######## conv_window_ctrl ########
==> conv_window_ctrl/met2.png <==
Cells faint in the background.
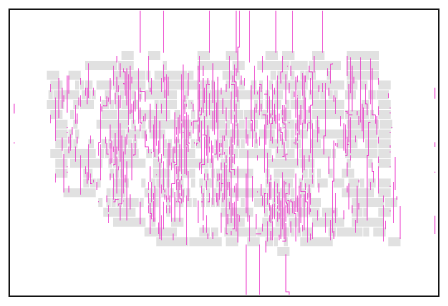

**src/rtl/conv_window_ctrl_pkg.sv**
```systemverilog
`default_nettype none
// ---------------------------------------------------------------------------
// conv_window_ctrl_pkg -- shared types/defaults for the 3x3 window sequencer
// Revision 1.0
// ---------------------------------------------------------------------------
package conv_window_ctrl_pkg;

  localparam int DEF_IMAGE_WIDTH  = 512;
  localparam int DEF_IMAGE_HEIGHT = 512;
  localparam int DEF_COL_W        = $clog2(DEF_IMAGE_WIDTH);
  localparam int DEF_ROW_W        = $clog2(DEF_IMAGE_HEIGHT);

  typedef enum logic [1:0] {IDLE, PRIME, RUN, DONE} win_state_t;
  typedef enum logic {KSEL_GAUSS, KSEL_SOBEL} kernel_sel_t;

  function automatic logic [1:0] next_lb_sel(input logic [1:0] sel);
    return (sel == 2'd2) ? 2'd0 : sel + 2'd1;
  endfunction

endpackage
`default_nettype wire

```
**src/rtl/conv_window_ctrl_raster_counter.sv**
```systemverilog
`default_nettype none
// ---------------------------------------------------------------------------
// raster_counter -- column/row raster position, row-mod-3 selector, last flag
// Revision 1.0
// ---------------------------------------------------------------------------
module raster_counter
  import conv_window_ctrl_pkg::*;
#(
  parameter int WIDTH  = DEF_IMAGE_WIDTH,
  parameter int HEIGHT = DEF_IMAGE_HEIGHT,
  parameter int COL_W  = $clog2(WIDTH),
  parameter int ROW_W  = $clog2(HEIGHT)
) (
  input  logic             clk,
  input  logic             rst_n,
  input  logic             clear_i,
  input  logic             adv_i,
  output logic [COL_W-1:0] col_o,
  output logic [ROW_W-1:0] row_o,
  output logic [1:0]       sel_o,
  output logic             last_o
);

  localparam logic [COL_W-1:0] COL_MAX = COL_W'(WIDTH - 1);
  localparam logic [ROW_W-1:0] ROW_MAX = ROW_W'(HEIGHT - 1);

  logic [COL_W-1:0] col_q, col_d;
  logic [ROW_W-1:0] row_q, row_d;
  logic [1:0]       sel_q, sel_d;
  logic             w_col_end;

  assign w_col_end = (col_q == COL_MAX);
  assign last_o    = w_col_end && (row_q == ROW_MAX);
  assign col_o     = col_q;
  assign row_o     = row_q;
  assign sel_o     = sel_q;

  always_comb begin
    col_d = col_q;
    row_d = row_q;
    sel_d = sel_q;
    if (clear_i) begin
      col_d = '0;
      row_d = '0;
      sel_d = 2'd0;
    end else if (adv_i) begin
      if (w_col_end) begin
        // Wrap back to the frame origin after the last pixel
        col_d = '0;
        row_d = last_o ? '0 : row_q + ROW_W'(1);
        sel_d = last_o ? 2'd0 : next_lb_sel(sel_q);
      end else begin
        col_d = col_q + COL_W'(1);
      end
    end
  end

  always_ff @(posedge clk or negedge rst_n) begin
    if (!rst_n) begin
      col_q <= '0;
      row_q <= '0;
      sel_q <= 2'd0;
    end else begin
      col_q <= col_d;
      row_q <= row_d;
      sel_q <= sel_d;
    end
  end

endmodule
`default_nettype wire

```
**src/rtl/conv_window_ctrl.sv**
```systemverilog
`default_nettype none
// ---------------------------------------------------------------------------
// conv_window_ctrl -- line-buffer/window sequencer for the 3x3 convolution
// Revision 1.0
// ---------------------------------------------------------------------------
module conv_window_ctrl
  import conv_window_ctrl_pkg::*;
#(
  parameter int IMAGE_WIDTH  = DEF_IMAGE_WIDTH,
  parameter int IMAGE_HEIGHT = DEF_IMAGE_HEIGHT,
  parameter int COL_W        = $clog2(IMAGE_WIDTH),
  parameter int ROW_W        = $clog2(IMAGE_HEIGHT)
) (
  input  logic             clk,
  input  logic             rst_n,
  input  logic             start_i,
  input  logic             mode_i,
  input  logic             in_valid_i,
  output logic             in_ready_o,
  output logic             lb_wr_en_o,
  output logic [COL_W-1:0] lb_addr_o,
  output logic [1:0]       lb_wr_sel_o,
  output logic             win_shift_o,
  output logic             out_valid_o,
  input  logic             out_ready_i,
  output logic [ROW_W-1:0] out_row_o,
  output logic [COL_W-1:0] out_col_o,
  output logic             kernel_sel_o,
  output logic             busy_o,
  output logic             frame_done_o
);

  win_state_t       state_q, state_d;
  kernel_sel_t      ksel_q, ksel_d;
  logic             out_valid_q, out_valid_d;
  logic [ROW_W-1:0] out_row_q, out_row_d;
  logic [COL_W-1:0] out_col_q, out_col_d;
  logic [COL_W-1:0] addr_q, addr_d;
  logic             frame_done_q, frame_done_d;

  logic [COL_W-1:0] w_col;
  logic [ROW_W-1:0] w_row;
  logic [1:0]       w_sel;
  logic             w_last;
  logic             w_accept;
  logic             w_clear;
  logic             w_emit;
  logic             w_handoff;

  raster_counter #(
    .WIDTH  (IMAGE_WIDTH),
    .HEIGHT (IMAGE_HEIGHT),
    .COL_W  (COL_W),
    .ROW_W  (ROW_W)
  ) u_raster (
    .clk     (clk),
    .rst_n   (rst_n),
    .clear_i (w_clear),
    .adv_i   (w_accept),
    .col_o   (w_col),
    .row_o   (w_row),
    .sel_o   (w_sel),
    .last_o  (w_last)
  );

  assign in_ready_o   = ((state_q == PRIME) || (state_q == RUN)) && (!out_valid_q || out_ready_i);
  assign w_accept     = in_valid_i && in_ready_o;
  assign w_clear      = (state_q == IDLE) && start_i;
  assign w_handoff    = out_valid_q && out_ready_i;
  assign w_emit       = w_accept && (w_row >= ROW_W'(2)) && (w_col >= COL_W'(2));

  assign lb_wr_en_o   = w_accept;
  assign win_shift_o  = w_accept;
  assign lb_addr_o    = w_accept ? w_col : addr_q;
  assign lb_wr_sel_o  = w_sel;
  assign out_valid_o  = out_valid_q;
  assign out_row_o    = out_row_q;
  assign out_col_o    = out_col_q;
  assign kernel_sel_o = ksel_q;
  assign busy_o       = (state_q != IDLE);
  assign frame_done_o = frame_done_q;

  always_comb begin
    state_d      = state_q;
    ksel_d       = ksel_q;
    out_valid_d  = out_valid_q;
    out_row_d    = out_row_q;
    out_col_d    = out_col_q;
    addr_d       = w_accept ? w_col : addr_q;
    frame_done_d = 1'b0;

    if (w_handoff) out_valid_d = 1'b0;
    // A fresh window overrides a simultaneous hand-off so valid stays high
    if (w_emit) begin
      out_valid_d = 1'b1;
      out_row_d   = w_row - ROW_W'(1);
      out_col_d   = w_col - COL_W'(1);
    end

    case (state_q)
      IDLE: begin
        if (start_i) begin
          state_d = PRIME;
          ksel_d  = kernel_sel_t'(mode_i);
        end
      end
      PRIME: begin
        if (w_accept && (w_row == ROW_W'(2)) && (w_col == COL_W'(1))) state_d = RUN;
      end
      RUN: begin
        if (w_accept && w_last) state_d = DONE;
      end
      DONE: begin
        if (w_handoff) begin
          state_d      = IDLE;
          frame_done_d = 1'b1;
        end
      end
      default: state_d = IDLE;
    endcase
  end

  always_ff @(posedge clk or negedge rst_n) begin
    if (!rst_n) begin
      state_q      <= IDLE;
      ksel_q       <= KSEL_GAUSS;
      out_valid_q  <= 1'b0;
      out_row_q    <= '0;
      out_col_q    <= '0;
      addr_q       <= '0;
      frame_done_q <= 1'b0;
    end else begin
      state_q      <= state_d;
      ksel_q       <= ksel_d;
      out_valid_q  <= out_valid_d;
      out_row_q    <= out_row_d;
      out_col_q    <= out_col_d;
      addr_q       <= addr_d;
      frame_done_q <= frame_done_d;
    end
  end

endmodule
`default_nettype wire
```
**config.mk**
```make
export PLATFORM = sky130hd
export DESIGN_NAME = conv_window_ctrl
export DESIGN_NICKNAME = d
export VERILOG_FILES = /design/src/rtl/conv_window_ctrl_pkg.sv /design/src/rtl/conv_window_ctrl_raster_counter.sv /design/src/rtl/conv_window_ctrl.sv
export SDC_FILE = /design/constraint.sdc
export NUM_CORES = 1
export LEC_CHECK = 0
export ABC_AREA = 1
export CAP_MARGIN = 20
export CORE_ASPECT_RATIO = 0.6
export CORE_MARGIN = 10
export CORE_UTILIZATION = 50
export CTS_CLUSTER_DIAMETER = 100
export CTS_CLUSTER_SIZE = 16
export DETAILED_ROUTE_END_ITERATION = 16
export GPL_TIMING_DRIVEN = 0
export PLACE_DENSITY = 0.85
export REMOVE_ABC_BUFFERS = 1
export SYNTH_ARGS = -nofsm -noshare
export SYNTH_HDL_FRONTEND = slang
export SYNTH_HIERARCHICAL = 1
export SYNTH_SLANG_ARGS = --single-unit
```
**constraint.sdc**
```tcl
create_clock -name clk -period 4.7 [get_ports clk]
set_input_delay 0.47 -clock clk [delete_from_list [all_inputs] [get_ports clk]]
set_output_delay 0.47 -clock clk [all_outputs]
set_load 0.005 [all_outputs]
```
######## seg_capture_decoder ########
<file path="config.mk">
export PLATFORM = sky130hd
export DESIGN_NAME = seg_capture_decoder
export DESIGN_NICKNAME = d
export VERILOG_FILES = /design/src/rtl/seg_capture_decoder.sv
export SDC_FILE = /design/constraint.sdc
export NUM_CORES = 1
export LEC_CHECK = 0
export CAP_MARGIN = 20
export CORE_UTILIZATION = 55
export CTS_CLUSTER_DIAMETER = 100
export CTS_CLUSTER_SIZE = 24
export DETAILED_ROUTE_END_ITERATION = 12
export GPL_TIMING_DRIVEN = 1
export PLACE_DENSITY_LB_ADDON = 0.15
export SYNTH_ARGS = -nofsm -noshare
export SYNTH_HDL_FRONTEND = slang
export SYNTH_HIERARCHICAL = 1
export SYNTH_SLANG_ARGS = --single-unit
</file>
<file path="constraint.sdc">
create_clock -name clk -period 2.4 [get_ports clk]
set_input_delay 0.72 -clock clk [delete_from_list [all_inputs] [get_ports clk]]
set_output_delay 0.72 -clock clk [all_outputs]
set_load 0.02 [all_outputs]
</file>
<file path="src/rtl/seg_capture_decoder.sv">
// seg_capture_decoder: observes a multiplexed, active-low seven-segment bus,
// waits for each digit pattern to settle, and decodes it back to a hex nibble
// stored per digit position.
// Optional build macro: SEG_BLANK_DETECT_EN -- when defined, the all-off
// pattern is a legal "blank" that clears the digit's valid bit without
// raising pattern_err.

// Per-digit storage slot: owns one nibble and its valid bit.
module seg_digit_slot (
  input  logic       clk,
  input  logic       rst_n,
  input  logic       wr,
  input  logic       hit,
  input  logic [3:0] val,
  output logic [3:0] value,
  output logic       valid
);
  // Write on capture; a miss (bad or blank pattern) clears valid but keeps the old value.
  always_ff @(posedge clk or negedge rst_n) begin
    if (!rst_n) begin
      value <= '0;
      valid <= 1'b0;
    end else if (wr) begin
      valid <= hit;
      if (hit) value <= val;
    end
  end
endmodule

module seg_capture_decoder #(
  parameter int NUM_DIGITS    = 4,
  parameter int STABLE_CYCLES = 4
) (
  input  logic                          clk,
  input  logic                          reset_n,
  input  logic [6:0]                    seg_n,
  input  logic [NUM_DIGITS-1:0]         dig_en,
  output logic [4*NUM_DIGITS-1:0]       digit_value,
  output logic [NUM_DIGITS-1:0]         digit_valid,
  output logic                          capture_strb,
  output logic [$clog2(NUM_DIGITS)-1:0] capture_idx,
  output logic                          pattern_err
);
  localparam int IW = $clog2(NUM_DIGITS);
  localparam int CW = $clog2(STABLE_CYCLES + 1);
  localparam logic [CW-1:0] CMAX = CW'(STABLE_CYCLES);

  typedef enum logic [1:0] {IDLE, SETTLE, CAPTURE, HOLD} state_t;

  state_t                         state, state_d;
  logic [1:0]                     rst_ff;
  logic                           rst_s_n;
  logic [1:0][6:0]                seg_sy;
  logic [1:0][NUM_DIGITS-1:0]     dig_sy;
  logic [6:0]                     snap_seg, snap_seg_d;
  logic [NUM_DIGITS-1:0]          snap_dig, snap_dig_d;
  logic [CW-1:0]                  cnt, cnt_d;
  logic                           same, oh, cap_en, hit, blank_ok;
  logic [3:0]                     dval;
  logic [NUM_DIGITS-1:0]          wr_vec;
  logic [NUM_DIGITS-1:0][3:0]     val_arr;

  function automatic logic [4:0] seg_decode(input logic [6:0] s);
    case (s)
      7'b1000000: seg_decode = {1'b1, 4'h0};
      7'b1111001: seg_decode = {1'b1, 4'h1};
      7'b0100100: seg_decode = {1'b1, 4'h2};
      7'b0110000: seg_decode = {1'b1, 4'h3};
      7'b0011001: seg_decode = {1'b1, 4'h4};
      7'b0010010: seg_decode = {1'b1, 4'h5};
      7'b0000010: seg_decode = {1'b1, 4'h6};
      7'b1111000: seg_decode = {1'b1, 4'h7};
      7'b0000000: seg_decode = {1'b1, 4'h8};
      7'b0011000: seg_decode = {1'b1, 4'h9};
      7'b0001000: seg_decode = {1'b1, 4'hA};
      7'b0000011: seg_decode = {1'b1, 4'hB};
      7'b0100111: seg_decode = {1'b1, 4'hC};
      7'b0100001: seg_decode = {1'b1, 4'hD};
      7'b0000110: seg_decode = {1'b1, 4'hE};
      7'b0001110: seg_decode = {1'b1, 4'hF};
      default:    seg_decode = 5'b0;
    endcase
  endfunction

  function automatic logic [IW-1:0] enc(input logic [NUM_DIGITS-1:0] d);
    enc = '0;
    for (int i = 0; i < NUM_DIGITS; i++)
      if (d[i]) enc = IW'(i);
  endfunction

  // Reset synchronizer: assert immediately, release on a clock edge.
  always_ff @(posedge clk or negedge reset_n) begin
    if (!reset_n) rst_ff <= '0;
    else          rst_ff <= {rst_ff[0], 1'b1};
  end
  assign rst_s_n = rst_ff[1];

  // Two-flop synchronizers on the asynchronous display pins.
  always_ff @(posedge clk or negedge rst_s_n) begin
    if (!rst_s_n) begin
      seg_sy <= '1;
      dig_sy <= '0;
    end else begin
      seg_sy <= {seg_sy[0], seg_n};
      dig_sy <= {dig_sy[0], dig_en};
    end
  end

  assign same = (seg_sy[1] == snap_seg) && (dig_sy[1] == snap_dig);
  assign oh   = $onehot(dig_sy[1]);

  // State, snapshot and stability counter registers.
  always_ff @(posedge clk or negedge rst_s_n) begin
    if (!rst_s_n) begin
      state    <= IDLE;
      snap_seg <= '0;
      snap_dig <= '0;
      cnt      <= '0;
    end else begin
      state    <= state_d;
      snap_seg <= snap_seg_d;
      snap_dig <= snap_dig_d;
      cnt      <= cnt_d;
    end
  end

  // Next-state: settle on a one-hot snapshot, capture once, hold until the bus moves.
  always_comb begin
    state_d    = state;
    snap_seg_d = snap_seg;
    snap_dig_d = snap_dig;
    cnt_d      = cnt;
    case (state)
      IDLE: if (oh) begin
        snap_seg_d = seg_sy[1];
        snap_dig_d = dig_sy[1];
        cnt_d      = CW'(1);
        state_d    = SETTLE;
      end
      SETTLE: begin
        if (same) begin
          if (cnt == CMAX) state_d = CAPTURE;
          else             cnt_d   = cnt + 1'b1;
        end else if (oh) begin
          snap_seg_d = seg_sy[1];
          snap_dig_d = dig_sy[1];
          cnt_d      = CW'(1);
        end else begin
          state_d = IDLE;
        end
      end
      CAPTURE: state_d = HOLD;
      HOLD:    if (!same) state_d = IDLE;
      default: state_d = IDLE;
    endcase
  end

  assign {hit, dval} = seg_decode(snap_seg);
  assign cap_en      = (state == CAPTURE);
  assign wr_vec      = {NUM_DIGITS{cap_en}} & snap_dig;

`ifdef SEG_BLANK_DETECT_EN
  assign blank_ok = (snap_seg == 7'b111_1111);
`else
  assign blank_ok = 1'b0;
`endif

  // Capture strobes, registered so they leave the block glitch-free.
  always_ff @(posedge clk or negedge rst_s_n) begin
    if (!rst_s_n) begin
      capture_strb <= 1'b0;
      pattern_err  <= 1'b0;
      capture_idx  <= '0;
    end else begin
      capture_strb <= cap_en && hit;
      pattern_err  <= cap_en && !hit && !blank_ok;
      if (cap_en && hit) capture_idx <= enc(snap_dig);
    end
  end

  for (genvar g = 0; g < NUM_DIGITS; g++) begin : g_slot
    seg_digit_slot u_slot (
      .clk   (clk),
      .rst_n (rst_s_n),
      .wr    (wr_vec[g]),
      .hit   (hit),
      .val   (dval),
      .value (val_arr[g]),
      .valid (digit_valid[g])
    );
  end

  assign digit_value = val_arr;
endmodule

</file>
######## risc_ctrl_seq_flat ########
[src/rtl/risc_ctrl_seq_if.sv]
// Control bundle between the sequencer and the rest of the accumulator core:
// run/step/opcode/zero-flag in, datapath strobes and status out.
interface risc_ctrl_seq_if #(
    parameter int CNTW = 8
);
    // run is a level, step a one-cycle pulse honoured only while paused;
    // strobes are valid for the whole cycle they are asserted and need no ack.
    logic            run;
    logic            step;
    logic [2:0]      opcd;
    logic            zr;
    logic            sel;
    logic            rd;
    logic            ld_ir;
    logic            inc_pc;
    logic            ld_pc;
    logic            ld_ac;
    logic            data_e;
    logic            wr;
    logic            halt;
    logic            paused;
    logic [2:0]      phase;
    logic            instr_done;
    logic [CNTW-1:0] instr_cnt;

    modport master (
        output run, step, opcd, zr,
        input  sel, rd, ld_ir, inc_pc, ld_pc, ld_ac, data_e, wr,
        input  halt, paused, phase, instr_done, instr_cnt
    );

    modport slave (
        input  run, step, opcd, zr,
        output sel, rd, ld_ir, inc_pc, ld_pc, ld_ac, data_e, wr,
        output halt, paused, phase, instr_done, instr_cnt
    );
endinterface

[src/rtl/risc_ctrl_seq.sv]
// Eight-phase instruction sequencer for the 8-bit accumulator core, with
// run/single-step control and a saturating retired-instruction counter.
module risc_ctrl_seq #(
    parameter int CNTW = 8
) (
    input  logic                  clk,
    input  logic                  rst,
    risc_ctrl_seq_if.slave        bus,
    output logic [3:0]            o_dbg_state
);
    // P0..P7 encode their own phase number in the low three bits.
    typedef enum logic [3:0] {
        S_P0    = 4'd0,
        S_P1    = 4'd1,
        S_P2    = 4'd2,
        S_P3    = 4'd3,
        S_P4    = 4'd4,
        S_P5    = 4'd5,
        S_P6    = 4'd6,
        S_P7    = 4'd7,
        S_PAUSE = 4'd8,
        S_HALT  = 4'd9
    } state_t;

    localparam logic [CNTW-1:0] CNT_MAX = {CNTW{1'b1}};

    state_t          r_state;
    state_t          w_next;
    logic [CNTW-1:0] r_cnt;
    logic            w_aluop;
    logic            w_sel, w_rd, w_ld_ir, w_inc_pc, w_ld_pc, w_ld_ac;
    logic            w_data_e, w_wr, w_halt, w_paused, w_done;
    logic [2:0]      w_phase;

    always_ff @(posedge clk) begin
        if (rst) begin
            r_state <= S_PAUSE;
            r_cnt   <= '0;
        end else begin
            r_state <= w_next;
            if (r_state == S_P7 && r_cnt != CNT_MAX)
                r_cnt <= r_cnt + 1'b1;
        end
    end

    always_comb begin
        w_next = r_state;
        case (r_state)
            S_PAUSE: if (bus.run || bus.step) w_next = S_P0;
            S_P0:    w_next = S_P1;
            S_P1:    w_next = S_P2;
            S_P2:    w_next = S_P3;
            S_P3:    w_next = S_P4;
            S_P4:    w_next = (bus.opcd == 3'b000) ? S_HALT : S_P5;
            S_P5:    w_next = S_P6;
            S_P6:    w_next = S_P7;
            S_P7:    w_next = bus.run ? S_P0 : S_PAUSE;
            S_HALT:  w_next = S_HALT;
            default: w_next = S_PAUSE;
        endcase
    end

    assign w_aluop = (bus.opcd == 3'b010) || (bus.opcd == 3'b011) ||
                     (bus.opcd == 3'b100) || (bus.opcd == 3'b101);

    always_comb begin
        w_sel    = 1'b0;
        w_rd     = 1'b0;
        w_ld_ir  = 1'b0;
        w_inc_pc = 1'b0;
        w_ld_pc  = 1'b0;
        w_ld_ac  = 1'b0;
        w_data_e = 1'b0;
        w_wr     = 1'b0;
        w_halt   = 1'b0;
        w_paused = 1'b0;
        w_done   = 1'b0;
        w_phase  = r_state[2:0];
        case (r_state)
            S_PAUSE: begin
                w_sel    = 1'b1;
                w_paused = 1'b1;
                w_phase  = 3'd0;
            end
            S_P0: w_sel = 1'b1;
            S_P1: begin
                w_sel = 1'b1;
                w_rd  = 1'b1;
            end
            S_P2, S_P3: begin
                w_sel   = 1'b1;
                w_rd    = 1'b1;
                w_ld_ir = 1'b1;
            end
            S_P4: begin
                w_inc_pc = (bus.opcd != 3'b000);
                w_halt   = (bus.opcd == 3'b000);
            end
            S_P5: w_rd = w_aluop;
            S_P6: begin
                // SKZ skips by a second PC increment; zr is only looked at here.
                w_rd     = w_aluop;
                w_inc_pc = (bus.opcd == 3'b001) && bus.zr;
                w_ld_pc  = (bus.opcd == 3'b111);
                w_data_e = (bus.opcd == 3'b110);
            end
            S_P7: begin
                w_rd     = w_aluop;
                w_ld_ac  = w_aluop;
                w_ld_pc  = (bus.opcd == 3'b111);
                w_data_e = (bus.opcd == 3'b110);
                w_wr     = (bus.opcd == 3'b110);
                w_done   = 1'b1;
            end
            S_HALT: begin
                w_halt  = 1'b1;
                w_phase = 3'd4;
            end
            default: w_phase = 3'd0;
        endcase
    end

    assign bus.sel        = w_sel;
    assign bus.rd         = w_rd;
    assign bus.ld_ir      = w_ld_ir;
    assign bus.inc_pc     = w_inc_pc;
    assign bus.ld_pc      = w_ld_pc;
    assign bus.ld_ac      = w_ld_ac;
    assign bus.data_e     = w_data_e;
    assign bus.wr         = w_wr;
    assign bus.halt       = w_halt;
    assign bus.paused     = w_paused;
    assign bus.phase      = w_phase;
    assign bus.instr_done = w_done;
    assign bus.instr_cnt  = r_cnt;
    assign o_dbg_state    = r_state;
endmodule

[src/flat_wrapper.sv]
// flat-port wrapper written by rule: the top's interface ports become plain ports
module risc_ctrl_seq_flat 
#(
    parameter int CNTW = 8
)
  (clk, rst, o_dbg_state, bus_run, bus_step, bus_opcd, bus_zr, bus_sel, bus_rd, bus_ld_ir, bus_inc_pc, bus_ld_pc, bus_ld_ac, bus_data_e, bus_wr, bus_halt, bus_paused, bus_phase, bus_instr_done, bus_instr_cnt);
  risc_ctrl_seq_if #(.CNTW(CNTW)) bus_i ();
  input  logic clk;
  input  logic rst;
  output logic [3:0] o_dbg_state;
  input wire logic [$bits(bus_i.run)-1:0] bus_run;
  input wire logic [$bits(bus_i.step)-1:0] bus_step;
  input wire logic [$bits(bus_i.opcd)-1:0] bus_opcd;
  input wire logic [$bits(bus_i.zr)-1:0] bus_zr;
  output wire logic [$bits(bus_i.sel)-1:0] bus_sel;
  output wire logic [$bits(bus_i.rd)-1:0] bus_rd;
  output wire logic [$bits(bus_i.ld_ir)-1:0] bus_ld_ir;
  output wire logic [$bits(bus_i.inc_pc)-1:0] bus_inc_pc;
  output wire logic [$bits(bus_i.ld_pc)-1:0] bus_ld_pc;
  output wire logic [$bits(bus_i.ld_ac)-1:0] bus_ld_ac;
  output wire logic [$bits(bus_i.data_e)-1:0] bus_data_e;
  output wire logic [$bits(bus_i.wr)-1:0] bus_wr;
  output wire logic [$bits(bus_i.halt)-1:0] bus_halt;
  output wire logic [$bits(bus_i.paused)-1:0] bus_paused;
  output wire logic [$bits(bus_i.phase)-1:0] bus_phase;
  output wire logic [$bits(bus_i.instr_done)-1:0] bus_instr_done;
  output wire logic [$bits(bus_i.instr_cnt)-1:0] bus_instr_cnt;
  assign bus_i.run = bus_run;
  assign bus_i.step = bus_step;
  assign bus_i.opcd = bus_opcd;
  assign bus_i.zr = bus_zr;
  assign bus_sel = bus_i.sel;
  assign bus_rd = bus_i.rd;
  assign bus_ld_ir = bus_i.ld_ir;
  assign bus_inc_pc = bus_i.inc_pc;
  assign bus_ld_pc = bus_i.ld_pc;
  assign bus_ld_ac = bus_i.ld_ac;
  assign bus_data_e = bus_i.data_e;
  assign bus_wr = bus_i.wr;
  assign bus_halt = bus_i.halt;
  assign bus_paused = bus_i.paused;
  assign bus_phase = bus_i.phase;
  assign bus_instr_done = bus_i.instr_done;
  assign bus_instr_cnt = bus_i.instr_cnt;
  risc_ctrl_seq #(.CNTW(CNTW)) u_core (.clk(clk), .rst(rst), .bus(bus_i), .o_dbg_state(o_dbg_state));
endmodule
[config.mk]
export PLATFORM = sky130hd
export DESIGN_NAME = risc_ctrl_seq_flat
export DESIGN_NICKNAME = d
export VERILOG_FILES = /design/src/rtl/risc_ctrl_seq_if.sv /design/src/rtl/risc_ctrl_seq.sv /design/src/flat_wrapper.sv
export SDC_FILE = /design/constraint.sdc
export NUM_CORES = 1
export LEC_CHECK = 0
export ABC_CLOCK_PERIOD_IN_PS = 3600
export CORE_UTILIZATION = 39
export CTS_CLUSTER_DIAMETER = 40
export DETAILED_ROUTE_END_ITERATION = 10
export PLACE_DENSITY_LB_ADDON = 0.1
export SLEW_MARGIN = 25
export SYNTH_ARGS = -nofsm -noshare
export SYNTH_HDL_FRONTEND = slang
export SYNTH_SLANG_ARGS = --single-unit
export TNS_END_PERCENT = 1
[constraint.sdc]
create_clock -name clk -period 3.6 [get_ports clk]
set_input_delay 1.08 -clock clk [delete_from_list [all_inputs] [get_ports clk]]
set_output_delay 1.08 -clock clk [all_outputs]
set_load 0.01 [all_outputs]
==> risc_ctrl_seq_flat/met2.png <==
Cells faint in the background.
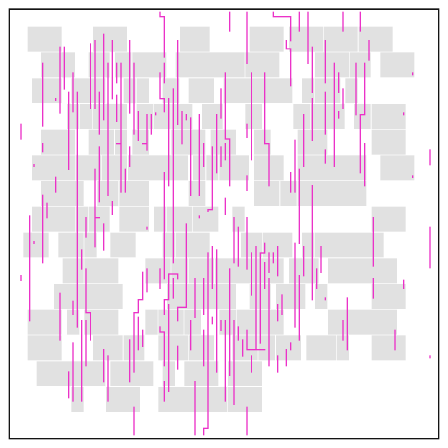
The wires run mostly vertical. The layer carries 783 um of wire. 112 nets have wire on it.

==> metrics.yaml, risc_ctrl_seq_flat <==
run_status:
  status: "completed"
floorplan:
  taps: 25
  die_area_um2: 2050
  rows: 15
  boundaryPins: 34
setup_path:
  critPathMaxStageDelay_ps: 450
  path_cells: "clkdlybuf4s50_1, nor2_1, nand2_1, a2111oi_1, dlygate4sd1_1"
  crit_start: "bus_opcd[1]"
  cpMaxStageDelayCell: "clkdlybuf4s50_1"
power:
  power.share.switching: 0.268
  seq-power_uw: 147
  switchingPower_uw: 78.9
  max-vdd-ir-drop_mv: 0.127
logic_synthesis:
  top_cell: "nor2_1"
  logic_family: "simple AND/OR/NAND/NOR gates"
  top_area_cell: "dfxtp_1"
  xor_area_frac: 0.0840
  synthAoiAreaFrac: 0.158
  synth_top_area_share: 0.329
  netlist_area_um2: 729
  ys_area_um2: 729
routing:
  met3WireLength_um: 137
  vias: 774
  drtIter0Drc: 16
final_layout:
  layout.nonclk_buf_frac: 0.333
  comb_share: 0.390
  area_delta_synth_final_pct: 54.7
  seq_share: 0.213
  largest_cell_class: "combinational gates"
  inverters: 5
timing:
  hold_slack_ps: 506
  max_freq_mhz: 287
  drv_slew: 0
clocking:
  insertion_delay_ps: 260
  h-tree-depth: 1
  cts_resized: 6
hold_path:
  min_path_type: "flop to flop"
job:
  cap_viol_max_count: 0
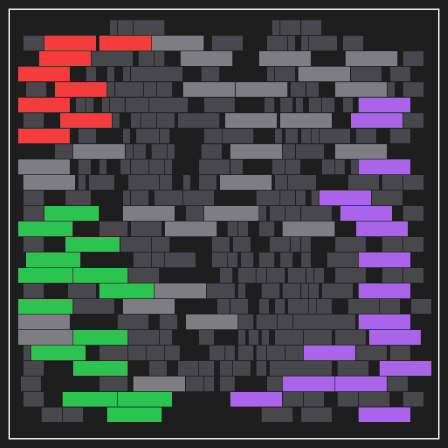
(seg_capture_decoder/registers.png)
Other sequential cells in the stronger grey, the rest of the logic in the fainter grey.
Key: dig_sy = red [sequential cells 8, where top left]; seg_sy = green [sequential cells 14]; g_slot.u_slot/value = purple [sequential cells 16]
Another 26 sequential cells are not coloured.
fraction of area in registers: 0.429
FF+latch area: 1620 um^2
Sequential Power: 1400 uW
Final Core Density: 0.735

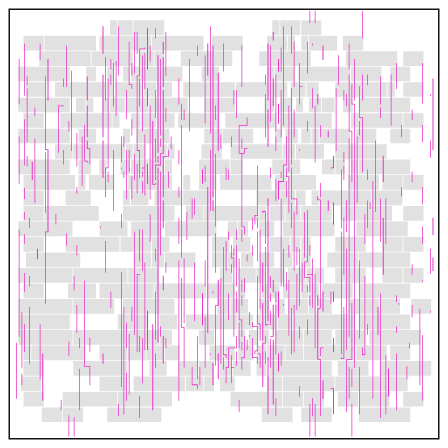
(seg_capture_decoder/met2.png)
Cells faint in the background.
The layer carries 2,660 um of wire. The wires run mostly vertical. 274 nets have wire on it.

==> metrics.yaml, seg_capture_decoder <==
run_status:
  status: "completed"
logic_synthesis:
  flop_cell: "dfrtp_1"
  synthAoiAreaFrac: 0.0786
  logic_family: "multiplexers"
  synth_area_per_cell_um2: 12.7
  synthAdderAreaFrac: 0.0238
  fp_nets: 249
  netlist_instances: 231
  common_cells: "50 x dfrtp_1, 25 x mux2_4, 18 x inv_1, 14 x dfstp_2"
  synth_cell_types: 53
placed_design:
  port_buffers: 36
  dp_hpwl_um: 3860
  gp_congestion: 0.871
floorplan:
  taps: 70
  core_area_um2: 5140
final_layout:
  buffers: 56
  seq_cell_count: 64
  post_layout_nonfiller_instances: 363
  design_area_um2: 3780
  logic_area_um2: 1240
  lay_top_cells: "48 x dfrtp_1, 36 x clkdlybuf4s50_1, 27 x mux2_4"
  logic_gate_count: 139
  clockBufferCount: 13
  largest_cell_class: "sequential cells"
  inverters: 18
timing:
  relSlewSlack: 0.593
  setup_viol: 0
  hold_slack_ps: 285
  tightest_slew_ps: 610
  max_freq_mhz: 421
  finalSetupTns_ps: 0
setup_path:
  worstSetupEndpointType: "flop"
  cp.depth: 10
  endpoint: "snap_seg[6]"
  path_buffers: 3
  required_ps: 2620
  critPathTopFamily: "adder cells"
clocking:
  cts.sinks: 64
  clkSlewWorstSetupHoldPaths_ps: 70
  hold_buffers: 0
  numCtsBuffers: 9
  cts_buffer_depth: 2
  cts_resized: 4
routing:
  highest_layer: "met4"
  met1_length_um: 2350
  drtIter0Drc: 170
  vias_per_cell: 5.25
  wl_met2_um: 2660
job:
  cap_viol_max_count: 0
power:
  seq_power_share: 0.420
  p_leak_uw: 0.00172
  max-vdd-ir-drop_mv: 0.570
  power.share.switching: 0.300
global_routing:
  grt.total_usage: 0.214
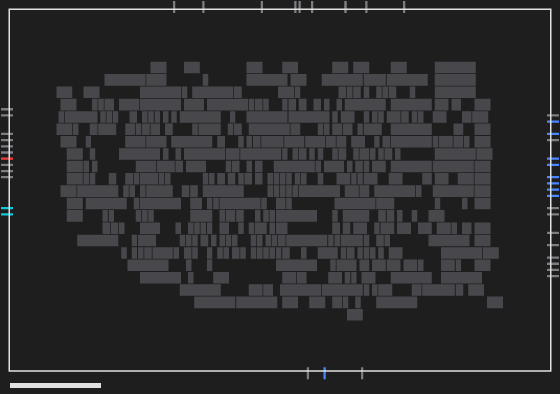
(conv_window_ctrl/pins.png)
The bar under the picture is 20 um long. Pins as bars across the die edge, other pins in grey.
Key: out_col_o = blue [pins 9, direction output, edge 8 right, 1 bottom]; lb_wr_en_o = red [pins 1, direction output, edge left]; lb_wr_sel_o = cyan [pins 2, direction output, edge left]
All pins by edge: 18 right, 12 left, 9 top, 3 bottom.
number of port buffers: 41
Die Y: 79.3 um
width of the die: 119 um

About conv_window_ctrl/met2.png:
The wires run mostly vertical. The layer carries 2,720 um of wire. The layer holds 43% of the routed length. 337 nets have wire on it. The longest straight run is 23.1 um.
Routed WL: 6380 um
Vias: 2,365
met2 Track Usage GR: 0.218

==> metrics.yaml, conv_window_ctrl <==
run_status:
  status: "completed"
setup_path:
  endpoint: "lb_addr_o[5]"
  crit_fanout: 18
  reg2reg_depth: 11
  required_ps: 4230
global_routing:
  grt_pass1_wl_um: 11100
  antenna_found_initial: 0
placed_design:
  dp_hpwl_um: 4960
  dp_cells: 465
  pre_cts_slack_ps: 1890
final_layout:
  design_area_um2: 3480
  seq_cell_count: 52
  lay_top_cells: "87 x nand2_1, 52 x dfrtp_1, 40 x inv_1, 40 x nor2_1, 40 x clkdlybuf4s50_1"
  diodes: 0
  final_common_cell: "nand2_1"
logic_synthesis:
  synth_cell_types: 30
  ys_area_um2: 2930
  top_area_cell: "dfrtp_1"
  netlist_area_um2: 2930
  top_cell: "nand2_1"
  synth-simple-area-share: 0.286
timing:
  max_freq_mhz: 340
  relSlewSlack: 0.628
clocking:
  cts.sinks: 52
  numCtsBuffers: 5
floorplan:
  core_area_um2: 5620
routing:
  first_pass_iters: 4

==> gallery <==
Routing congestion map.
image #1
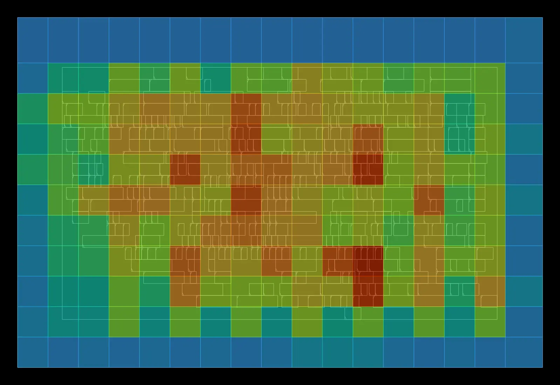
image #2
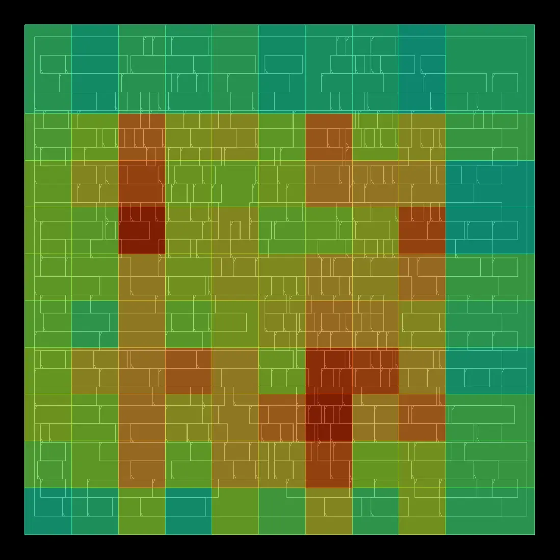
image #3
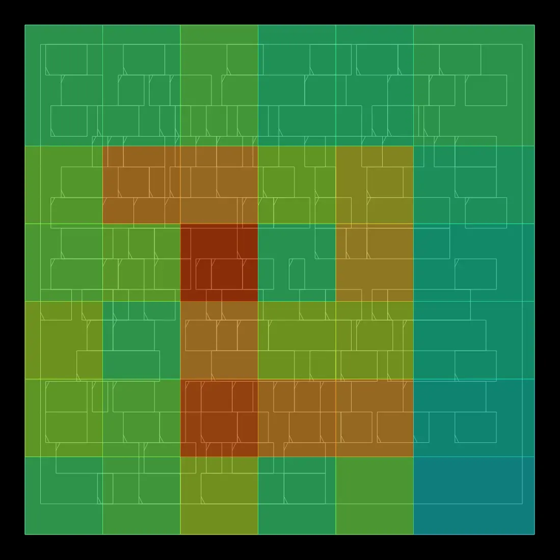
image #3 -> risc_ctrl_seq_flat
image #1 -> conv_window_ctrl
image #2 -> seg_capture_decoder
- lowest track usage: image #1


######## itof_pipe ########
==> itof_pipe/registers.png <==
Other sequential cells in the stronger grey, the rest of the logic in the fainter grey.
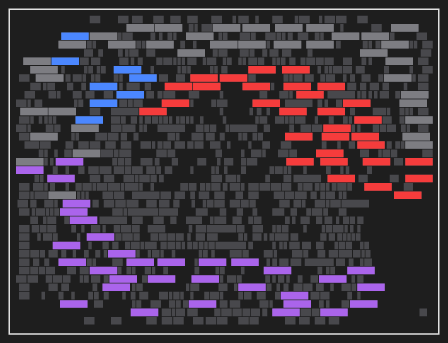

<file path="config.mk">
export PLATFORM = sky130hd
export DESIGN_NAME = itof_pipe
export DESIGN_NICKNAME = d
export VERILOG_FILES = /design/src/rtl/itof_pipe.sv
export SDC_FILE = /design/constraint.sdc
export NUM_CORES = 1
export LEC_CHECK = 0
export ABC_CLOCK_PERIOD_IN_PS = 5600
export CAP_MARGIN = 20
export CORE_ASPECT_RATIO = 0.75
export CORE_MARGIN = 1.5
export CORE_UTILIZATION = 52
export CTS_BUF_LIST = sky130_fd_sc_hd__clkbuf_4 sky130_fd_sc_hd__clkbuf_8 sky130_fd_sc_hd__clkbuf_16
export CTS_CLUSTER_SIZE = 16
export DETAILED_ROUTE_END_ITERATION = 8
export PLACE_DENSITY = 0.76
export SYNTH_ARGS = -nofsm -noshare
export SYNTH_HDL_FRONTEND = slang
export SYNTH_SLANG_ARGS = --single-unit
</file>
<file path="constraint.sdc">
create_clock -name clk -period 5.6 [get_ports clk]
set_clock_uncertainty 0.05 [all_clocks]
set_input_delay 1.4 -clock clk [delete_from_list [all_inputs] [get_ports clk]]
set_output_delay 1.4 -clock clk [all_outputs]
set_load 0.01 [all_outputs]
</file>
<file path="src/rtl/itof_pipe.sv">
// itof_pipe: three-stage signed int32 to IEEE-754 single-precision converter with valid/ready flow control.
// Stage 1 takes the magnitude, stage 2 left-normalises it, stage 3 rounds to nearest-even and packs.
module itof_pipe (
    input  logic        clk,
    input  logic        rstn,
    input  logic        in_valid,
    input  logic [31:0] in_x,
    output logic        in_ready,
    output logic        out_valid,
    input  logic        out_ready,
    output logic [31:0] out_y
);

    // Position of the most significant set bit; an all-zero input is flagged separately.
    function automatic logic [4:0] msb_pos(input logic [31:0] v);
        logic [4:0] pos;
        pos = 5'd0;
        for (int i = 0; i < 32; i++) begin
            if (v[i]) begin
                pos = 5'(i);
            end else begin
                pos = pos;
            end
        end
        return pos;
    endfunction

    logic        en_s;

    logic        v1_q, v1_d;
    logic        s1_q, s1_d;
    logic [31:0] abs1_q, abs1_d;

    logic        v2_q, v2_d;
    logic        s2_q, s2_d;
    logic        z2_q, z2_d;
    logic [7:0]  e2_q, e2_d;
    logic [31:0] n2_q, n2_d;

    logic        v3_q, v3_d;
    logic [31:0] y3_q, y3_d;

    logic [4:0]  pos_s;
    logic [22:0] frac_s;
    logic        guard_s;
    logic        sticky_s;
    logic        inc_s;
    logic [23:0] sum_s;

    assign en_s      = !v3_q || out_ready;
    assign in_ready  = en_s;
    assign out_valid = v3_q;
    assign out_y     = y3_q;

    // Stage 1 next state: sign and 32-bit unsigned magnitude (-2^31 maps to 0x80000000).
    always_comb begin
        v1_d   = in_valid;
        s1_d   = in_x[31];
        abs1_d = in_x;
        if (in_x[31]) begin
            abs1_d = 32'd0 - in_x;
        end else begin
            abs1_d = in_x;
        end
    end

    // Stage 2 next state: exponent from MSB position and magnitude shifted so the MSB sits at bit 31.
    always_comb begin
        pos_s = msb_pos(abs1_q);
        v2_d  = v1_q;
        s2_d  = s1_q;
        z2_d  = (abs1_q == 32'd0);
        e2_d  = 8'd127 + {3'd0, pos_s};
        n2_d  = abs1_q << (5'd31 - pos_s);
    end

    // Stage 3 next state: round-to-nearest-even on the 23 bits below the hidden one, then pack.
    always_comb begin
        frac_s   = n2_q[30:8];
        guard_s  = n2_q[7];
        sticky_s = |n2_q[6:0];
        inc_s    = guard_s && (sticky_s || frac_s[0]);
        sum_s    = {1'b0, frac_s} + {23'd0, inc_s};
        v3_d     = v2_q;
        y3_d     = 32'd0;
        if (z2_q) begin
            y3_d = 32'd0;
        end else if (sum_s[23]) begin
            y3_d = {s2_q, e2_q + 8'd1, 23'd0};
        end else begin
            y3_d = {s2_q, e2_q, sum_s[22:0]};
        end
    end

    // Pipeline registers: every stage advances together on en_s and holds otherwise.
    always_ff @(posedge clk or negedge rstn) begin
        if (!rstn) begin
            v1_q   <= 1'b0;
            s1_q   <= 1'b0;
            abs1_q <= 32'd0;
            v2_q   <= 1'b0;
            s2_q   <= 1'b0;
            z2_q   <= 1'b0;
            e2_q   <= 8'd0;
            n2_q   <= 32'd0;
            v3_q   <= 1'b0;
            y3_q   <= 32'd0;
        end else if (en_s) begin
            v1_q   <= v1_d;
            s1_q   <= s1_d;
            abs1_q <= abs1_d;
            v2_q   <= v2_d;
            s2_q   <= s2_d;
            z2_q   <= z2_d;
            e2_q   <= e2_d;
            n2_q   <= n2_d;
            v3_q   <= v3_d;
            y3_q   <= y3_d;
        end else begin
            v1_q   <= v1_q;
            s1_q   <= s1_q;
            abs1_q <= abs1_q;
            v2_q   <= v2_q;
            s2_q   <= s2_q;
            z2_q   <= z2_q;
            e2_q   <= e2_q;
            n2_q   <= n2_q;
            v3_q   <= v3_q;
            y3_q   <= y3_q;
        end
    end

endmodule
</file>
######## input_debouncer ########
## src/rtl/io_pkg.sv

```systemverilog
// Shared I/O definitions for the switch/button conditioning path.
// Holds the board input width, default debounce timing and a width helper.
package io_pkg;

    localparam int unsigned IO_SW_WIDTH        = 19;
    localparam int unsigned DEF_SAMPLE_DIV     = 100000;
    localparam int unsigned DEF_STABLE_SAMPLES = 10;

    // Bits needed to hold values 0..v-1, never less than 1
    function automatic int unsigned clog2_min1(input int unsigned v);
        int unsigned r;
        r = 0;
        for (int unsigned i = 0; i < 32; i++) begin
            if ((64'd1 << r) < 64'(v)) begin
                r = r + 1;
            end
        end
        return (r == 0) ? 1 : r;
    endfunction

endpackage

```

## src/rtl/debounce_bit.sv

```systemverilog
// One conditioned input: 2-FF synchronizer, stability counter advanced on
// the shared sample tick, clean level and registered edge pulses.
module debounce_bit
    import io_pkg::*;
#(
    parameter int unsigned STABLE_SAMPLES = DEF_STABLE_SAMPLES,
    parameter int unsigned CNT_W          = clog2_min1(STABLE_SAMPLES + 1)
) (
    input  logic clk,
    input  logic rst_n,
    input  logic tick,
    input  logic raw,
    output logic clean,
    output logic rise,
    output logic fall
);

    localparam logic [CNT_W-1:0] CNT_LAST = CNT_W'(STABLE_SAMPLES - 1);

    logic             s1;
    logic             s2;
    logic [CNT_W-1:0] cnt;
    logic             accept;

    // A new level is taken on the tick that completes the run of differing samples
    assign accept = tick && (s2 != clean) && (cnt == CNT_LAST);

    // Two-stage synchronizer for the asynchronous pad input
    always_ff @(posedge clk or negedge rst_n) begin
        if (!rst_n) begin
            s1 <= 1'b0;
            s2 <= 1'b0;
        end else begin
            s1 <= raw;
            s2 <= s1;
        end
    end

    // Stability counter and clean level, both frozen between ticks
    always_ff @(posedge clk or negedge rst_n) begin
        if (!rst_n) begin
            cnt   <= '0;
            clean <= 1'b0;
        end else if (tick) begin
            if (s2 == clean) begin
                cnt <= '0;
            end else if (cnt == CNT_LAST) begin
                clean <= s2;
                cnt   <= '0;
            end else begin
                cnt <= cnt + 1'b1;
            end
        end
    end

    // Edge pulses register alongside clean so they mark its first new cycle
    always_ff @(posedge clk or negedge rst_n) begin
        if (!rst_n) begin
            rise <= 1'b0;
            fall <= 1'b0;
        end else begin
            rise <= accept & s2;
            fall <= accept & ~s2;
        end
    end

endmodule

```

## src/rtl/input_debouncer.sv

```systemverilog
// Switch/button debouncer feeding the memory-mapped I/O block.
// Shared sample-tick prescaler, WIDTH debounce_bit instances and, when
// DEBOUNCE_EVENT_LATCH_EN is defined, sticky press flags with an irq line.
module input_debouncer
    import io_pkg::*;
#(
    parameter int unsigned WIDTH          = IO_SW_WIDTH,
    parameter int unsigned SAMPLE_DIV     = DEF_SAMPLE_DIV,
    parameter int unsigned STABLE_SAMPLES = DEF_STABLE_SAMPLES
) (
    input  logic             clk,
    input  logic             rst_n,
    input  logic [WIDTH-1:0] raw_in,
    output logic [WIDTH-1:0] clean_out,
    output logic [WIDTH-1:0] rise_pulse,
    output logic [WIDTH-1:0] fall_pulse,
    input  logic             clr_en,
    input  logic [WIDTH-1:0] clr_mask,
    output logic [WIDTH-1:0] event_pending,
    output logic             irq
);

    localparam int unsigned DIV_W = clog2_min1(SAMPLE_DIV);
    localparam int unsigned CNT_W = clog2_min1(STABLE_SAMPLES + 1);

    logic tick;

    generate
        if (SAMPLE_DIV == 1) begin : g_tick_always
            assign tick = 1'b1;
        end else begin : g_prescaler
            localparam logic [DIV_W-1:0] DIV_LAST = DIV_W'(SAMPLE_DIV - 1);
            logic [DIV_W-1:0] div_cnt;

            // Free-running prescaler wrapping at SAMPLE_DIV-1
            always_ff @(posedge clk or negedge rst_n) begin
                if (!rst_n) begin
                    div_cnt <= '0;
                end else if (div_cnt == DIV_LAST) begin
                    div_cnt <= '0;
                end else begin
                    div_cnt <= div_cnt + 1'b1;
                end
            end

            assign tick = (div_cnt == DIV_LAST);
        end
    endgenerate

    generate
        for (genvar i = 0; i < WIDTH; i++) begin : g_bit
            debounce_bit #(
                .STABLE_SAMPLES (STABLE_SAMPLES),
                .CNT_W          (CNT_W)
            ) u_bit (
                .clk   (clk),
                .rst_n (rst_n),
                .tick  (tick),
                .raw   (raw_in[i]),
                .clean (clean_out[i]),
                .rise  (rise_pulse[i]),
                .fall  (fall_pulse[i])
            );
        end
    endgenerate

`ifdef DEBOUNCE_EVENT_LATCH_EN
    // Sticky press flags: a new rise overrides a clear in the same cycle
    always_ff @(posedge clk or negedge rst_n) begin
        if (!rst_n) begin
            event_pending <= '0;
        end else begin
            event_pending <= (event_pending & ~(clr_en ? clr_mask : '0)) | rise_pulse;
        end
    end

    // Interrupt follows the flags one cycle later
    always_ff @(posedge clk or negedge rst_n) begin
        if (!rst_n) begin
            irq <= 1'b0;
        end else begin
            irq <= |event_pending;
        end
    end
`else
    logic unused_clr;

    assign unused_clr    = &{1'b0, clr_en, clr_mask};
    assign event_pending = '0;
    assign irq           = 1'b0;
`endif

endmodule

```

## config.mk

```make
export PLATFORM = sky130hd
export DESIGN_NAME = input_debouncer
export DESIGN_NICKNAME = d
export VERILOG_FILES = /design/src/rtl/io_pkg.sv /design/src/rtl/debounce_bit.sv /design/src/rtl/input_debouncer.sv
export SDC_FILE = /design/constraint.sdc
export NUM_CORES = 1
export LEC_CHECK = 0
export ABC_AREA = 1
export CAP_MARGIN = 15
export CORE_ASPECT_RATIO = 1.2
export CORE_UTILIZATION = 48
export CTS_CLUSTER_DIAMETER = 80
export CTS_CLUSTER_SIZE = 24
export DETAILED_ROUTE_END_ITERATION = 7
export PLACE_DENSITY_LB_ADDON = 0.2
export SLEW_MARGIN = 5
export SYNTH_ARGS = -nofsm -noshare
export SYNTH_HDL_FRONTEND = slang
export SYNTH_SLANG_ARGS = --single-unit
export TNS_END_PERCENT = 30
```

## constraint.sdc

```tcl
create_clock -name clk -period 3.4 [get_ports clk]
set_clock_uncertainty 0.15 [all_clocks]
set_input_delay 0.68 -clock clk [delete_from_list [all_inputs] [get_ports clk]]
set_output_delay 0.68 -clock clk [all_outputs]
set_load 0.005 [all_outputs]
```

######## pc_fetch_sequencer_flat ########
<file path="src/rtl/pc_fetch_sequencer_if.sv">
// Fetch-side bundle: imem request/ack bus plus decoder valid/ready and control inputs.
// master = the sequencer, slave = imem + decoder environment.
interface pc_fetch_sequencer_if;
  logic        imem_req;
  logic [31:0] imem_addr;
  logic        imem_ack;
  logic [31:0] imem_rdata;
  logic        inst_valid;
  logic [31:0] inst;
  logic [31:0] inst_pc;
  logic        dec_ready;
  logic        stall;
  logic        ctl_jump;
  logic        ctl_branch;
  logic        ctl_jr;
  logic [31:0] jr_addr;

  modport master (
    output imem_req, imem_addr, inst_valid, inst, inst_pc,
    input  imem_ack, imem_rdata, dec_ready, stall, ctl_jump, ctl_branch, ctl_jr, jr_addr
  );

  modport slave (
    input  imem_req, imem_addr, inst_valid, inst, inst_pc,
    output imem_ack, imem_rdata, dec_ready, stall, ctl_jump, ctl_branch, ctl_jr, jr_addr
  );
endinterface

</file>
<file path="src/rtl/pc_fetch_sequencer.sv">
// PC owner and fetch sequencer: IDLE -> FETCH (req/ack, timeout retry) -> ISSUE (valid/ready).
// Optional macro DELAY_SLOT_EN: redirects take effect after one delay-slot instruction.
module pc_fetch_sequencer #(
  parameter logic [31:0] RESET_PC = 32'h0000_0000,
  parameter int          TIMEOUT  = 16
) (
  input  logic                   clk,
  input  logic                   rst_n,
  pc_fetch_sequencer_if.master   bus,
  output logic [31:0]            pc,
  output logic                   fetch_err,
  output logic                   addr_err
);
  localparam int CW = $clog2(TIMEOUT + 1);

  typedef enum logic [1:0] {S_IDLE, S_FETCH, S_RETRY, S_ISSUE} state_t;
  state_t state;

  logic [CW-1:0] cnt;
  logic [CW-1:0] cnt_nxt;
  logic [31:0]   pc4, br_tgt, jmp_tgt, jr_tgt, redir_tgt, next_pc;
  logic          accept, redir, jr_bad, set_addr_err;

  assign cnt_nxt = cnt + 1'b1;
  assign accept  = bus.dec_ready & ~bus.stall;
  assign redir   = bus.ctl_jr | bus.ctl_jump | bus.ctl_branch;
  assign jr_bad  = bus.ctl_jr & (|bus.jr_addr[1:0]);

  // Targets are relative to the held instruction, not the live pc register.
  assign pc4     = bus.inst_pc + 32'd4;
  assign br_tgt  = pc4 + {{14{bus.inst[15]}}, bus.inst[15:0], 2'b00};
  assign jmp_tgt = {pc4[31:28], bus.inst[25:0], 2'b00};
  assign jr_tgt  = {bus.jr_addr[31:2], 2'b00};

  always_comb begin
    redir_tgt = pc4;
    if (bus.ctl_jr)          redir_tgt = jr_tgt;
    else if (bus.ctl_jump)   redir_tgt = jmp_tgt;
    else if (bus.ctl_branch) redir_tgt = br_tgt;
  end

`ifdef DELAY_SLOT_EN
  logic [31:0] pending_target;
  logic        slot_pending;

  // The delay-slot instruction's own control inputs are ignored.
  assign next_pc      = slot_pending ? pending_target : pc4;
  assign set_addr_err = ~slot_pending & jr_bad;

  always_ff @(posedge clk or negedge rst_n) begin
    if (!rst_n) begin
      pending_target <= '0;
      slot_pending   <= 1'b0;
    end else if (state == S_ISSUE && accept) begin
      if (slot_pending) begin
        slot_pending <= 1'b0;
      end else if (redir) begin
        pending_target <= redir_tgt;
        slot_pending   <= 1'b1;
      end
    end
  end
`else
  assign next_pc      = redir ? redir_tgt : pc4;
  assign set_addr_err = jr_bad;
`endif

  always_ff @(posedge clk or negedge rst_n) begin
    if (!rst_n) begin
      state          <= S_IDLE;
      pc             <= RESET_PC;
      bus.imem_req   <= 1'b0;
      bus.imem_addr  <= RESET_PC;
      bus.inst_valid <= 1'b0;
      bus.inst       <= '0;
      bus.inst_pc    <= '0;
      fetch_err      <= 1'b0;
      addr_err       <= 1'b0;
      cnt            <= '0;
    end else begin
      case (state)
        S_IDLE: begin
          state         <= S_FETCH;
          bus.imem_req  <= 1'b1;
          bus.imem_addr <= pc;
        end
        S_FETCH: begin
          if (bus.imem_ack) begin
            bus.inst       <= bus.imem_rdata;
            bus.inst_pc    <= pc;
            bus.inst_valid <= 1'b1;
            bus.imem_req   <= 1'b0;
            cnt            <= '0;
            state          <= S_ISSUE;
          end else if (cnt_nxt == CW'(TIMEOUT)) begin
            fetch_err    <= 1'b1;
            bus.imem_req <= 1'b0;
            cnt          <= '0;
            state        <= S_RETRY;
          end else begin
            cnt <= cnt_nxt;
          end
        end
        S_RETRY: begin
          // One-cycle request gap; any ack seen here is stale and dropped.
          state         <= S_FETCH;
          bus.imem_req  <= 1'b1;
          bus.imem_addr <= pc;
        end
        S_ISSUE: begin
          if (accept) begin
            pc             <= next_pc;
            bus.inst_valid <= 1'b0;
            bus.imem_req   <= 1'b1;
            bus.imem_addr  <= next_pc;
            state          <= S_FETCH;
            if (set_addr_err) addr_err <= 1'b1;
          end
        end
        default: state <= S_IDLE;
      endcase
    end
  end
endmodule
</file>
<file path="src/flat_wrapper.sv">
// flat-port wrapper written by rule: the top's interface ports become plain ports
module pc_fetch_sequencer_flat 
#(
  parameter logic [31:0] RESET_PC = 32'h0000_0000,
  parameter int          TIMEOUT  = 16
)
  (clk, rst_n, pc, fetch_err, addr_err, bus_imem_req, bus_imem_addr, bus_inst_valid, bus_inst, bus_inst_pc, bus_imem_ack, bus_imem_rdata, bus_dec_ready, bus_stall, bus_ctl_jump, bus_ctl_branch, bus_ctl_jr, bus_jr_addr);
  pc_fetch_sequencer_if bus_i ();
  input  logic clk;
  input  logic rst_n;
  output logic [31:0] pc;
  output logic fetch_err;
  output logic addr_err;
  output wire logic [$bits(bus_i.imem_req)-1:0] bus_imem_req;
  output wire logic [$bits(bus_i.imem_addr)-1:0] bus_imem_addr;
  output wire logic [$bits(bus_i.inst_valid)-1:0] bus_inst_valid;
  output wire logic [$bits(bus_i.inst)-1:0] bus_inst;
  output wire logic [$bits(bus_i.inst_pc)-1:0] bus_inst_pc;
  input wire logic [$bits(bus_i.imem_ack)-1:0] bus_imem_ack;
  input wire logic [$bits(bus_i.imem_rdata)-1:0] bus_imem_rdata;
  input wire logic [$bits(bus_i.dec_ready)-1:0] bus_dec_ready;
  input wire logic [$bits(bus_i.stall)-1:0] bus_stall;
  input wire logic [$bits(bus_i.ctl_jump)-1:0] bus_ctl_jump;
  input wire logic [$bits(bus_i.ctl_branch)-1:0] bus_ctl_branch;
  input wire logic [$bits(bus_i.ctl_jr)-1:0] bus_ctl_jr;
  input wire logic [$bits(bus_i.jr_addr)-1:0] bus_jr_addr;
  assign bus_imem_req = bus_i.imem_req;
  assign bus_imem_addr = bus_i.imem_addr;
  assign bus_inst_valid = bus_i.inst_valid;
  assign bus_inst = bus_i.inst;
  assign bus_inst_pc = bus_i.inst_pc;
  assign bus_i.imem_ack = bus_imem_ack;
  assign bus_i.imem_rdata = bus_imem_rdata;
  assign bus_i.dec_ready = bus_dec_ready;
  assign bus_i.stall = bus_stall;
  assign bus_i.ctl_jump = bus_ctl_jump;
  assign bus_i.ctl_branch = bus_ctl_branch;
  assign bus_i.ctl_jr = bus_ctl_jr;
  assign bus_i.jr_addr = bus_jr_addr;
  pc_fetch_sequencer #(.RESET_PC(RESET_PC), .TIMEOUT(TIMEOUT)) u_core (.clk(clk), .rst_n(rst_n), .bus(bus_i), .pc(pc), .fetch_err(fetch_err), .addr_err(addr_err));
endmodule
</file>
<file path="config.mk">
export PLATFORM = sky130hd
export DESIGN_NAME = pc_fetch_sequencer_flat
export DESIGN_NICKNAME = d
export VERILOG_FILES = /design/src/rtl/pc_fetch_sequencer_if.sv /design/src/rtl/pc_fetch_sequencer.sv /design/src/flat_wrapper.sv
export SDC_FILE = /design/constraint.sdc
export NUM_CORES = 1
export LEC_CHECK = 0
export CORE_UTILIZATION = 42
export DETAILED_ROUTE_END_ITERATION = 10
export PLACE_DENSITY = 0.66
export SYNTH_ARGS = -nofsm -noshare
export SYNTH_HDL_FRONTEND = slang
export SYNTH_SLANG_ARGS = --single-unit
</file>
<file path="constraint.sdc">
create_clock -name clk -period 4 [get_ports clk]
set_clock_uncertainty 0.1 [all_clocks]
set_input_delay 0.8 -clock clk [delete_from_list [all_inputs] [get_ports clk]]
set_output_delay 0.8 -clock clk [all_outputs]
set_load 0.02 [all_outputs]
</file>
==> input_debouncer/met1.png <==
Supply wires on this layer in grey. Cells faint in the background.
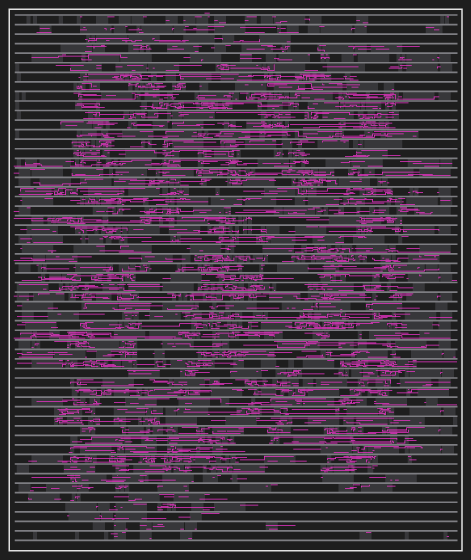
974 nets have wire on it. The wires run mostly horizontal. The longest straight run is 35.9 um.

==> metrics.yaml, input_debouncer <==
run_status:
  status: "completed"
timing:
  finalCritPeriodShare: 0.659
  grt_setup_unrepaired: "false"
  tightest_slew_ps: 579
  finalSetupTns_ps: 0
  timing.final.ws_setup_ps: 1160
routing:
  met1_length_um: 7770
  first_pass_iters: 5
  wirelength_um: 16900
power:
  clockPowerShare: 0.454
  pwr_density_cell_nw_per_um2: 422
  power.share.switching: 0.223
  powerClk_uw: 1980
  switchingPower_uw: 974
  power_uw: 4360
floorplan:
  die_x_um: 128
  taps: 256
  rows: 55
  die_y_um: 154
  core_area_um2: 18900
final_layout:
  final_util: 0.548
  seq_share: 0.455
  comb_share: 0.335
  post_layout_nonfiller_instances: 1312
  lay_top_cells: "188 x dfrtp_1, 149 x nand2_1, 124 x nor2_1"
  buffers: 87
  largest_reg_flops: 76
  inverters: 103
global_routing:
  grt_max_degree: 115
  use_met1: 0.241
  use_met3: 0.0289
job:
  cap_viol_max_count: 0
logic_synthesis:
  netlist_area_um2: 9210
  synth_top_area_share: 0.511
  common_cells: "188 x dfrtp_1, 149 x nand2_1, 125 x nor2_1, 119 x nand3_1, 98 x inv_1"
  xor_area_frac: 0.0542
  async_flop_share: 1.00
  synth_area_per_cell_um2: 9.03
  synth_cell_types: 23
clocking:
  h-tree-depth: 4
  clockRootBuffer: "clkbuf_16"
  cts_buffer_depth: 2
  cts_resized: 0
  numCtsBuffers: 17
setup_path:
  path_cells: "clkdlybuf4s50_1"
  crit_arrival_ps: 1410
  start_kind: "flop"
placed_design:
  dp_hpwl_um: 10800
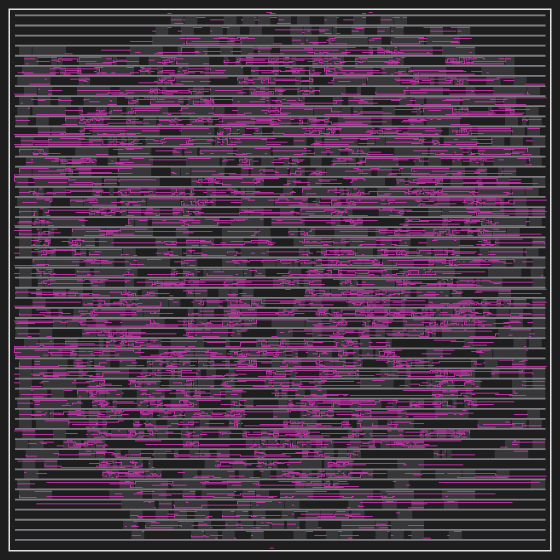
(pc_fetch_sequencer_flat/met1.png)
Supply wires on this layer in grey. Cells faint in the background.
The longest straight run is 46.9 um. The layer holds 41% of the routed length. 1,140 nets have wire on it. The wires run mostly horizontal. The layer carries 12,200 um of wire.

==> metrics.yaml, pc_fetch_sequencer_flat <==
clocking:
  cts_resized: 1
  h-tree-depth: 4
setup_path:
  cp.depth: 15
  critPathMaxStageDelay_ps: 380
  cpMaxStageDelayCell: "dfrtp_1"
  critPathTopFamily: "simple AND/OR/NAND/NOR gates"
  endpoint: "u_core.pc[31]"
  cp_common_cell: "o21ai_1"
  start_kind: "flop"
  path_cells: "nand4_1, nor4_4, nand3_2, nor3b_2, xor2_2, ha_4, a211oi_2, o21ai_1, a221oi_2, o211ai_1, and3_1, nor3_4, xnor2_1, o21ai_1, mux2_2"
  crit_arrival_ps: 4040
  r2r_end: "u_core.pc[31]"
  required_ps: 4210
timing:
  grt_setup_unrepaired: "true"
  timing.final.ws_setup_ps: 166
  finalCritPeriodShare: 0.958
  max_freq_mhz: 261
  hold_viol: 0
  layout_min_cycle_time_ps: 3830
final_layout:
  clkCellAreaFrac: 0.0475
  lay_top_cells: "201 x clkdlybuf4s50_1, 135 x dfrtp_1, 119 x nand2_1"
  comb_share: 0.417
  logic_gate_count: 738
  logic_area_um2: 5030
  seq_area_um2: 3480
  clockBufferCount: 19
power:
  combPwrFrac: 0.637
  p_leak_uw: 0.00510
  power.share.switching: 0.465
  seq_power_share: 0.231
  max-vdd-ir-drop_mv: 0.504
  seq-power_uw: 2740
  comb_power_uw: 7560
job:
  cap_viol_max_count: 0
  tool_warnings: 36
logic_synthesis:
  netlist_instances: 944
  async_flop_share: 1.00
  yosys_cells: 944
  synth-edff-count: 0
  flop_cell: "dfrtp_1"
  top_cell: "dfrtp_1"
  ys_warn_count: 0
  logic_family: "AND-OR/OR-AND gates"
  synth_area_per_cell_um2: 9.18
  common_cells: "139 x dfrtp_1, 120 x nand2_1, 84 x nor2_1, 74 x o21ai_0, 66 x mux2_2"
  synth_top_area_share: 0.402
  ys_ff: 139
global_routing:
  antenna_found_initial: 0
  use_met3: 0.0752
placed_design:
  gp_congestion: 0.974
  port_buffers: 203
routing:
  vias: 8292
  met3WireLength_um: 2470
  ant_nets: 0
hold_path:
  hold_end: "u_core.fetch_err"
  whs_path_depth: 1
floorplan:
  rows: 52
  core_area_um2: 20200
run_status:
  status: "completed"
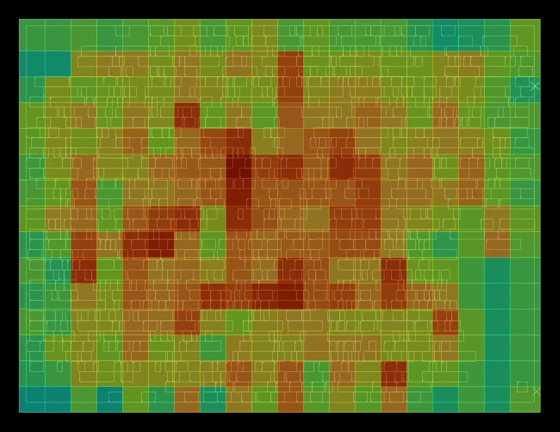
(itof_pipe/final_congestion.png)
met3 Use GR: 0.0532
Final Core Density: 0.604

## Picture notes: itof_pipe/registers.png
Key: abs1_q = purple [sequential cells 32]; e2_q = blue [sequential cells 8, where top left]; n2_q = red [sequential cells 31]
FF+latch area: 2730 um^2
Sequential Power: 1430 uW
fraction of area in registers: 0.331

==> metrics.yaml, itof_pipe <==
timing:
  hold_slack_ps: 421
  finalSetupTns_ps: 0
  grt_setup_unrepaired: "false"
  relSlewSlack: 0.397
placed_design:
  gp_congestion: 0.966
  dp_cells: 1035
setup_path:
  critPathMaxStageDelay_ps: 700
  required_ps: 5760
  cp.depth: 8
logic_synthesis:
  area_leaders: "dfrtp_1 38%, mux2i_1 7.1%, o21ai_0 6.8%"
  yosys_cells: 843
  synth_cell_types: 70
  flop_cell: "dfrtp_1"
routing:
  drc_errors: 3
  ant_nets: 0
  wl_per_cell_um: 18.4
hold_path:
  whs_path_depth: 2
run_status:
  violations: "DRC"
  status: "finished with violations"
power:
  powerClk_uw: 629
clocking:
  cts_resized: 0

==> gallery <==
I/O nets highlighted.
The bar under the picture is 50 um long.
panel A
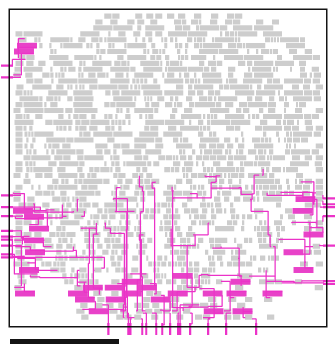
panel B
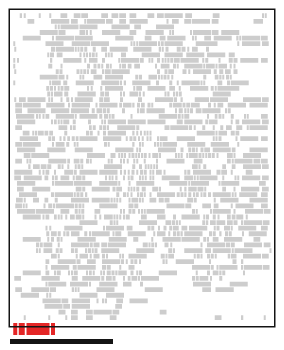
panel C
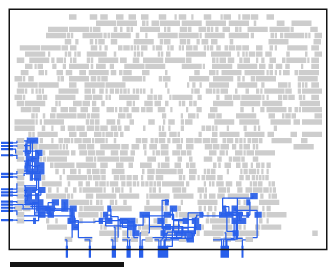
| from | picture |
|---|---|
| itof_pipe | panel C |
| pc_fetch_sequencer_flat | panel A |
| input_debouncer | panel B |
- fewest cells: panel C
- smallest die: panel C

Key to panel A:
Key: bus_inst = magenta [bits 32, direction output, edge 14 bottom, 11 left, 7 right, end cells 32, buffers 33, wire 1,730 um]


######## seq_multiplier ########
$ cat src/rtl/mul_pkg.sv
// mul_pkg: shared types and helpers for the iterative RV32M multiplier.
package mul_pkg;

  localparam int XLEN = 32;

  typedef enum logic [1:0] {
    MUL_OP_MUL    = 2'b00,
    MUL_OP_MULH   = 2'b01,
    MUL_OP_MULHSU = 2'b10,
    MUL_OP_MULHU  = 2'b11
  } mul_op_t;

  typedef enum logic [1:0] {
    IDLE,
    CALC,
    FIX,
    DONE
  } mul_state_t;

  // Two's-complement magnitude of a signed operand; unsigned operands pass
  // through. 0x80000000 maps to itself, read as unsigned.
  function automatic logic [XLEN-1:0] magnitude(input logic [XLEN-1:0] v,
                                                input logic            is_signed);
    logic signed [XLEN-1:0] sv;
    sv = v;
    if (is_signed && (sv < 0)) begin
      return ~v + {{(XLEN-1){1'b0}}, 1'b1};
    end
    return v;
  endfunction

endpackage

$ cat src/rtl/shift_expander.sv
// shift_expander: zero-extends a 32-bit operand to 64 bits and shifts it left
// by shift_index, giving the partial product for one multiplier bit.
module shift_expander (
  input  logic [31:0] input_a,
  input  logic [6:0]  shift_index,
  output logic [63:0] output_b
);

  // Pure combinational expand-and-shift.
  always_comb begin
    output_b = {32'b0, input_a} << shift_index;
  end

endmodule

$ cat src/rtl/seq_multiplier.sv
// seq_multiplier: shift-and-add multiplier for MUL/MULH/MULHSU/MULHU.
// Operands are reduced to magnitudes, one multiplier bit is accumulated per
// CALC cycle, and the sign is restored in FIX.
// Build option: define MUL_EARLY_EXIT_EN to leave CALC as soon as the remaining
// multiplier bits are all zero (latency 3 + msb_index(mag_b)); otherwise CALC
// always runs 32 cycles (fixed 34-cycle latency).
module seq_multiplier
  import mul_pkg::*;
(
  input  logic            clk,
  input  logic            rst_n,
  input  logic            start,
  input  logic [1:0]      op,
  input  logic [XLEN-1:0] operand_a,
  input  logic [XLEN-1:0] operand_b,
  output logic            busy,
  output logic            done,
  output logic [XLEN-1:0] result
);

  mul_state_t            state_q;
  mul_op_t               op_q;
  logic [XLEN-1:0]       mag_a_q;
  logic [XLEN-1:0]       mag_b_q;
  logic                  neg_q;
  logic [2*XLEN-1:0]     acc_q;
  logic [4:0]            idx_q;
  logic                  busy_q;
  logic                  done_q;
  logic [XLEN-1:0]       result_q;

  mul_op_t               op_d;
  logic                  a_signed_d;
  logic                  b_signed_d;
  logic [XLEN-1:0]       mag_a_d;
  logic [XLEN-1:0]       mag_b_d;
  logic                  neg_d;
  logic [2*XLEN-1:0]     shifted;
  logic [2*XLEN-1:0]     acc_add_d;
  logic [2*XLEN-1:0]     acc_fix_d;
  logic                  last_d;

  shift_expander u_shift_expander (
    .input_a     (mag_a_q),
    .shift_index ({2'b00, idx_q}),
    .output_b    (shifted)
  );

  // Operand conditioning at acceptance, accumulate step, sign fix and
  // CALC termination test.
  always_comb begin
    op_d       = mul_op_t'(op);
    a_signed_d = (op_d != MUL_OP_MULHU);
    b_signed_d = (op_d == MUL_OP_MUL) || (op_d == MUL_OP_MULH);
    mag_a_d    = magnitude(operand_a, a_signed_d);
    mag_b_d    = magnitude(operand_b, b_signed_d);
    neg_d      = (a_signed_d & operand_a[XLEN-1]) ^ (b_signed_d & operand_b[XLEN-1]);

    acc_add_d  = acc_q + (mag_b_q[idx_q] ? shifted : '0);
    acc_fix_d  = neg_q ? (~acc_q + 64'd1) : acc_q;

`ifdef MUL_EARLY_EXIT_EN
    last_d     = (idx_q == 5'd31) || ((mag_b_q >> ({1'b0, idx_q} + 6'd1)) == '0);
`else
    last_d     = (idx_q == 5'd31);
`endif
  end

  // Control FSM with registered busy/done/result.
  always_ff @(posedge clk) begin
    if (!rst_n) begin
      state_q  <= IDLE;
      acc_q    <= '0;
      idx_q    <= '0;
      busy_q   <= 1'b0;
      done_q   <= 1'b0;
      result_q <= '0;
    end else begin
      done_q <= 1'b0;
      case (state_q)
        IDLE: begin
          if (start) begin
            op_q    <= op_d;
            mag_a_q <= mag_a_d;
            mag_b_q <= mag_b_d;
            neg_q   <= neg_d;
            acc_q   <= '0;
            idx_q   <= '0;
            busy_q  <= 1'b1;
            state_q <= CALC;
          end
        end
        CALC: begin
          acc_q <= acc_add_d;
          idx_q <= idx_q + 5'd1;
          if (last_d) begin
            state_q <= FIX;
          end
        end
        FIX: begin
          acc_q    <= acc_fix_d;
          result_q <= (op_q == MUL_OP_MUL) ? acc_fix_d[XLEN-1:0]
                                           : acc_fix_d[2*XLEN-1:XLEN];
          done_q   <= 1'b1;
          state_q  <= DONE;
        end
        DONE: begin
          busy_q  <= 1'b0;
          state_q <= IDLE;
        end
        default: begin
          busy_q  <= 1'b0;
          state_q <= IDLE;
        end
      endcase
    end
  end

  assign busy   = busy_q;
  assign done   = done_q;
  assign result = result_q;

endmodule

$ cat config.mk
export PLATFORM = sky130hd
export DESIGN_NAME = seq_multiplier
export DESIGN_NICKNAME = d
export VERILOG_FILES = /design/src/rtl/mul_pkg.sv /design/src/rtl/shift_expander.sv /design/src/rtl/seq_multiplier.sv
export SDC_FILE = /design/constraint.sdc
export NUM_CORES = 1
export LEC_CHECK = 0
export CAP_MARGIN = 20
export CORE_MARGIN = 2
export CORE_UTILIZATION = 30
export DETAILED_ROUTE_END_ITERATION = 10
export SLEW_MARGIN = 20
export SYNTH_ARGS = -nofsm -noshare
export SYNTH_HDL_FRONTEND = slang
export SYNTH_SLANG_ARGS = --single-unit
$ cat constraint.sdc
create_clock -name clk -period 7.9 [get_ports clk]
set_input_delay 1.975 -clock clk [delete_from_list [all_inputs] [get_ports clk]]
set_output_delay 1.975 -clock clk [all_outputs]
set_load 0.01 [all_outputs]
######## mem_responder ########
## src/rtl/mem_responder.sv

```systemverilog
// mem_responder: responder side of the data-memory request interface.
// Accepts one request, waits LATENCY cycles, commits it to the storage array
// and returns a one-cycle ack carrying the read data.
// Optional build macro MEM_RESPONDER_RANGE_CHECK_EN: addresses >= DEPTH
// complete with err=1 and rdata=0, and their writes are suppressed. Without it,
// addresses wrap modulo DEPTH and err is tied low.
module mem_responder #(
    parameter int DATA_W  = 8,
    parameter int ADDR_W  = 8,
    parameter int DEPTH   = 256,
    parameter int LATENCY = 2
) (
    input  logic              clk,
    input  logic              init_n,
    input  logic              req,
    input  logic              we,
    input  logic [ADDR_W-1:0] addr,
    input  logic [DATA_W-1:0] wdata,
    output logic              ack,
    output logic [DATA_W-1:0] rdata,
    output logic              busy,
    output logic              err
);

    localparam int IDX_W = (DEPTH > 1) ? $clog2(DEPTH) : 1;

    typedef enum logic [1:0] {
        S_IDLE,
        S_WAIT,
        S_RESP
    } state_t;

    state_t              r_state;
    state_t              w_next;
    logic [3:0]          r_cnt;
    logic                r_we;
    logic [ADDR_W-1:0]   r_addr;
    logic [DATA_W-1:0]   r_wdata;
    logic [DATA_W-1:0]   r_rdata;
    logic [DATA_W-1:0]   r_mem [DEPTH];

    logic                w_enter_resp;
    logic                w_we;
    logic [ADDR_W-1:0]   w_addr;
    logic [DATA_W-1:0]   w_wdata;
    logic [IDX_W-1:0]    w_idx;
    logic                w_oor;

    // With LATENCY=1 the commit happens on the accept edge itself, so the
    // operands come straight from the inputs while idle, else from the captured copy.
    assign w_we    = (r_state == S_IDLE) ? we    : r_we;
    assign w_addr  = (r_state == S_IDLE) ? addr  : r_addr;
    assign w_wdata = (r_state == S_IDLE) ? wdata : r_wdata;
    assign w_idx   = w_addr[IDX_W-1:0];

    // Next-state logic; flags the edge on which the transaction commits.
    always_comb begin
        // NOTE: every always_comb output gets a default first so no path can infer a latch.
        w_next       = r_state;
        w_enter_resp = 1'b0;
        case (r_state)
            S_IDLE: begin
                if (req) begin
                    if (LATENCY == 1) begin
                        w_next       = S_RESP;
                        w_enter_resp = 1'b1;
                    end else begin
                        w_next = S_WAIT;
                    end
                end
            end
            S_WAIT: begin
                if (r_cnt == 4'd0) begin
                    w_next       = S_RESP;
                    w_enter_resp = 1'b1;
                end
            end
            S_RESP:  w_next = S_IDLE;
            default: w_next = S_IDLE;
        endcase
    end

    // State register, latency counter and request capture.
    always_ff @(posedge clk or negedge init_n) begin
        // NOTE: sequential state uses non-blocking assignments so all flops update together.
        if (!init_n) begin
            r_state <= S_IDLE;
            r_cnt   <= 4'd0;
            r_we    <= 1'b0;
            r_addr  <= '0;
            r_wdata <= '0;
        end else begin
            r_state <= w_next;
            if (r_state == S_IDLE && req) begin
                r_cnt   <= 4'(LATENCY - 1);
                r_we    <= we;
                r_addr  <= addr;
                r_wdata <= wdata;
            end else if (r_state == S_WAIT && r_cnt != 4'd0) begin
                r_cnt <= r_cnt - 4'd1;
            end
        end
    end

    // Read-data register: loaded on the commit edge of a read or an out-of-range access.
    always_ff @(posedge clk or negedge init_n) begin
        if (!init_n) begin
            r_rdata <= '0;
        end else if (w_enter_resp && (w_oor || !w_we)) begin
            r_rdata <= w_oor ? '0 : r_mem[w_idx];
        end
    end

    // Storage array write port; a reset in flight suppresses the pending commit.
    always_ff @(posedge clk) begin
        // NOTE: the storage array has no reset; its contents survive init_n by design.
        if (init_n && w_enter_resp && w_we && !w_oor) begin
            r_mem[w_idx] <= w_wdata;
        end
    end

`ifdef MEM_RESPONDER_RANGE_CHECK_EN
    logic r_err;

    assign w_oor = (32'(w_addr) >= DEPTH);

    // Error flag rides alongside ack for the single RESP cycle.
    always_ff @(posedge clk or negedge init_n) begin
        if (!init_n) begin
            r_err <= 1'b0;
        end else begin
            r_err <= w_enter_resp & w_oor;
        end
    end

    assign err = r_err;
`else
    assign w_oor = 1'b0;
    assign err   = 1'b0;
`endif

    assign ack   = (r_state == S_RESP);
    assign busy  = (r_state != S_IDLE);
    assign rdata = r_rdata;

endmodule
```

## config.mk

```make
export PLATFORM = sky130hd
export DESIGN_NAME = mem_responder
export DESIGN_NICKNAME = d
export VERILOG_FILES = /design/src/rtl/mem_responder.sv
export SDC_FILE = /design/constraint.sdc
export NUM_CORES = 2
export LEC_CHECK = 0
export CORE_MARGIN = 5
export CORE_UTILIZATION = 48
export DETAILED_ROUTE_END_ITERATION = 10
export PLACE_DENSITY = 0.67
export SLEW_MARGIN = 15
export SYNTH_ARGS = -nofsm -noshare
export SYNTH_HDL_FRONTEND = slang
export SYNTH_SLANG_ARGS = --single-unit
```

## constraint.sdc

```tcl
create_clock -name clk -period 6.6 [get_ports clk]
set_input_delay 0.66 -clock clk [delete_from_list [all_inputs] [get_ports clk]]
set_output_delay 0.66 -clock clk [all_outputs]
set_load 0.05 [all_outputs]
```

######## matrix_frame_sequencer ########
$ cat config.mk
export PLATFORM = sky130hd
export DESIGN_NAME = matrix_frame_sequencer
export DESIGN_NICKNAME = d
export VERILOG_FILES = /design/src/rtl/matrix_frame_sequencer.sv
export SDC_FILE = /design/constraint.sdc
export NUM_CORES = 1
export LEC_CHECK = 0
export CAP_MARGIN = 30
export CELL_PAD_IN_SITES_DETAIL_PLACEMENT = 1
export CELL_PAD_IN_SITES_GLOBAL_PLACEMENT = 1
export CORE_UTILIZATION = 30
export CTS_CLUSTER_DIAMETER = 80
export DETAILED_ROUTE_END_ITERATION = 16
export HOLD_SLACK_MARGIN = 0.05
export PLACE_DENSITY = 0.7
export SLEW_MARGIN = 20
export SYNTH_ARGS = -nofsm -noshare
export SYNTH_HDL_FRONTEND = slang
export SYNTH_SLANG_ARGS = --single-unit
$ cat constraint.sdc
create_clock -name clk -period 2 [get_ports clk]
set_input_delay 0.2 -clock clk [delete_from_list [all_inputs] [get_ports clk]]
set_output_delay 0.2 -clock clk [all_outputs]
set_load 0.02 [all_outputs]
$ cat src/rtl/matrix_frame_sequencer.sv
// Walks the frame buffer once per frame and feeds output_module one word per step,
// pacing every new_image / next_data / new_column command on the tx_finish handshake.
module matrix_frame_sequencer #(
  parameter int CHANNEL_NUMBER   = 3,
  parameter int SPI_SIZE         = 8,
  parameter int COLUMNS          = 16,
  parameter int BYTES_PER_COLUMN = 24,
  parameter int ADDR_WIDTH       = $clog2(COLUMNS*BYTES_PER_COLUMN)
) (
  input  logic                               clk,
  input  logic                               rst,
  input  logic                               enable,
  output logic                               rd_en,
  output logic [ADDR_WIDTH-1:0]              rd_addr,
  input  logic [CHANNEL_NUMBER*SPI_SIZE-1:0] rd_data,
  output logic [CHANNEL_NUMBER*SPI_SIZE-1:0] data_out,
  output logic                               new_image,
  output logic                               new_column,
  output logic                               next_data,
  input  logic                               tx_finish,
  output logic                               frame_done,
  output logic                               busy
);

  // state     | meaning
  // IDLE      | waiting for enable with output_module idle
  // IMG       | new_image pulse, counters and address cleared
  // FETCH     | frame-buffer read at rd_addr
  // LOAD      | rd_data presented on data_out, next_data pulse
  // STEP      | advance byte counter and address
  // COL       | new_column pulse
  // CSTEP     | advance column or close the frame
  // WAIT_BUSY | command issued, waiting for tx_finish low
  // WAIT_DONE | output_module busy, waiting for tx_finish high

  localparam int TOTAL = COLUMNS * BYTES_PER_COLUMN;
  localparam int BW    = (BYTES_PER_COLUMN > 1) ? $clog2(BYTES_PER_COLUMN) : 1;
  localparam int CW    = (COLUMNS > 1) ? $clog2(COLUMNS) : 1;
  localparam logic [BW-1:0]         BYTE_LAST = BW'(BYTES_PER_COLUMN - 1);
  localparam logic [CW-1:0]         COL_LAST  = CW'(COLUMNS - 1);
  localparam logic [ADDR_WIDTH-1:0] ADDR_LAST = ADDR_WIDTH'(TOTAL - 1);

  typedef enum logic [3:0] {
    S_IDLE, S_IMG, S_FETCH, S_LOAD, S_STEP, S_COL, S_CSTEP, S_WAIT_BUSY, S_WAIT_DONE
  } state_t;

  state_t state_q, state_d;
  state_t ret_q, ret_d;
  logic [BW-1:0] byte_q;
  logic [CW-1:0] col_q;
  logic [CHANNEL_NUMBER*SPI_SIZE-1:0] data_q;

  always_ff @(posedge clk or posedge rst) begin
    if (rst) begin
      state_q <= S_IDLE;
      ret_q   <= S_IDLE;
      byte_q  <= '0;
      col_q   <= '0;
      rd_addr <= '0;
      data_q  <= '0;
    end else begin
      state_q <= state_d;
      ret_q   <= ret_d;
      case (state_q)
        S_IMG: begin
          byte_q  <= '0;
          col_q   <= '0;
          rd_addr <= '0;
        end
        S_LOAD: data_q <= rd_data;
        S_STEP: begin
          byte_q  <= (byte_q == BYTE_LAST) ? '0 : byte_q + 1'b1;
          rd_addr <= (rd_addr == ADDR_LAST) ? '0 : rd_addr + 1'b1;
        end
        S_CSTEP: begin
          if (col_q == COL_LAST) begin
            col_q   <= '0;
            rd_addr <= '0;
          end else begin
            col_q <= col_q + 1'b1;
          end
        end
        default: ;
      endcase
    end
  end

  always_comb begin
    state_d    = state_q;
    ret_d      = ret_q;
    rd_en      = 1'b0;
    new_image  = 1'b0;
    next_data  = 1'b0;
    new_column = 1'b0;
    frame_done = 1'b0;
    case (state_q)
      S_IDLE:  if (enable && tx_finish) state_d = S_IMG;
      S_IMG: begin
        new_image = 1'b1;
        ret_d     = S_FETCH;
        state_d   = S_WAIT_BUSY;
      end
      S_FETCH: begin
        rd_en   = 1'b1;
        state_d = S_LOAD;
      end
      S_LOAD: begin
        next_data = 1'b1;
        ret_d     = S_STEP;
        state_d   = S_WAIT_BUSY;
      end
      S_STEP:  state_d = (byte_q == BYTE_LAST) ? S_COL : S_FETCH;
      S_COL: begin
        new_column = 1'b1;
        ret_d      = S_CSTEP;
        state_d    = S_WAIT_BUSY;
      end
      S_CSTEP: begin
        if (col_q == COL_LAST) begin
          frame_done = 1'b1;
          state_d    = enable ? S_IMG : S_IDLE;
        end else begin
          state_d = S_FETCH;
        end
      end
      // a pulse may be followed by tx_finish still high; never re-issue here
      S_WAIT_BUSY: if (!tx_finish) state_d = S_WAIT_DONE;
      S_WAIT_DONE: if (tx_finish) state_d = ret_q;
      default: state_d = S_IDLE;
    endcase
  end

  // the fetched word is visible in the same cycle as its next_data pulse, then held
  assign data_out = (state_q == S_LOAD) ? rd_data : data_q;
  assign busy     = (state_q != S_IDLE);

endmodule

==> seq_multiplier/port_nets.png <==
The bar under the picture is 50 um long.
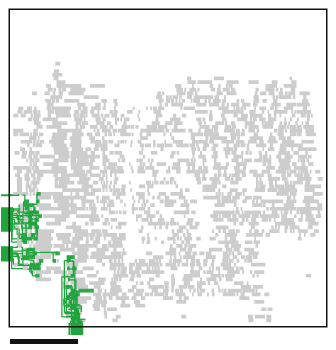
Key: operand_b = green [bits 32, direction input, edge 22 left, 10 bottom, end cells 67, buffers 32, wire 1,140 um]
number of port buffers: 102
io pins: 103

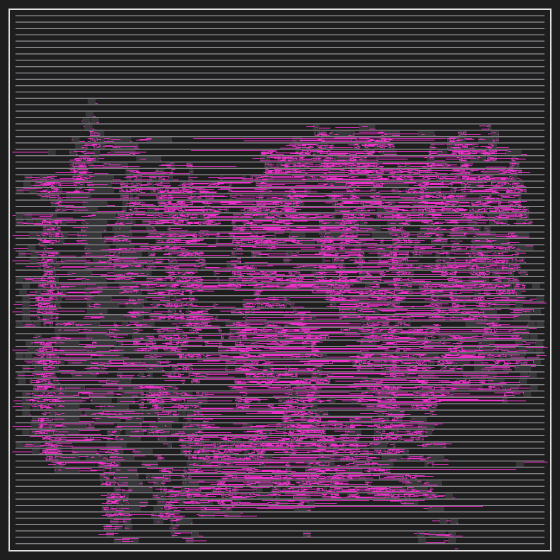
(seq_multiplier/met1.png)
Supply wires on this layer in grey. Cells faint in the background.
The wires run mostly horizontal. 1,996 nets have wire on it. The longest straight run is 91.5 um. The layer holds 46% of the routed length.
Vias: 15,200
Routed WL: 53,500 um
global routing usage on met1: 0.278

==> metrics.yaml, seq_multiplier <==
run_status:
  status: "completed"
setup_path:
  worstSetupEndpointType: "flop"
  required_ps: 8240
  start_kind: "flop"
  critPathMaxStageDelay_ps: 810
  path_buffers: 2
  worst-setup-path-type: "flop to flop"
  r2r_end: "acc_q[60]"
  endpoint: "acc_q[60]"
routing:
  vias_per_cell: 5.70
  first_pass_iters: 6
  wl_per_cell_um: 20.1
  met3WireLength_um: 3590
  ant_nets: 0
  highest_layer: "met4"
final_layout:
  fillers: 5405
  inverters: 49
  comb_share: 0.608
  post_layout_nonfiller_instances: 2666
  largest-register: "acc_q"
  nNetsFinal: 2115
  seq_cell_count: 172
  buffers: 118
  seq_share: 0.235
timing:
  finalClockSkew_ps: 14.2
  tightest_slew_ps: 1070
  relSlewSlack: 0.279
  hold_viol: 0
  finalSetupTns_ps: 0
  drv_slew: 0
logic_synthesis:
  fp_nets: 2098
  synth_top_area_share: 0.136
  logic_family: "AND-OR/OR-AND gates"
  ys_ff: 172
  ys_warn_count: 0
  xor_area_frac: 0.101
  mux_share: 0.0773
  synthAdderAreaFrac: 0.0596
  area_leaders: "dfxtp_1 14%, edfxtp_1 13%, o21ai_0 6.2%"
  top_area_cell: "dfxtp_1"
  async_flop_share: 0
  common_cells: "225 x nand2_1, 190 x o21ai_0, 171 x a21oi_1, 166 x nor2_1, 105 x dfxtp_1"
floorplan:
  rows: 83
  initCoreUtil: 0.302
power:
  p_int_uw: 2310
  powerClk_uw: 852
  power_uw: 4390
  clockPowerShare: 0.194
  switchingPower_uw: 2080
  comb_power_uw: 2410
global_routing:
  grt_remaining_overflow: 0
  grt_pass1_vias: 14200
  grt_busiest_layer: "met2"
  grtUsageMet2: 0.305
  grt_max_degree: 70
placed_design:
  gp_congestion: 0.943
  dp_hpwl_um: 42200
hold_path:
  hold_end: "result[14]"
  min_path_type: "flop to flop"
  whs_path_depth: 2
clocking:
  cts_tree: "yes"
  cts.sinks: 172
  cts_resized: 0
job:
  tool_warnings: 29
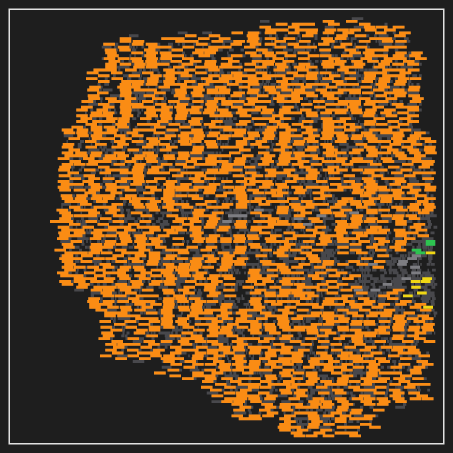
(mem_responder/registers.png)
Other sequential cells in the stronger grey, the rest of the logic in the fainter grey.
Key: r_mem = orange [sequential cells 2,048, where spread over the die]; r_wdata = yellow [sequential cells 8]; r_cnt = green [sequential cells 4, where right middle]
Another 19 sequential cells are not coloured.

==> metrics.yaml, mem_responder <==
final_layout:
  inverters: 5
  area_delta_synth_final_pct: 12.4
  diodes: 2
  clkCellAreaFrac: 0.0729
  clockBufferCount: 242
  post_layout_nonfiller_instances: 6800
  design_area_um2: 87200
  largest-register: "r_mem"
global_routing:
  grt_remaining_overflow: 0
  use_met1: 0.340
placed_design:
  dpl-instance-area_um2: 80800
timing:
  finalClockSkew_ps: 67.1
  layout_min_cycle_time_ps: 4970
  hold_slack_ps: 428
  timing.final.ws_setup_ps: 1630
  relSlewSlack: 0.192
  max_freq_mhz: 201
  hold_viol: 0
logic_synthesis:
  synth-simple-area-share: 0.0481
  netlist_instances: 4418
  ys_warn_count: 0
  top_area_cell: "edfxtp_1"
  logic_family: "AND-OR/OR-AND gates"
  synth-edff-count: 2048
  yosys_cells: 4418
  synth_area_per_cell_um2: 17.6
setup_path:
  worst-setup-path-type: "flop to flop"
  r2r_start: "r_state[1]"
  crit_fanout: 26
  path_cells: "nor2_4, buf_4, inv_1, buf_4, nand2_1, nand2_1, nand2_1, buf_4, buf_4, nor4_1, o41ai_1, nand4_1, mux2_2"
  cp.depth: 13
  reg2reg_slack_ps: 1630
run_status:
  status: "completed"
floorplan:
  core_area_um2: 161000
  taps: 2160
clocking:
  cts_tree: "yes"
  clockRootBuffer: "clkbuf_16"
  hold_buffers: 1
routing:
  drc_errors: 0
  ant_nets: 0
power:
  p_int_uw: 27400
  seq_power_share: 0.401
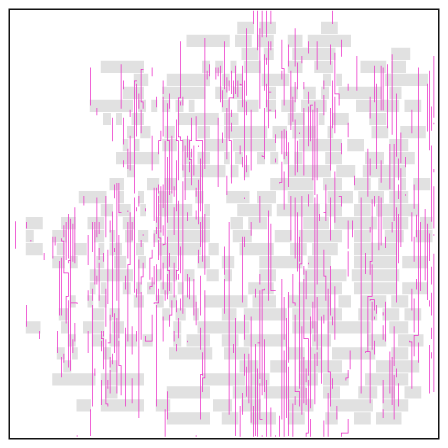
(matrix_frame_sequencer/met2.png)
Cells faint in the background.
The layer carries 3,380 um of wire. The layer holds 50% of the routed length. The wires run mostly vertical. 294 nets have wire on it. The longest straight run is 55.9 um.

==> metrics.yaml, matrix_frame_sequencer <==
run_status:
  status: "completed"
timing:
  grt_setup_unrepaired: "true"
  tightest_slew_ps: 522
  finalCritPeriodShare: 0.971
  drv_slew: 0
floorplan:
  die_y_um: 89.4
global_routing:
  grt_remaining_overflow: 0
setup_path:
  critPathTopFamily: "buffers and inverters"
placed_design:
  pre_cts_slack_ps: -40.4
logic_synthesis:
  top_area_cell: "dfrtp_1"
  netlist_area_um2: 2290
  ys_ff: 48
  area_leaders: "dfrtp_1 52%, mux2_2 12%, nand2_1 2.9%"
  synth_top_area_share: 0.524
final_layout:
  seq_area_um2: 1200
  fillers: 790
clocking:
  cts_tree: "yes"
routing:
  first_pass_iters: 4
power:
  power_uw: 5880

######## load_store_unit ########
==> load_store_unit/registers.png <==
Other sequential cells in the stronger grey, the rest of the logic in the fainter grey.
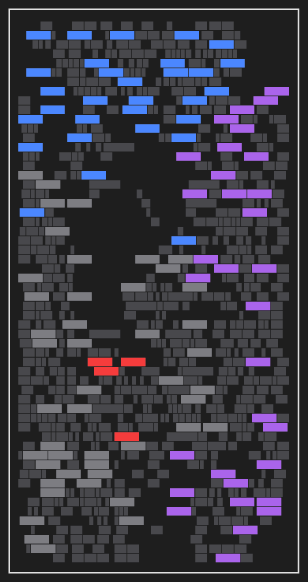

## src/rtl/load_store_unit.sv

```systemverilog
// RV32I load/store unit: converts byte/half/word accesses into aligned word accesses
// with byte enables. Optional memory-wait timeout is enabled by defining LSU_TIMEOUT_EN.
module load_store_unit #(
    parameter int ADDR_W         = 32,
    parameter int TIMEOUT_CYCLES = 16
) (
    input  logic              clk,
    input  logic              reset,
    input  logic              req_valid,
    output logic              req_ready,
    input  logic              req_store,
    input  logic [2:0]        req_funct3,
    input  logic [ADDR_W-1:0] req_addr,
    input  logic [31:0]       req_wdata,
    output logic              mem_req,
    output logic              mem_we,
    output logic [ADDR_W-1:0] mem_addr,
    output logic [3:0]        mem_be,
    output logic [31:0]       mem_wdata,
    input  logic              mem_ack,
    input  logic [31:0]       mem_rdata,
    output logic              rsp_valid,
    output logic [31:0]       rsp_data,
    output logic              rsp_fault,
    output logic [1:0]        rsp_cause
);
    // state | meaning
    // IDLE  | ready for a request
    // MEM   | memory request outstanding, waiting for mem_ack
    // RESP  | one-cycle response pulse
    typedef enum logic [1:0] {IDLE, MEM, RESP} state_e;

    state_e            state_q;
    logic              store_q;
    logic [2:0]        funct3_q;
    logic [1:0]        lane_q;
    logic              mem_req_q, mem_we_q;
    logic [ADDR_W-1:0] mem_addr_q;
    logic [3:0]        mem_be_q;
    logic [31:0]       mem_wdata_q;
    logic              rsp_valid_q, rsp_fault_q;
    logic [31:0]       rsp_data_q;
    logic [1:0]        rsp_cause_q;

    logic              req_illegal, req_misaligned;
    logic [3:0]        req_be;
    logic [31:0]       req_wdata_rep;
    logic [7:0]        ld_byte;
    logic [15:0]       ld_half;
    logic [31:0]       rsp_data_d;

`ifdef LSU_TIMEOUT_EN
    localparam int CNT_W = $clog2(TIMEOUT_CYCLES + 1);
    logic [CNT_W-1:0]  tmo_cnt_q;
`else
    logic unused_tmo;
    assign unused_tmo = (TIMEOUT_CYCLES != 0);
`endif

    always_comb begin
        if (req_store)
            req_illegal = (req_funct3 > 3'b010);
        else
            req_illegal = (req_funct3 == 3'b011) || (req_funct3 > 3'b101);
        case (req_funct3[1:0])
            2'b01:   req_misaligned = req_addr[0];
            2'b10:   req_misaligned = (req_addr[1:0] != 2'b00);
            default: req_misaligned = 1'b0;
        endcase
    end

    always_comb begin
        req_be        = 4'b1111;
        req_wdata_rep = req_wdata;
        if (req_store) begin
            case (req_funct3[1:0])
                2'b00: begin
                    req_be        = 4'b0001 << req_addr[1:0];
                    req_wdata_rep = {4{req_wdata[7:0]}};
                end
                2'b01: begin
                    req_be        = req_addr[1] ? 4'b1100 : 4'b0011;
                    req_wdata_rep = {2{req_wdata[15:0]}};
                end
                default: ;
            endcase
        end
    end

    // Load lane selection works on the raw memory word during the ack cycle.
    always_comb begin
        ld_byte = mem_rdata[8*lane_q +: 8];
        ld_half = lane_q[1] ? mem_rdata[31:16] : mem_rdata[15:0];
        case (funct3_q)
            3'b000:  rsp_data_d = {{24{ld_byte[7]}}, ld_byte};
            3'b001:  rsp_data_d = {{16{ld_half[15]}}, ld_half};
            3'b100:  rsp_data_d = {24'b0, ld_byte};
            3'b101:  rsp_data_d = {16'b0, ld_half};
            default: rsp_data_d = mem_rdata;
        endcase
        if (store_q)
            rsp_data_d = 32'b0;
    end

    always_ff @(posedge clk) begin
        if (!reset) begin
            state_q     <= IDLE;
            store_q     <= 1'b0;
            funct3_q    <= 3'b0;
            lane_q      <= 2'b0;
            mem_req_q   <= 1'b0;
            mem_we_q    <= 1'b0;
            mem_addr_q  <= '0;
            mem_be_q    <= 4'b0;
            mem_wdata_q <= 32'b0;
            rsp_valid_q <= 1'b0;
            rsp_fault_q <= 1'b0;
            rsp_data_q  <= 32'b0;
            rsp_cause_q <= 2'b0;
`ifdef LSU_TIMEOUT_EN
            tmo_cnt_q   <= '0;
`endif
        end else begin
            case (state_q)
                IDLE: begin
                    rsp_valid_q <= 1'b0;
                    if (req_valid) begin
                        store_q  <= req_store;
                        funct3_q <= req_funct3;
                        lane_q   <= req_addr[1:0];
                        if (req_illegal || req_misaligned) begin
                            state_q     <= RESP;
                            rsp_valid_q <= 1'b1;
                            rsp_fault_q <= 1'b1;
                            rsp_data_q  <= 32'b0;
                            rsp_cause_q <= req_illegal ? 2'b10 : 2'b01;
                        end else begin
                            state_q     <= MEM;
                            mem_req_q   <= 1'b1;
                            mem_we_q    <= req_store;
                            mem_addr_q  <= {req_addr[ADDR_W-1:2], 2'b00};
                            mem_be_q    <= req_be;
                            mem_wdata_q <= req_wdata_rep;
`ifdef LSU_TIMEOUT_EN
                            tmo_cnt_q   <= CNT_W'(TIMEOUT_CYCLES - 1);
`endif
                        end
                    end
                end
                MEM: begin
                    if (mem_ack) begin
                        state_q     <= RESP;
                        mem_req_q   <= 1'b0;
                        rsp_valid_q <= 1'b1;
                        rsp_fault_q <= 1'b0;
                        rsp_cause_q <= 2'b00;
                        rsp_data_q  <= rsp_data_d;
                    end
`ifdef LSU_TIMEOUT_EN
                    else if (tmo_cnt_q == '0) begin
                        state_q     <= RESP;
                        mem_req_q   <= 1'b0;
                        rsp_valid_q <= 1'b1;
                        rsp_fault_q <= 1'b1;
                        rsp_cause_q <= 2'b11;
                        rsp_data_q  <= 32'b0;
                    end else begin
                        tmo_cnt_q   <= tmo_cnt_q - 1'b1;
                    end
`endif
                end
                default: begin
                    rsp_valid_q <= 1'b0;
                    state_q     <= IDLE;
                end
            endcase
        end
    end

    assign req_ready = (state_q == IDLE);
    assign mem_req   = mem_req_q;
    assign mem_we    = mem_we_q;
    assign mem_addr  = mem_addr_q;
    assign mem_be    = mem_be_q;
    assign mem_wdata = mem_wdata_q;
    assign rsp_valid = rsp_valid_q;
    assign rsp_data  = rsp_data_q;
    assign rsp_fault = rsp_fault_q;
    assign rsp_cause = rsp_cause_q;
endmodule

```

## config.mk

```make
export PLATFORM = sky130hd
export DESIGN_NAME = load_store_unit
export DESIGN_NICKNAME = d
export VERILOG_FILES = /design/src/rtl/load_store_unit.sv
export SDC_FILE = /design/constraint.sdc
export NUM_CORES = 1
export LEC_CHECK = 0
export CORE_ASPECT_RATIO = 2
export CORE_MARGIN = 2
export CORE_UTILIZATION = 40
export CTS_CLUSTER_SIZE = 12
export DETAILED_ROUTE_END_ITERATION = 10
export PLACE_DENSITY = 0.82
export SLEW_MARGIN = 20
export SYNTH_ARGS = -nofsm -noshare
export SYNTH_HDL_FRONTEND = slang
export SYNTH_SLANG_ARGS = --single-unit
```

## constraint.sdc

```tcl
create_clock -name clk -period 4.4 [get_ports clk]
set_input_delay 1.32 -clock clk [delete_from_list [all_inputs] [get_ports clk]]
set_output_delay 1.32 -clock clk [all_outputs]
set_load 0.1 [all_outputs]
```

######## serial_add_ctrl ########
--- config.mk ---
export PLATFORM = sky130hd
export DESIGN_NAME = serial_add_ctrl
export DESIGN_NICKNAME = d
export VERILOG_FILES = /design/src/rtl/serial_add_ctrl.sv
export SDC_FILE = /design/constraint.sdc
export NUM_CORES = 1
export LEC_CHECK = 0
export CAP_MARGIN = 20
export CORE_ASPECT_RATIO = 0.8
export CORE_MARGIN = 2
export CORE_UTILIZATION = 50
export DETAILED_ROUTE_END_ITERATION = 6
export GPL_ROUTABILITY_DRIVEN = 0
export PLACE_DENSITY = 0.81
export SLEW_MARGIN = 20
export SYNTH_ARGS = -nofsm -noshare
export SYNTH_HDL_FRONTEND = slang
export SYNTH_SLANG_ARGS = --single-unit
--- constraint.sdc ---
create_clock -name clk -period 2.55 [get_ports clk]
set_input_delay 0.51 -clock clk [delete_from_list [all_inputs] [get_ports clk]]
set_output_delay 0.51 -clock clk [all_outputs]
set_load 0.03 [all_outputs]
--- src/rtl/serial_add_ctrl.sv ---
//------------------------------------------------------------------------------
// serial_add_ctrl
//
// Bit-serial adder controller. A single full-adder cell is time-shared over
// WIDTH clock cycles to add two WIDTH-bit operands plus a carry-in, LSB first.
// Operands are captured on an accepted start. The registered sum and carry-out
// are published together with a one-cycle done pulse.
//
// Optional feature macro:
//   SERIAL_ADD_OVF_EN - adds the ovf output (two's-complement overflow of the
//                       last result), updated and held together with S/Co.
//
// Parameters:
//   WIDTH  operand / sum width in bits (2..32)
//
// Ports:
//   clk    in   rising-edge clock
//   rst    in   synchronous reset, active-high
//   start  in   request; honoured only in IDLE or DONE
//   A, B   in   operands, captured on an accepted start
//   Ci     in   carry-in, captured on an accepted start
//   busy   out  high while bits are being processed
//   done   out  one-cycle pulse when S and Co are updated
//   S      out  registered sum, holds the last result
//   ovf    out  registered signed overflow (SERIAL_ADD_OVF_EN only)
//   Co     out  registered carry-out, holds the last result
//------------------------------------------------------------------------------
module serial_add_ctrl #(
    parameter int WIDTH = 4
) (
    input  logic             clk,
    input  logic             rst,
    input  logic             start,
    input  logic [WIDTH-1:0] A,
    input  logic [WIDTH-1:0] B,
    input  logic             Ci,
    output logic             busy,
    output logic             done,
    output logic [WIDTH-1:0] S,
`ifdef SERIAL_ADD_OVF_EN
    output logic             ovf,
`endif
    output logic             Co
);

    localparam int CNT_W = $clog2(WIDTH);
    localparam logic [CNT_W-1:0] LAST_CNT = CNT_W'(WIDTH - 1);

    typedef enum logic [1:0] {
        ST_IDLE = 2'd0,
        ST_RUN  = 2'd1,
        ST_DONE = 2'd2
    } state_t;

    state_t             r_state;
    state_t             w_next_state;

    logic [WIDTH-1:0]   r_a_sh;
    logic [WIDTH-1:0]   r_b_sh;
    // Only WIDTH-1 result bits need storing: the final bit is taken straight
    // from the adder on the last RUN edge.
    logic [WIDTH-2:0]   r_sh;
    logic               r_c;
    logic [CNT_W-1:0]   r_cnt;

    logic               r_busy;
    logic               r_done;
    logic [WIDTH-1:0]   r_s;
    logic               r_co;

    logic               w_accept;
    logic               w_last;
    logic               w_sum;
    logic               w_carry;
    logic [WIDTH-1:0]   w_sum_word;

    // Shared full-adder cell working on the current LSBs.
    assign w_sum      = r_a_sh[0] ^ r_b_sh[0] ^ r_c;
    assign w_carry    = (r_a_sh[0] & r_b_sh[0]) | ((r_a_sh[0] ^ r_b_sh[0]) & r_c);
    assign w_sum_word = {w_sum, r_sh};

    assign w_accept = start && ((r_state == ST_IDLE) || (r_state == ST_DONE));
    assign w_last   = (r_state == ST_RUN) && (r_cnt == LAST_CNT);

    //--------------------------------------------------------------------------
    // FSM state register
    //--------------------------------------------------------------------------
    // NOTE: sequential state uses non-blocking assignments so every flop samples
    // pre-edge values regardless of statement order.
    always_ff @(posedge clk) begin
        if (rst) begin
            r_state <= ST_IDLE;
        end else begin
            r_state <= w_next_state;
        end
    end

    //--------------------------------------------------------------------------
    // FSM next-state logic
    //--------------------------------------------------------------------------
    // NOTE: the default assignment first guarantees every path assigns the
    // output, so no latch is inferred.
    always_comb begin
        w_next_state = r_state;
        unique case (r_state)
            ST_IDLE: if (start)  w_next_state = ST_RUN;
            ST_RUN:  if (w_last) w_next_state = ST_DONE;
            ST_DONE: w_next_state = start ? ST_RUN : ST_IDLE;
            default: w_next_state = ST_IDLE;
        endcase
    end

    //--------------------------------------------------------------------------
    // Datapath and registered outputs
    //--------------------------------------------------------------------------
    // NOTE: the shift registers are reset like ordinary flops because a
    // mid-operation reset must leave no residue of the discarded operation.
    always_ff @(posedge clk) begin
        if (rst) begin
            r_a_sh <= '0;
            r_b_sh <= '0;
            r_sh   <= '0;
            r_c    <= 1'b0;
            r_cnt  <= '0;
            r_busy <= 1'b0;
            r_done <= 1'b0;
            r_s    <= '0;
            r_co   <= 1'b0;
        end else begin
            r_done <= 1'b0;
            if (w_accept) begin
                r_a_sh <= A;
                r_b_sh <= B;
                r_c    <= Ci;
                r_cnt  <= '0;
                r_busy <= 1'b1;
            end else if (r_state == ST_RUN) begin
                r_a_sh <= {1'b0, r_a_sh[WIDTH-1:1]};
                r_b_sh <= {1'b0, r_b_sh[WIDTH-1:1]};
                r_c    <= w_carry;
                r_sh   <= w_sum_word[WIDTH-1:1];
                if (w_last) begin
                    r_s    <= w_sum_word;
                    r_co   <= w_carry;
                    r_done <= 1'b1;
                    r_busy <= 1'b0;
                end else begin
                    // Counter never wraps: the last count leaves RUN.
                    r_cnt  <= r_cnt + 1'b1;
                end
            end
        end
    end

`ifdef SERIAL_ADD_OVF_EN
    // On the last edge r_c is the carry into the MSB and w_carry the carry out.
    logic r_ovf;

    always_ff @(posedge clk) begin
        if (rst) begin
            r_ovf <= 1'b0;
        end else if (w_last) begin
            r_ovf <= r_c ^ w_carry;
        end
    end

    assign ovf = r_ovf;
`endif

    assign busy = r_busy;
    assign done = r_done;
    assign S    = r_s;
    assign Co   = r_co;

endmodule

######## entrada_codigo ########
===== config.mk =====
export PLATFORM = sky130hd
export DESIGN_NAME = entrada_codigo
export DESIGN_NICKNAME = d
export VERILOG_FILES = /design/src/rtl/entrada_codigo.sv
export SDC_FILE = /design/constraint.sdc
export NUM_CORES = 1
export LEC_CHECK = 0
export CORE_MARGIN = 1
export CORE_UTILIZATION = 47
export DETAILED_ROUTE_END_ITERATION = 16
export PLACE_DENSITY = 0.87
export SLEW_MARGIN = 20
export SYNTH_ARGS = -nofsm -noshare
export SYNTH_HDL_FRONTEND = slang
export SYNTH_SLANG_ARGS = --single-unit

===== constraint.sdc =====
create_clock -name clk -period 2 [get_ports clk]
set_clock_uncertainty 0.1 [all_clocks]
set_input_delay 0.6 -clock clk [delete_from_list [all_inputs] [get_ports clk]]
set_output_delay 0.6 -clock clk [all_outputs]
set_load 0.02 [all_outputs]

===== src/rtl/entrada_codigo.sv =====
// entrada_codigo: keypad product-code entry controller.
// Collects NUM_DIGITOS digits (first digit in the MSBs of codigo), abandons an
// idle entry after TIMEOUT_CICLOS cycles, aborts on cancela, and holds a
// complete code until the downstream stage acknowledges it with OK.
// Optional backspace support is compiled in with `define ENTRADA_CODIGO_APAGA_EN;
// without it the apaga port is present but has no effect.
module entrada_codigo #(
    parameter int NUM_DIGITOS    = 2,
    parameter int LARGURA_DIGITO = 4,
    parameter int TIMEOUT_CICLOS = 1000,
    localparam int IW = (NUM_DIGITOS > 1) ? $clog2(NUM_DIGITOS + 1) : 1,
    localparam int CW = $clog2(TIMEOUT_CICLOS)
) (
    input  logic                                  clk,
    input  logic                                  rst,
    input  logic                                  tecla_valida,
    input  logic [LARGURA_DIGITO-1:0]             tecla,
    input  logic                                  cancela,
    input  logic                                  apaga,
    input  logic                                  OK,
    output logic [NUM_DIGITOS*LARGURA_DIGITO-1:0] codigo,
    output logic                                  codigo_valido,
    output logic [IW-1:0]                         indice,
    output logic                                  ocupado,
    output logic                                  clear,
    output logic                                  estouro_tempo
);

    typedef enum logic [1:0] {ESPERA, CAPTURA, BLOQUEADO} estado_t;

    estado_t estado, proxEstado;

    logic [NUM_DIGITOS-1:0][LARGURA_DIGITO-1:0] slots;
    logic [CW-1:0]             cont, contProx;
    logic [IW-1:0]             indiceProx, idxEscrita;
    logic [LARGURA_DIGITO-1:0] dadoEscrita;
    logic                      escreve, zeraTudo, expira, apagaEf;

`ifdef ENTRADA_CODIGO_APAGA_EN
    assign apagaEf = apaga;
`else
    logic unusedApaga;
    assign unusedApaga = apaga;
    assign apagaEf     = 1'b0;
`endif

    // State register
    always_ff @(posedge clk or posedge rst) begin
        if (rst) estado <= ESPERA;
        else     estado <= proxEstado;
    end

    // Next-state logic; cancela outranks backspace, keys and timeout
    always_comb begin
        proxEstado = estado;
        case (estado)
            ESPERA: begin
                if (!cancela && tecla_valida)
                    proxEstado = (NUM_DIGITOS == 1) ? BLOQUEADO : CAPTURA;
            end
            CAPTURA: begin
                if (cancela)
                    proxEstado = ESPERA;
                else if (apagaEf) begin
                    if (indice == IW'(1)) proxEstado = ESPERA;
                end else if (tecla_valida) begin
                    if (indice == IW'(NUM_DIGITOS - 1)) proxEstado = BLOQUEADO;
                end else if (cont == CW'(TIMEOUT_CICLOS - 1))
                    proxEstado = ESPERA;
            end
            BLOQUEADO: begin
                if (OK) proxEstado = ESPERA;
            end
            default: proxEstado = ESPERA;
        endcase
    end

    // Output decode from the registered state
    always_comb begin
        clear         = (estado == ESPERA);
        ocupado       = (estado == CAPTURA);
        codigo_valido = (estado == BLOQUEADO);
    end

    // Datapath control: which slot to write, next digit count and idle counter.
    // Any transition into ESPERA wipes everything on the same edge.
    always_comb begin
        zeraTudo    = (proxEstado == ESPERA);
        escreve     = 1'b0;
        idxEscrita  = indice;
        dadoEscrita = tecla;
        indiceProx  = indice;
        contProx    = cont;
        expira      = 1'b0;
        if (zeraTudo) begin
            indiceProx = '0;
            contProx   = '0;
            // Only an idle CAPTURA cycle can reach ESPERA without a cause input
            expira = (estado == CAPTURA) && !cancela && !apagaEf && !tecla_valida;
        end else begin
            case (estado)
                ESPERA: begin
                    escreve    = 1'b1;
                    idxEscrita = '0;
                    indiceProx = IW'(1);
                end
                CAPTURA: begin
                    if (apagaEf) begin
                        escreve     = 1'b1;
                        idxEscrita  = indice - IW'(1);
                        dadoEscrita = '0;
                        indiceProx  = indice - IW'(1);
                        contProx    = '0;
                    end else if (tecla_valida) begin
                        escreve    = 1'b1;
                        indiceProx = indice + IW'(1);
                        contProx   = '0;
                    end else begin
                        contProx = cont + CW'(1);
                    end
                end
                default: ;
            endcase
        end
    end

    // Digit count, idle counter and timeout pulse registers
    always_ff @(posedge clk or posedge rst) begin
        if (rst) begin
            indice        <= '0;
            cont          <= '0;
            estouro_tempo <= 1'b0;
        end else begin
            indice        <= indiceProx;
            cont          <= contProx;
            estouro_tempo <= expira;
        end
    end

    // One register per digit slot; slot 0 lands in the MSBs of codigo
    for (genvar i = 0; i < NUM_DIGITOS; i++) begin : g_slot
        always_ff @(posedge clk or posedge rst) begin
            if (rst)                                 slots[i] <= '0;
            else if (zeraTudo)                       slots[i] <= '0;
            else if (escreve && idxEscrita == IW'(i)) slots[i] <= dadoEscrita;
        end
        assign codigo[(NUM_DIGITOS-1-i)*LARGURA_DIGITO +: LARGURA_DIGITO] = slots[i];
    end

endmodule


==> serial_add_ctrl/registers.png <==
Other sequential cells in the stronger grey, the rest of the logic in the fainter grey.
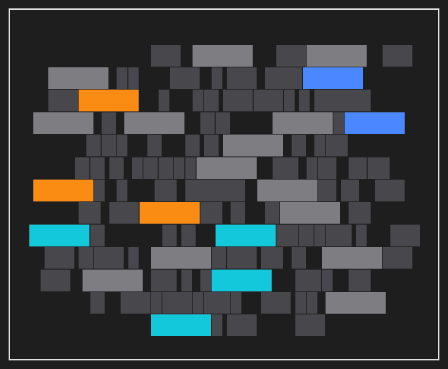
Key: r_sh = orange [sequential cells 3]; r_state = blue [sequential cells 2]; r_b_sh = cyan [sequential cells 4]

==> metrics.yaml, serial_add_ctrl <==
run_status:
  status: "completed"
global_routing:
  use_met3: 0.0679
  grt_remaining_overflow: 0
  grtUsageMet2: 0.296
power:
  power_uw: 639
  seq-power_uw: 388
timing:
  finalClockSkew_ps: 8.47
logic_synthesis:
  netlist_area_um2: 915
  ys_ff: 23
  async_flop_share: 0
  synth_top_area_share: 0.503
floorplan:
  initCoreUtil: 0.546
  core_area_um2: 1680
setup_path:
  reg2reg_depth: 4
  crit_start: "busy"
  critPathMaxStageDelay_ps: 680
clocking:
  cts_buffer_depth: 2
  clkSlewWorstSetupHoldPaths_ps: 130
  numCtsBuffers: 3
routing:
  wl_met2_um: 786
  met3WireLength_um: 86
final_layout:
  seq_area_um2: 460
  comb_share: 0.363
  nNetsFinal: 133
hold_path:
  hold_end: "Co"
placed_design:
  dp_hpwl_um: 1240
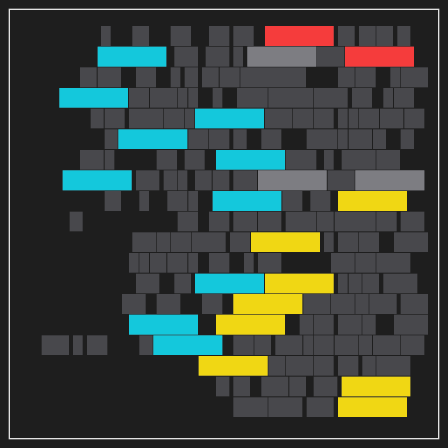
(entrada_codigo/registers.png)
Other sequential cells in the stronger grey, the rest of the logic in the fainter grey.
Key: estado = red [sequential cells 2]; codigo = yellow [sequential cells 8]; cont = cyan [sequential cells 10]
Another 3 sequential cells are not coloured.

==> metrics.yaml, entrada_codigo <==
run_status:
  status: "finished with violations"
  violations: "setup timing"
setup_path:
  r2r_end: "estouro_tempo"
  r2r_start: "cont[3]"
  cp.depth: 5
final_layout:
  clockBufferCount: 3
  nNetsFinal: 192
  seq_share: 0.321
placed_design:
  gp_congestion: 0.783
  dpl-instance-area_um2: 1750
floorplan:
  die_area_um2: 3190
  boundaryPins: 24
  die_x_um: 56.5
  die_y_um: 56.5
power:
  seq_power_share: 0.501
  p_int_uw: 676
  combPwrFrac: 0.274
  comb_power_uw: 272
  powerClk_uw: 224
clocking:
  cts_tree: "yes"
  cts_resized: 19
  insertion_delay_ps: 330
logic_synthesis:
  synthAoiAreaFrac: 0.213
  ys_ff: 23
  async_flop_share: 1.00
  ys_warn_count: 0
  area_leaders: "dfrtp_1 41%, a21oi_2 8.2%, nand2_1 3.8%"
global_routing:
  grt_pass1_wl_um: 5840
  grt_busiest_layer: "met2"
  grt_pass1_vias: 1268
  grtUsageMet2: 0.424
timing:
  finalCritPeriodShare: 1.02
  tightest_slew_ps: 326
  grt_setup_unrepaired: "true"
  setup_viol: 19
  timing.final.ws_setup_ps: -40.9
job:
  tool_warnings: 30
routing:
  drc_errors: 0
hold_path:
  hold_end: "codigo[7]"
  min_path_type: "flop to flop"
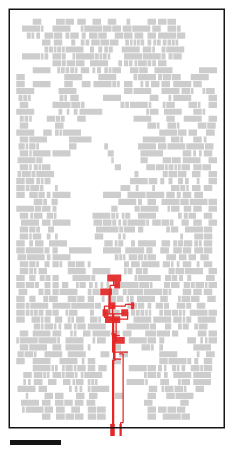
(load_store_unit/port_nets.png)
The bar under the picture is 20 um long.
Key: req_funct3 = red [bits 3, direction input, edge bottom, end cells 12, buffers 3, wire 214 um]

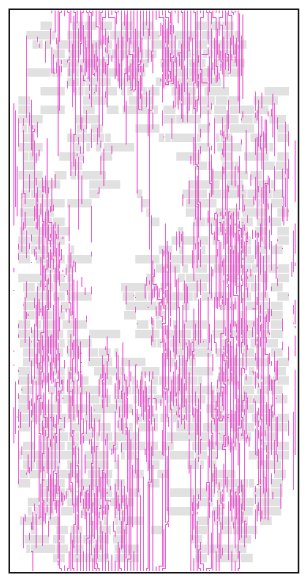
(load_store_unit/met2.png)
Cells faint in the background.
The layer holds 55% of the routed length. The layer carries 8,990 um of wire.
Routed WL: 16,400 um
met2 Track Usage GR: 0.439

About load_store_unit/registers.png:
Key: mem_addr = blue [sequential cells 30]; rsp_data = purple [sequential cells 32]; mem_be = red [sequential cells 4]

==> metrics.yaml, load_store_unit <==
run_status:
  status: "completed"
power:
  p_leak_uw: 0.00272
  switchingPower_uw: 1040
  p_int_uw: 1730
  powerClk_uw: 782
  maxPowerGroup: "sequential cells"
  seq-power_uw: 1110
  seq_power_share: 0.402
  comb_power_uw: 874
final_layout:
  design_area_um2: 7440
  diodes: 0
  comb_share: 0.340
  final_util: 0.596
  nNetsFinal: 879
  seq_cell_count: 112
  post_layout_nonfiller_instances: 926
  logic_gate_count: 417
  seq_area_um2: 2240
  clockBufferCount: 10
  seq_share: 0.301
  final_common_cell: "clkdlybuf4s50_1"
  clkCellAreaFrac: 0.0375
timing:
  hold_slack_ps: 459
  tightest_slew_ps: 1040
  finalCritPeriodShare: 0.801
  relSlewSlack: 0.303
  setup_viol: 0
  finalClockSkew_ps: 6.63
  finalSetupTns_ps: 0
logic_synthesis:
  netlist_area_um2: 5100
  synth-edff-count: 0
  synth-simple-area-share: 0.176
  top_cell: "dfxtp_1"
  synth_top_area_share: 0.439
  synth_cell_types: 49
  netlist_instances: 596
  mux_share: 0.101
setup_path:
  cp.depth: 10
  path_buffers: 5
  crit_arrival_ps: 3770
  reg2reg_slack_ps: 1990
placed_design:
  gp_congestion: 0.880
  dpl-instance-area_um2: 7160
  dp_cells: 910
routing:
  met1_length_um: 5640
  met3WireLength_um: 999
  wl_per_cell_um: 17.7
  wl_met2_um: 8990
  drtIter0Drc: 284
  first_pass_iters: 5
  vias_per_cell: 5.42
global_routing:
  antenna_found_initial: 0
  grt_busiest_layer: "met2"
  grt.total_usage: 0.233
  grt_max_degree: 124
clocking:
  cts_tree: "yes"
  numCtsBuffers: 9
  clkSlewWorstSetupHoldPaths_ps: 70
  hold_buffers: 0
floorplan:
  core_area_um2: 12500
  initCoreUtil: 0.409
hold_path:
  whs_path_depth: 2

==> layout pictures side by side <==
Routing congestion map.
shot_01.png
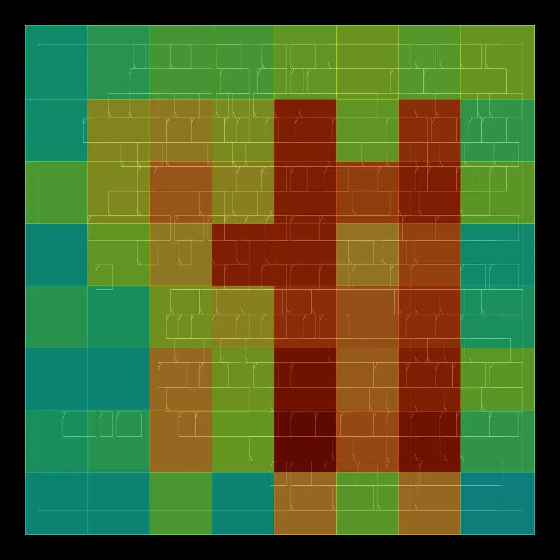
shot_02.png
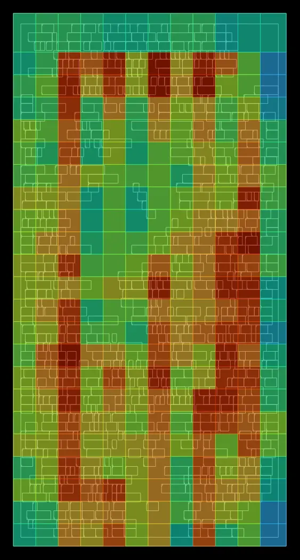
shot_03.png
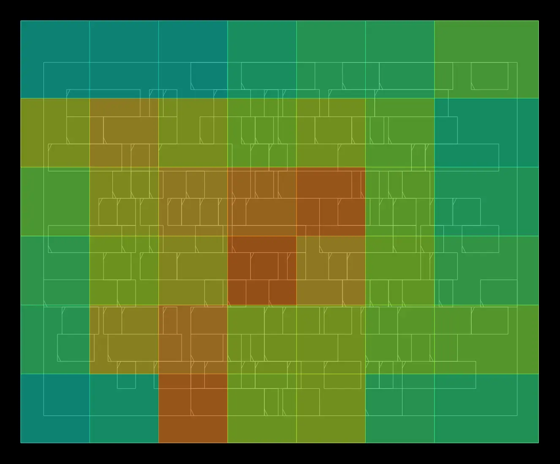
shot_02.png -> load_store_unit
shot_03.png -> serial_add_ctrl
shot_01.png -> entrada_codigo
The one with the lowest track usage is shot_03.png.
The one with the least wire per cell is shot_03.png.



==> gallery <==
The metal 2 layer.
Cells faint in the background.
(a)
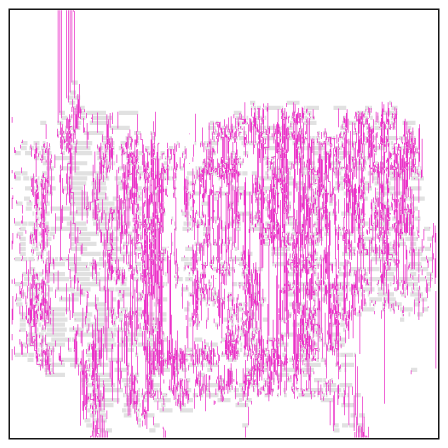
(b)
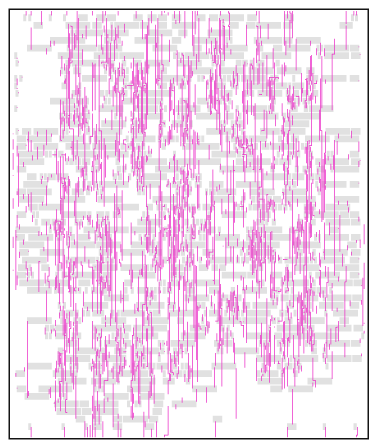
(c)
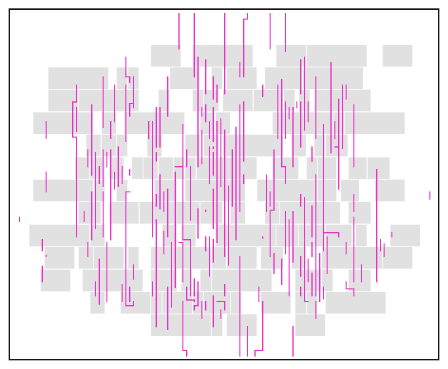
(d)
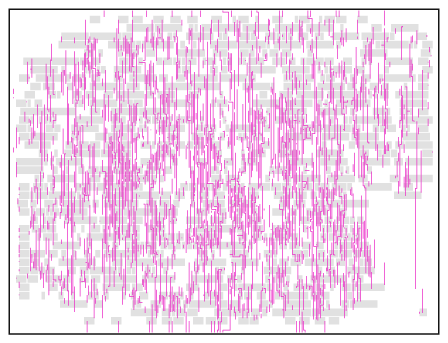
(e)
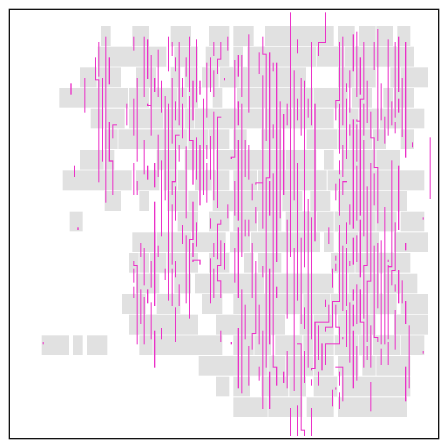
(f)
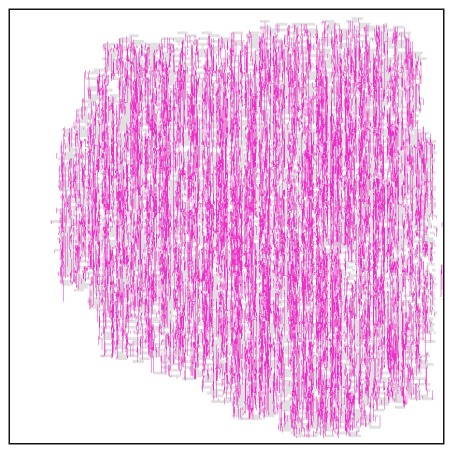
- (b) = input_debouncer
- (e) = entrada_codigo
- (d) = itof_pipe
- (a) = seq_multiplier
- (f) = mem_responder
- (c) = serial_add_ctrl


==> notes/layouts.md <==
Pictures saved along the way, in no particular order.

Sequential cells coloured by netlist name.
Plate I
Other cells in grey.
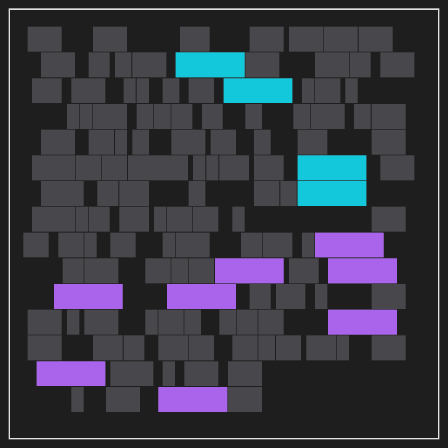
Plate II
Other sequential cells in the stronger grey, the rest of the logic in the fainter grey.
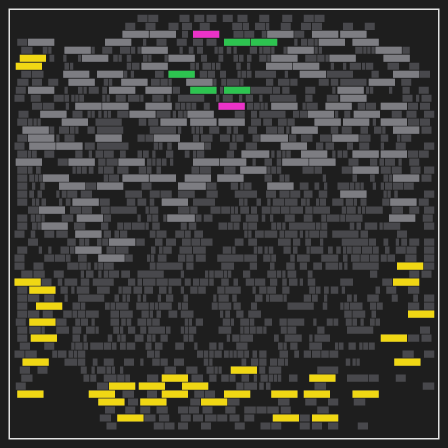
Plate III
Other sequential cells in the stronger grey, the rest of the logic in the fainter grey.
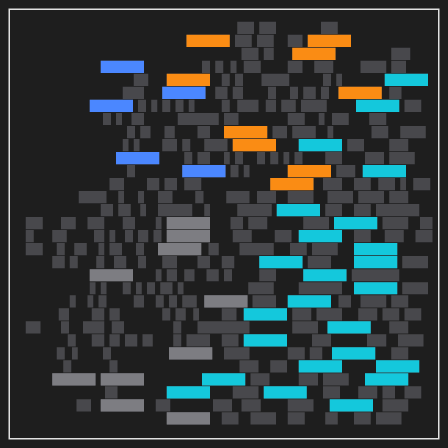
Plate IV
Other sequential cells in the stronger grey, the rest of the logic in the fainter grey.
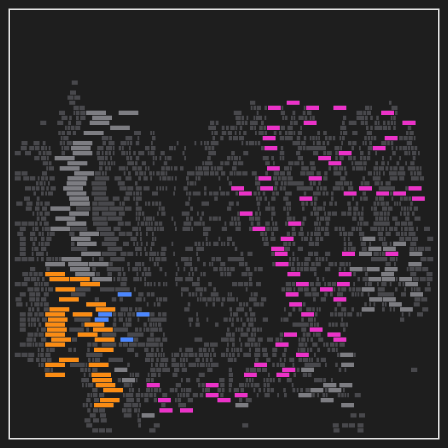
Plate V
Other sequential cells in the stronger grey, the rest of the logic in the fainter grey.
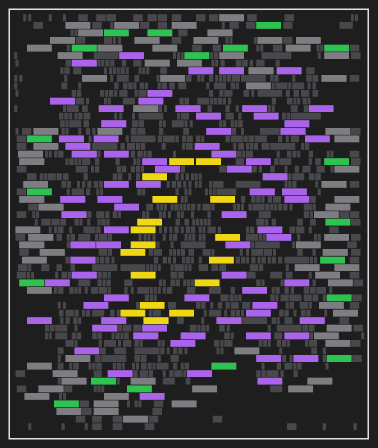
| picture | from |
|---|---|
| Plate I | risc_ctrl_seq_flat |
| Plate IV | seq_multiplier |
| Plate V | input_debouncer |
| Plate II | pc_fetch_sequencer_flat |
| Plate III | matrix_frame_sequencer |
The one with the most cells is Plate IV.

Power figures rest on the tool's default switching activity, not on a simulated workload.
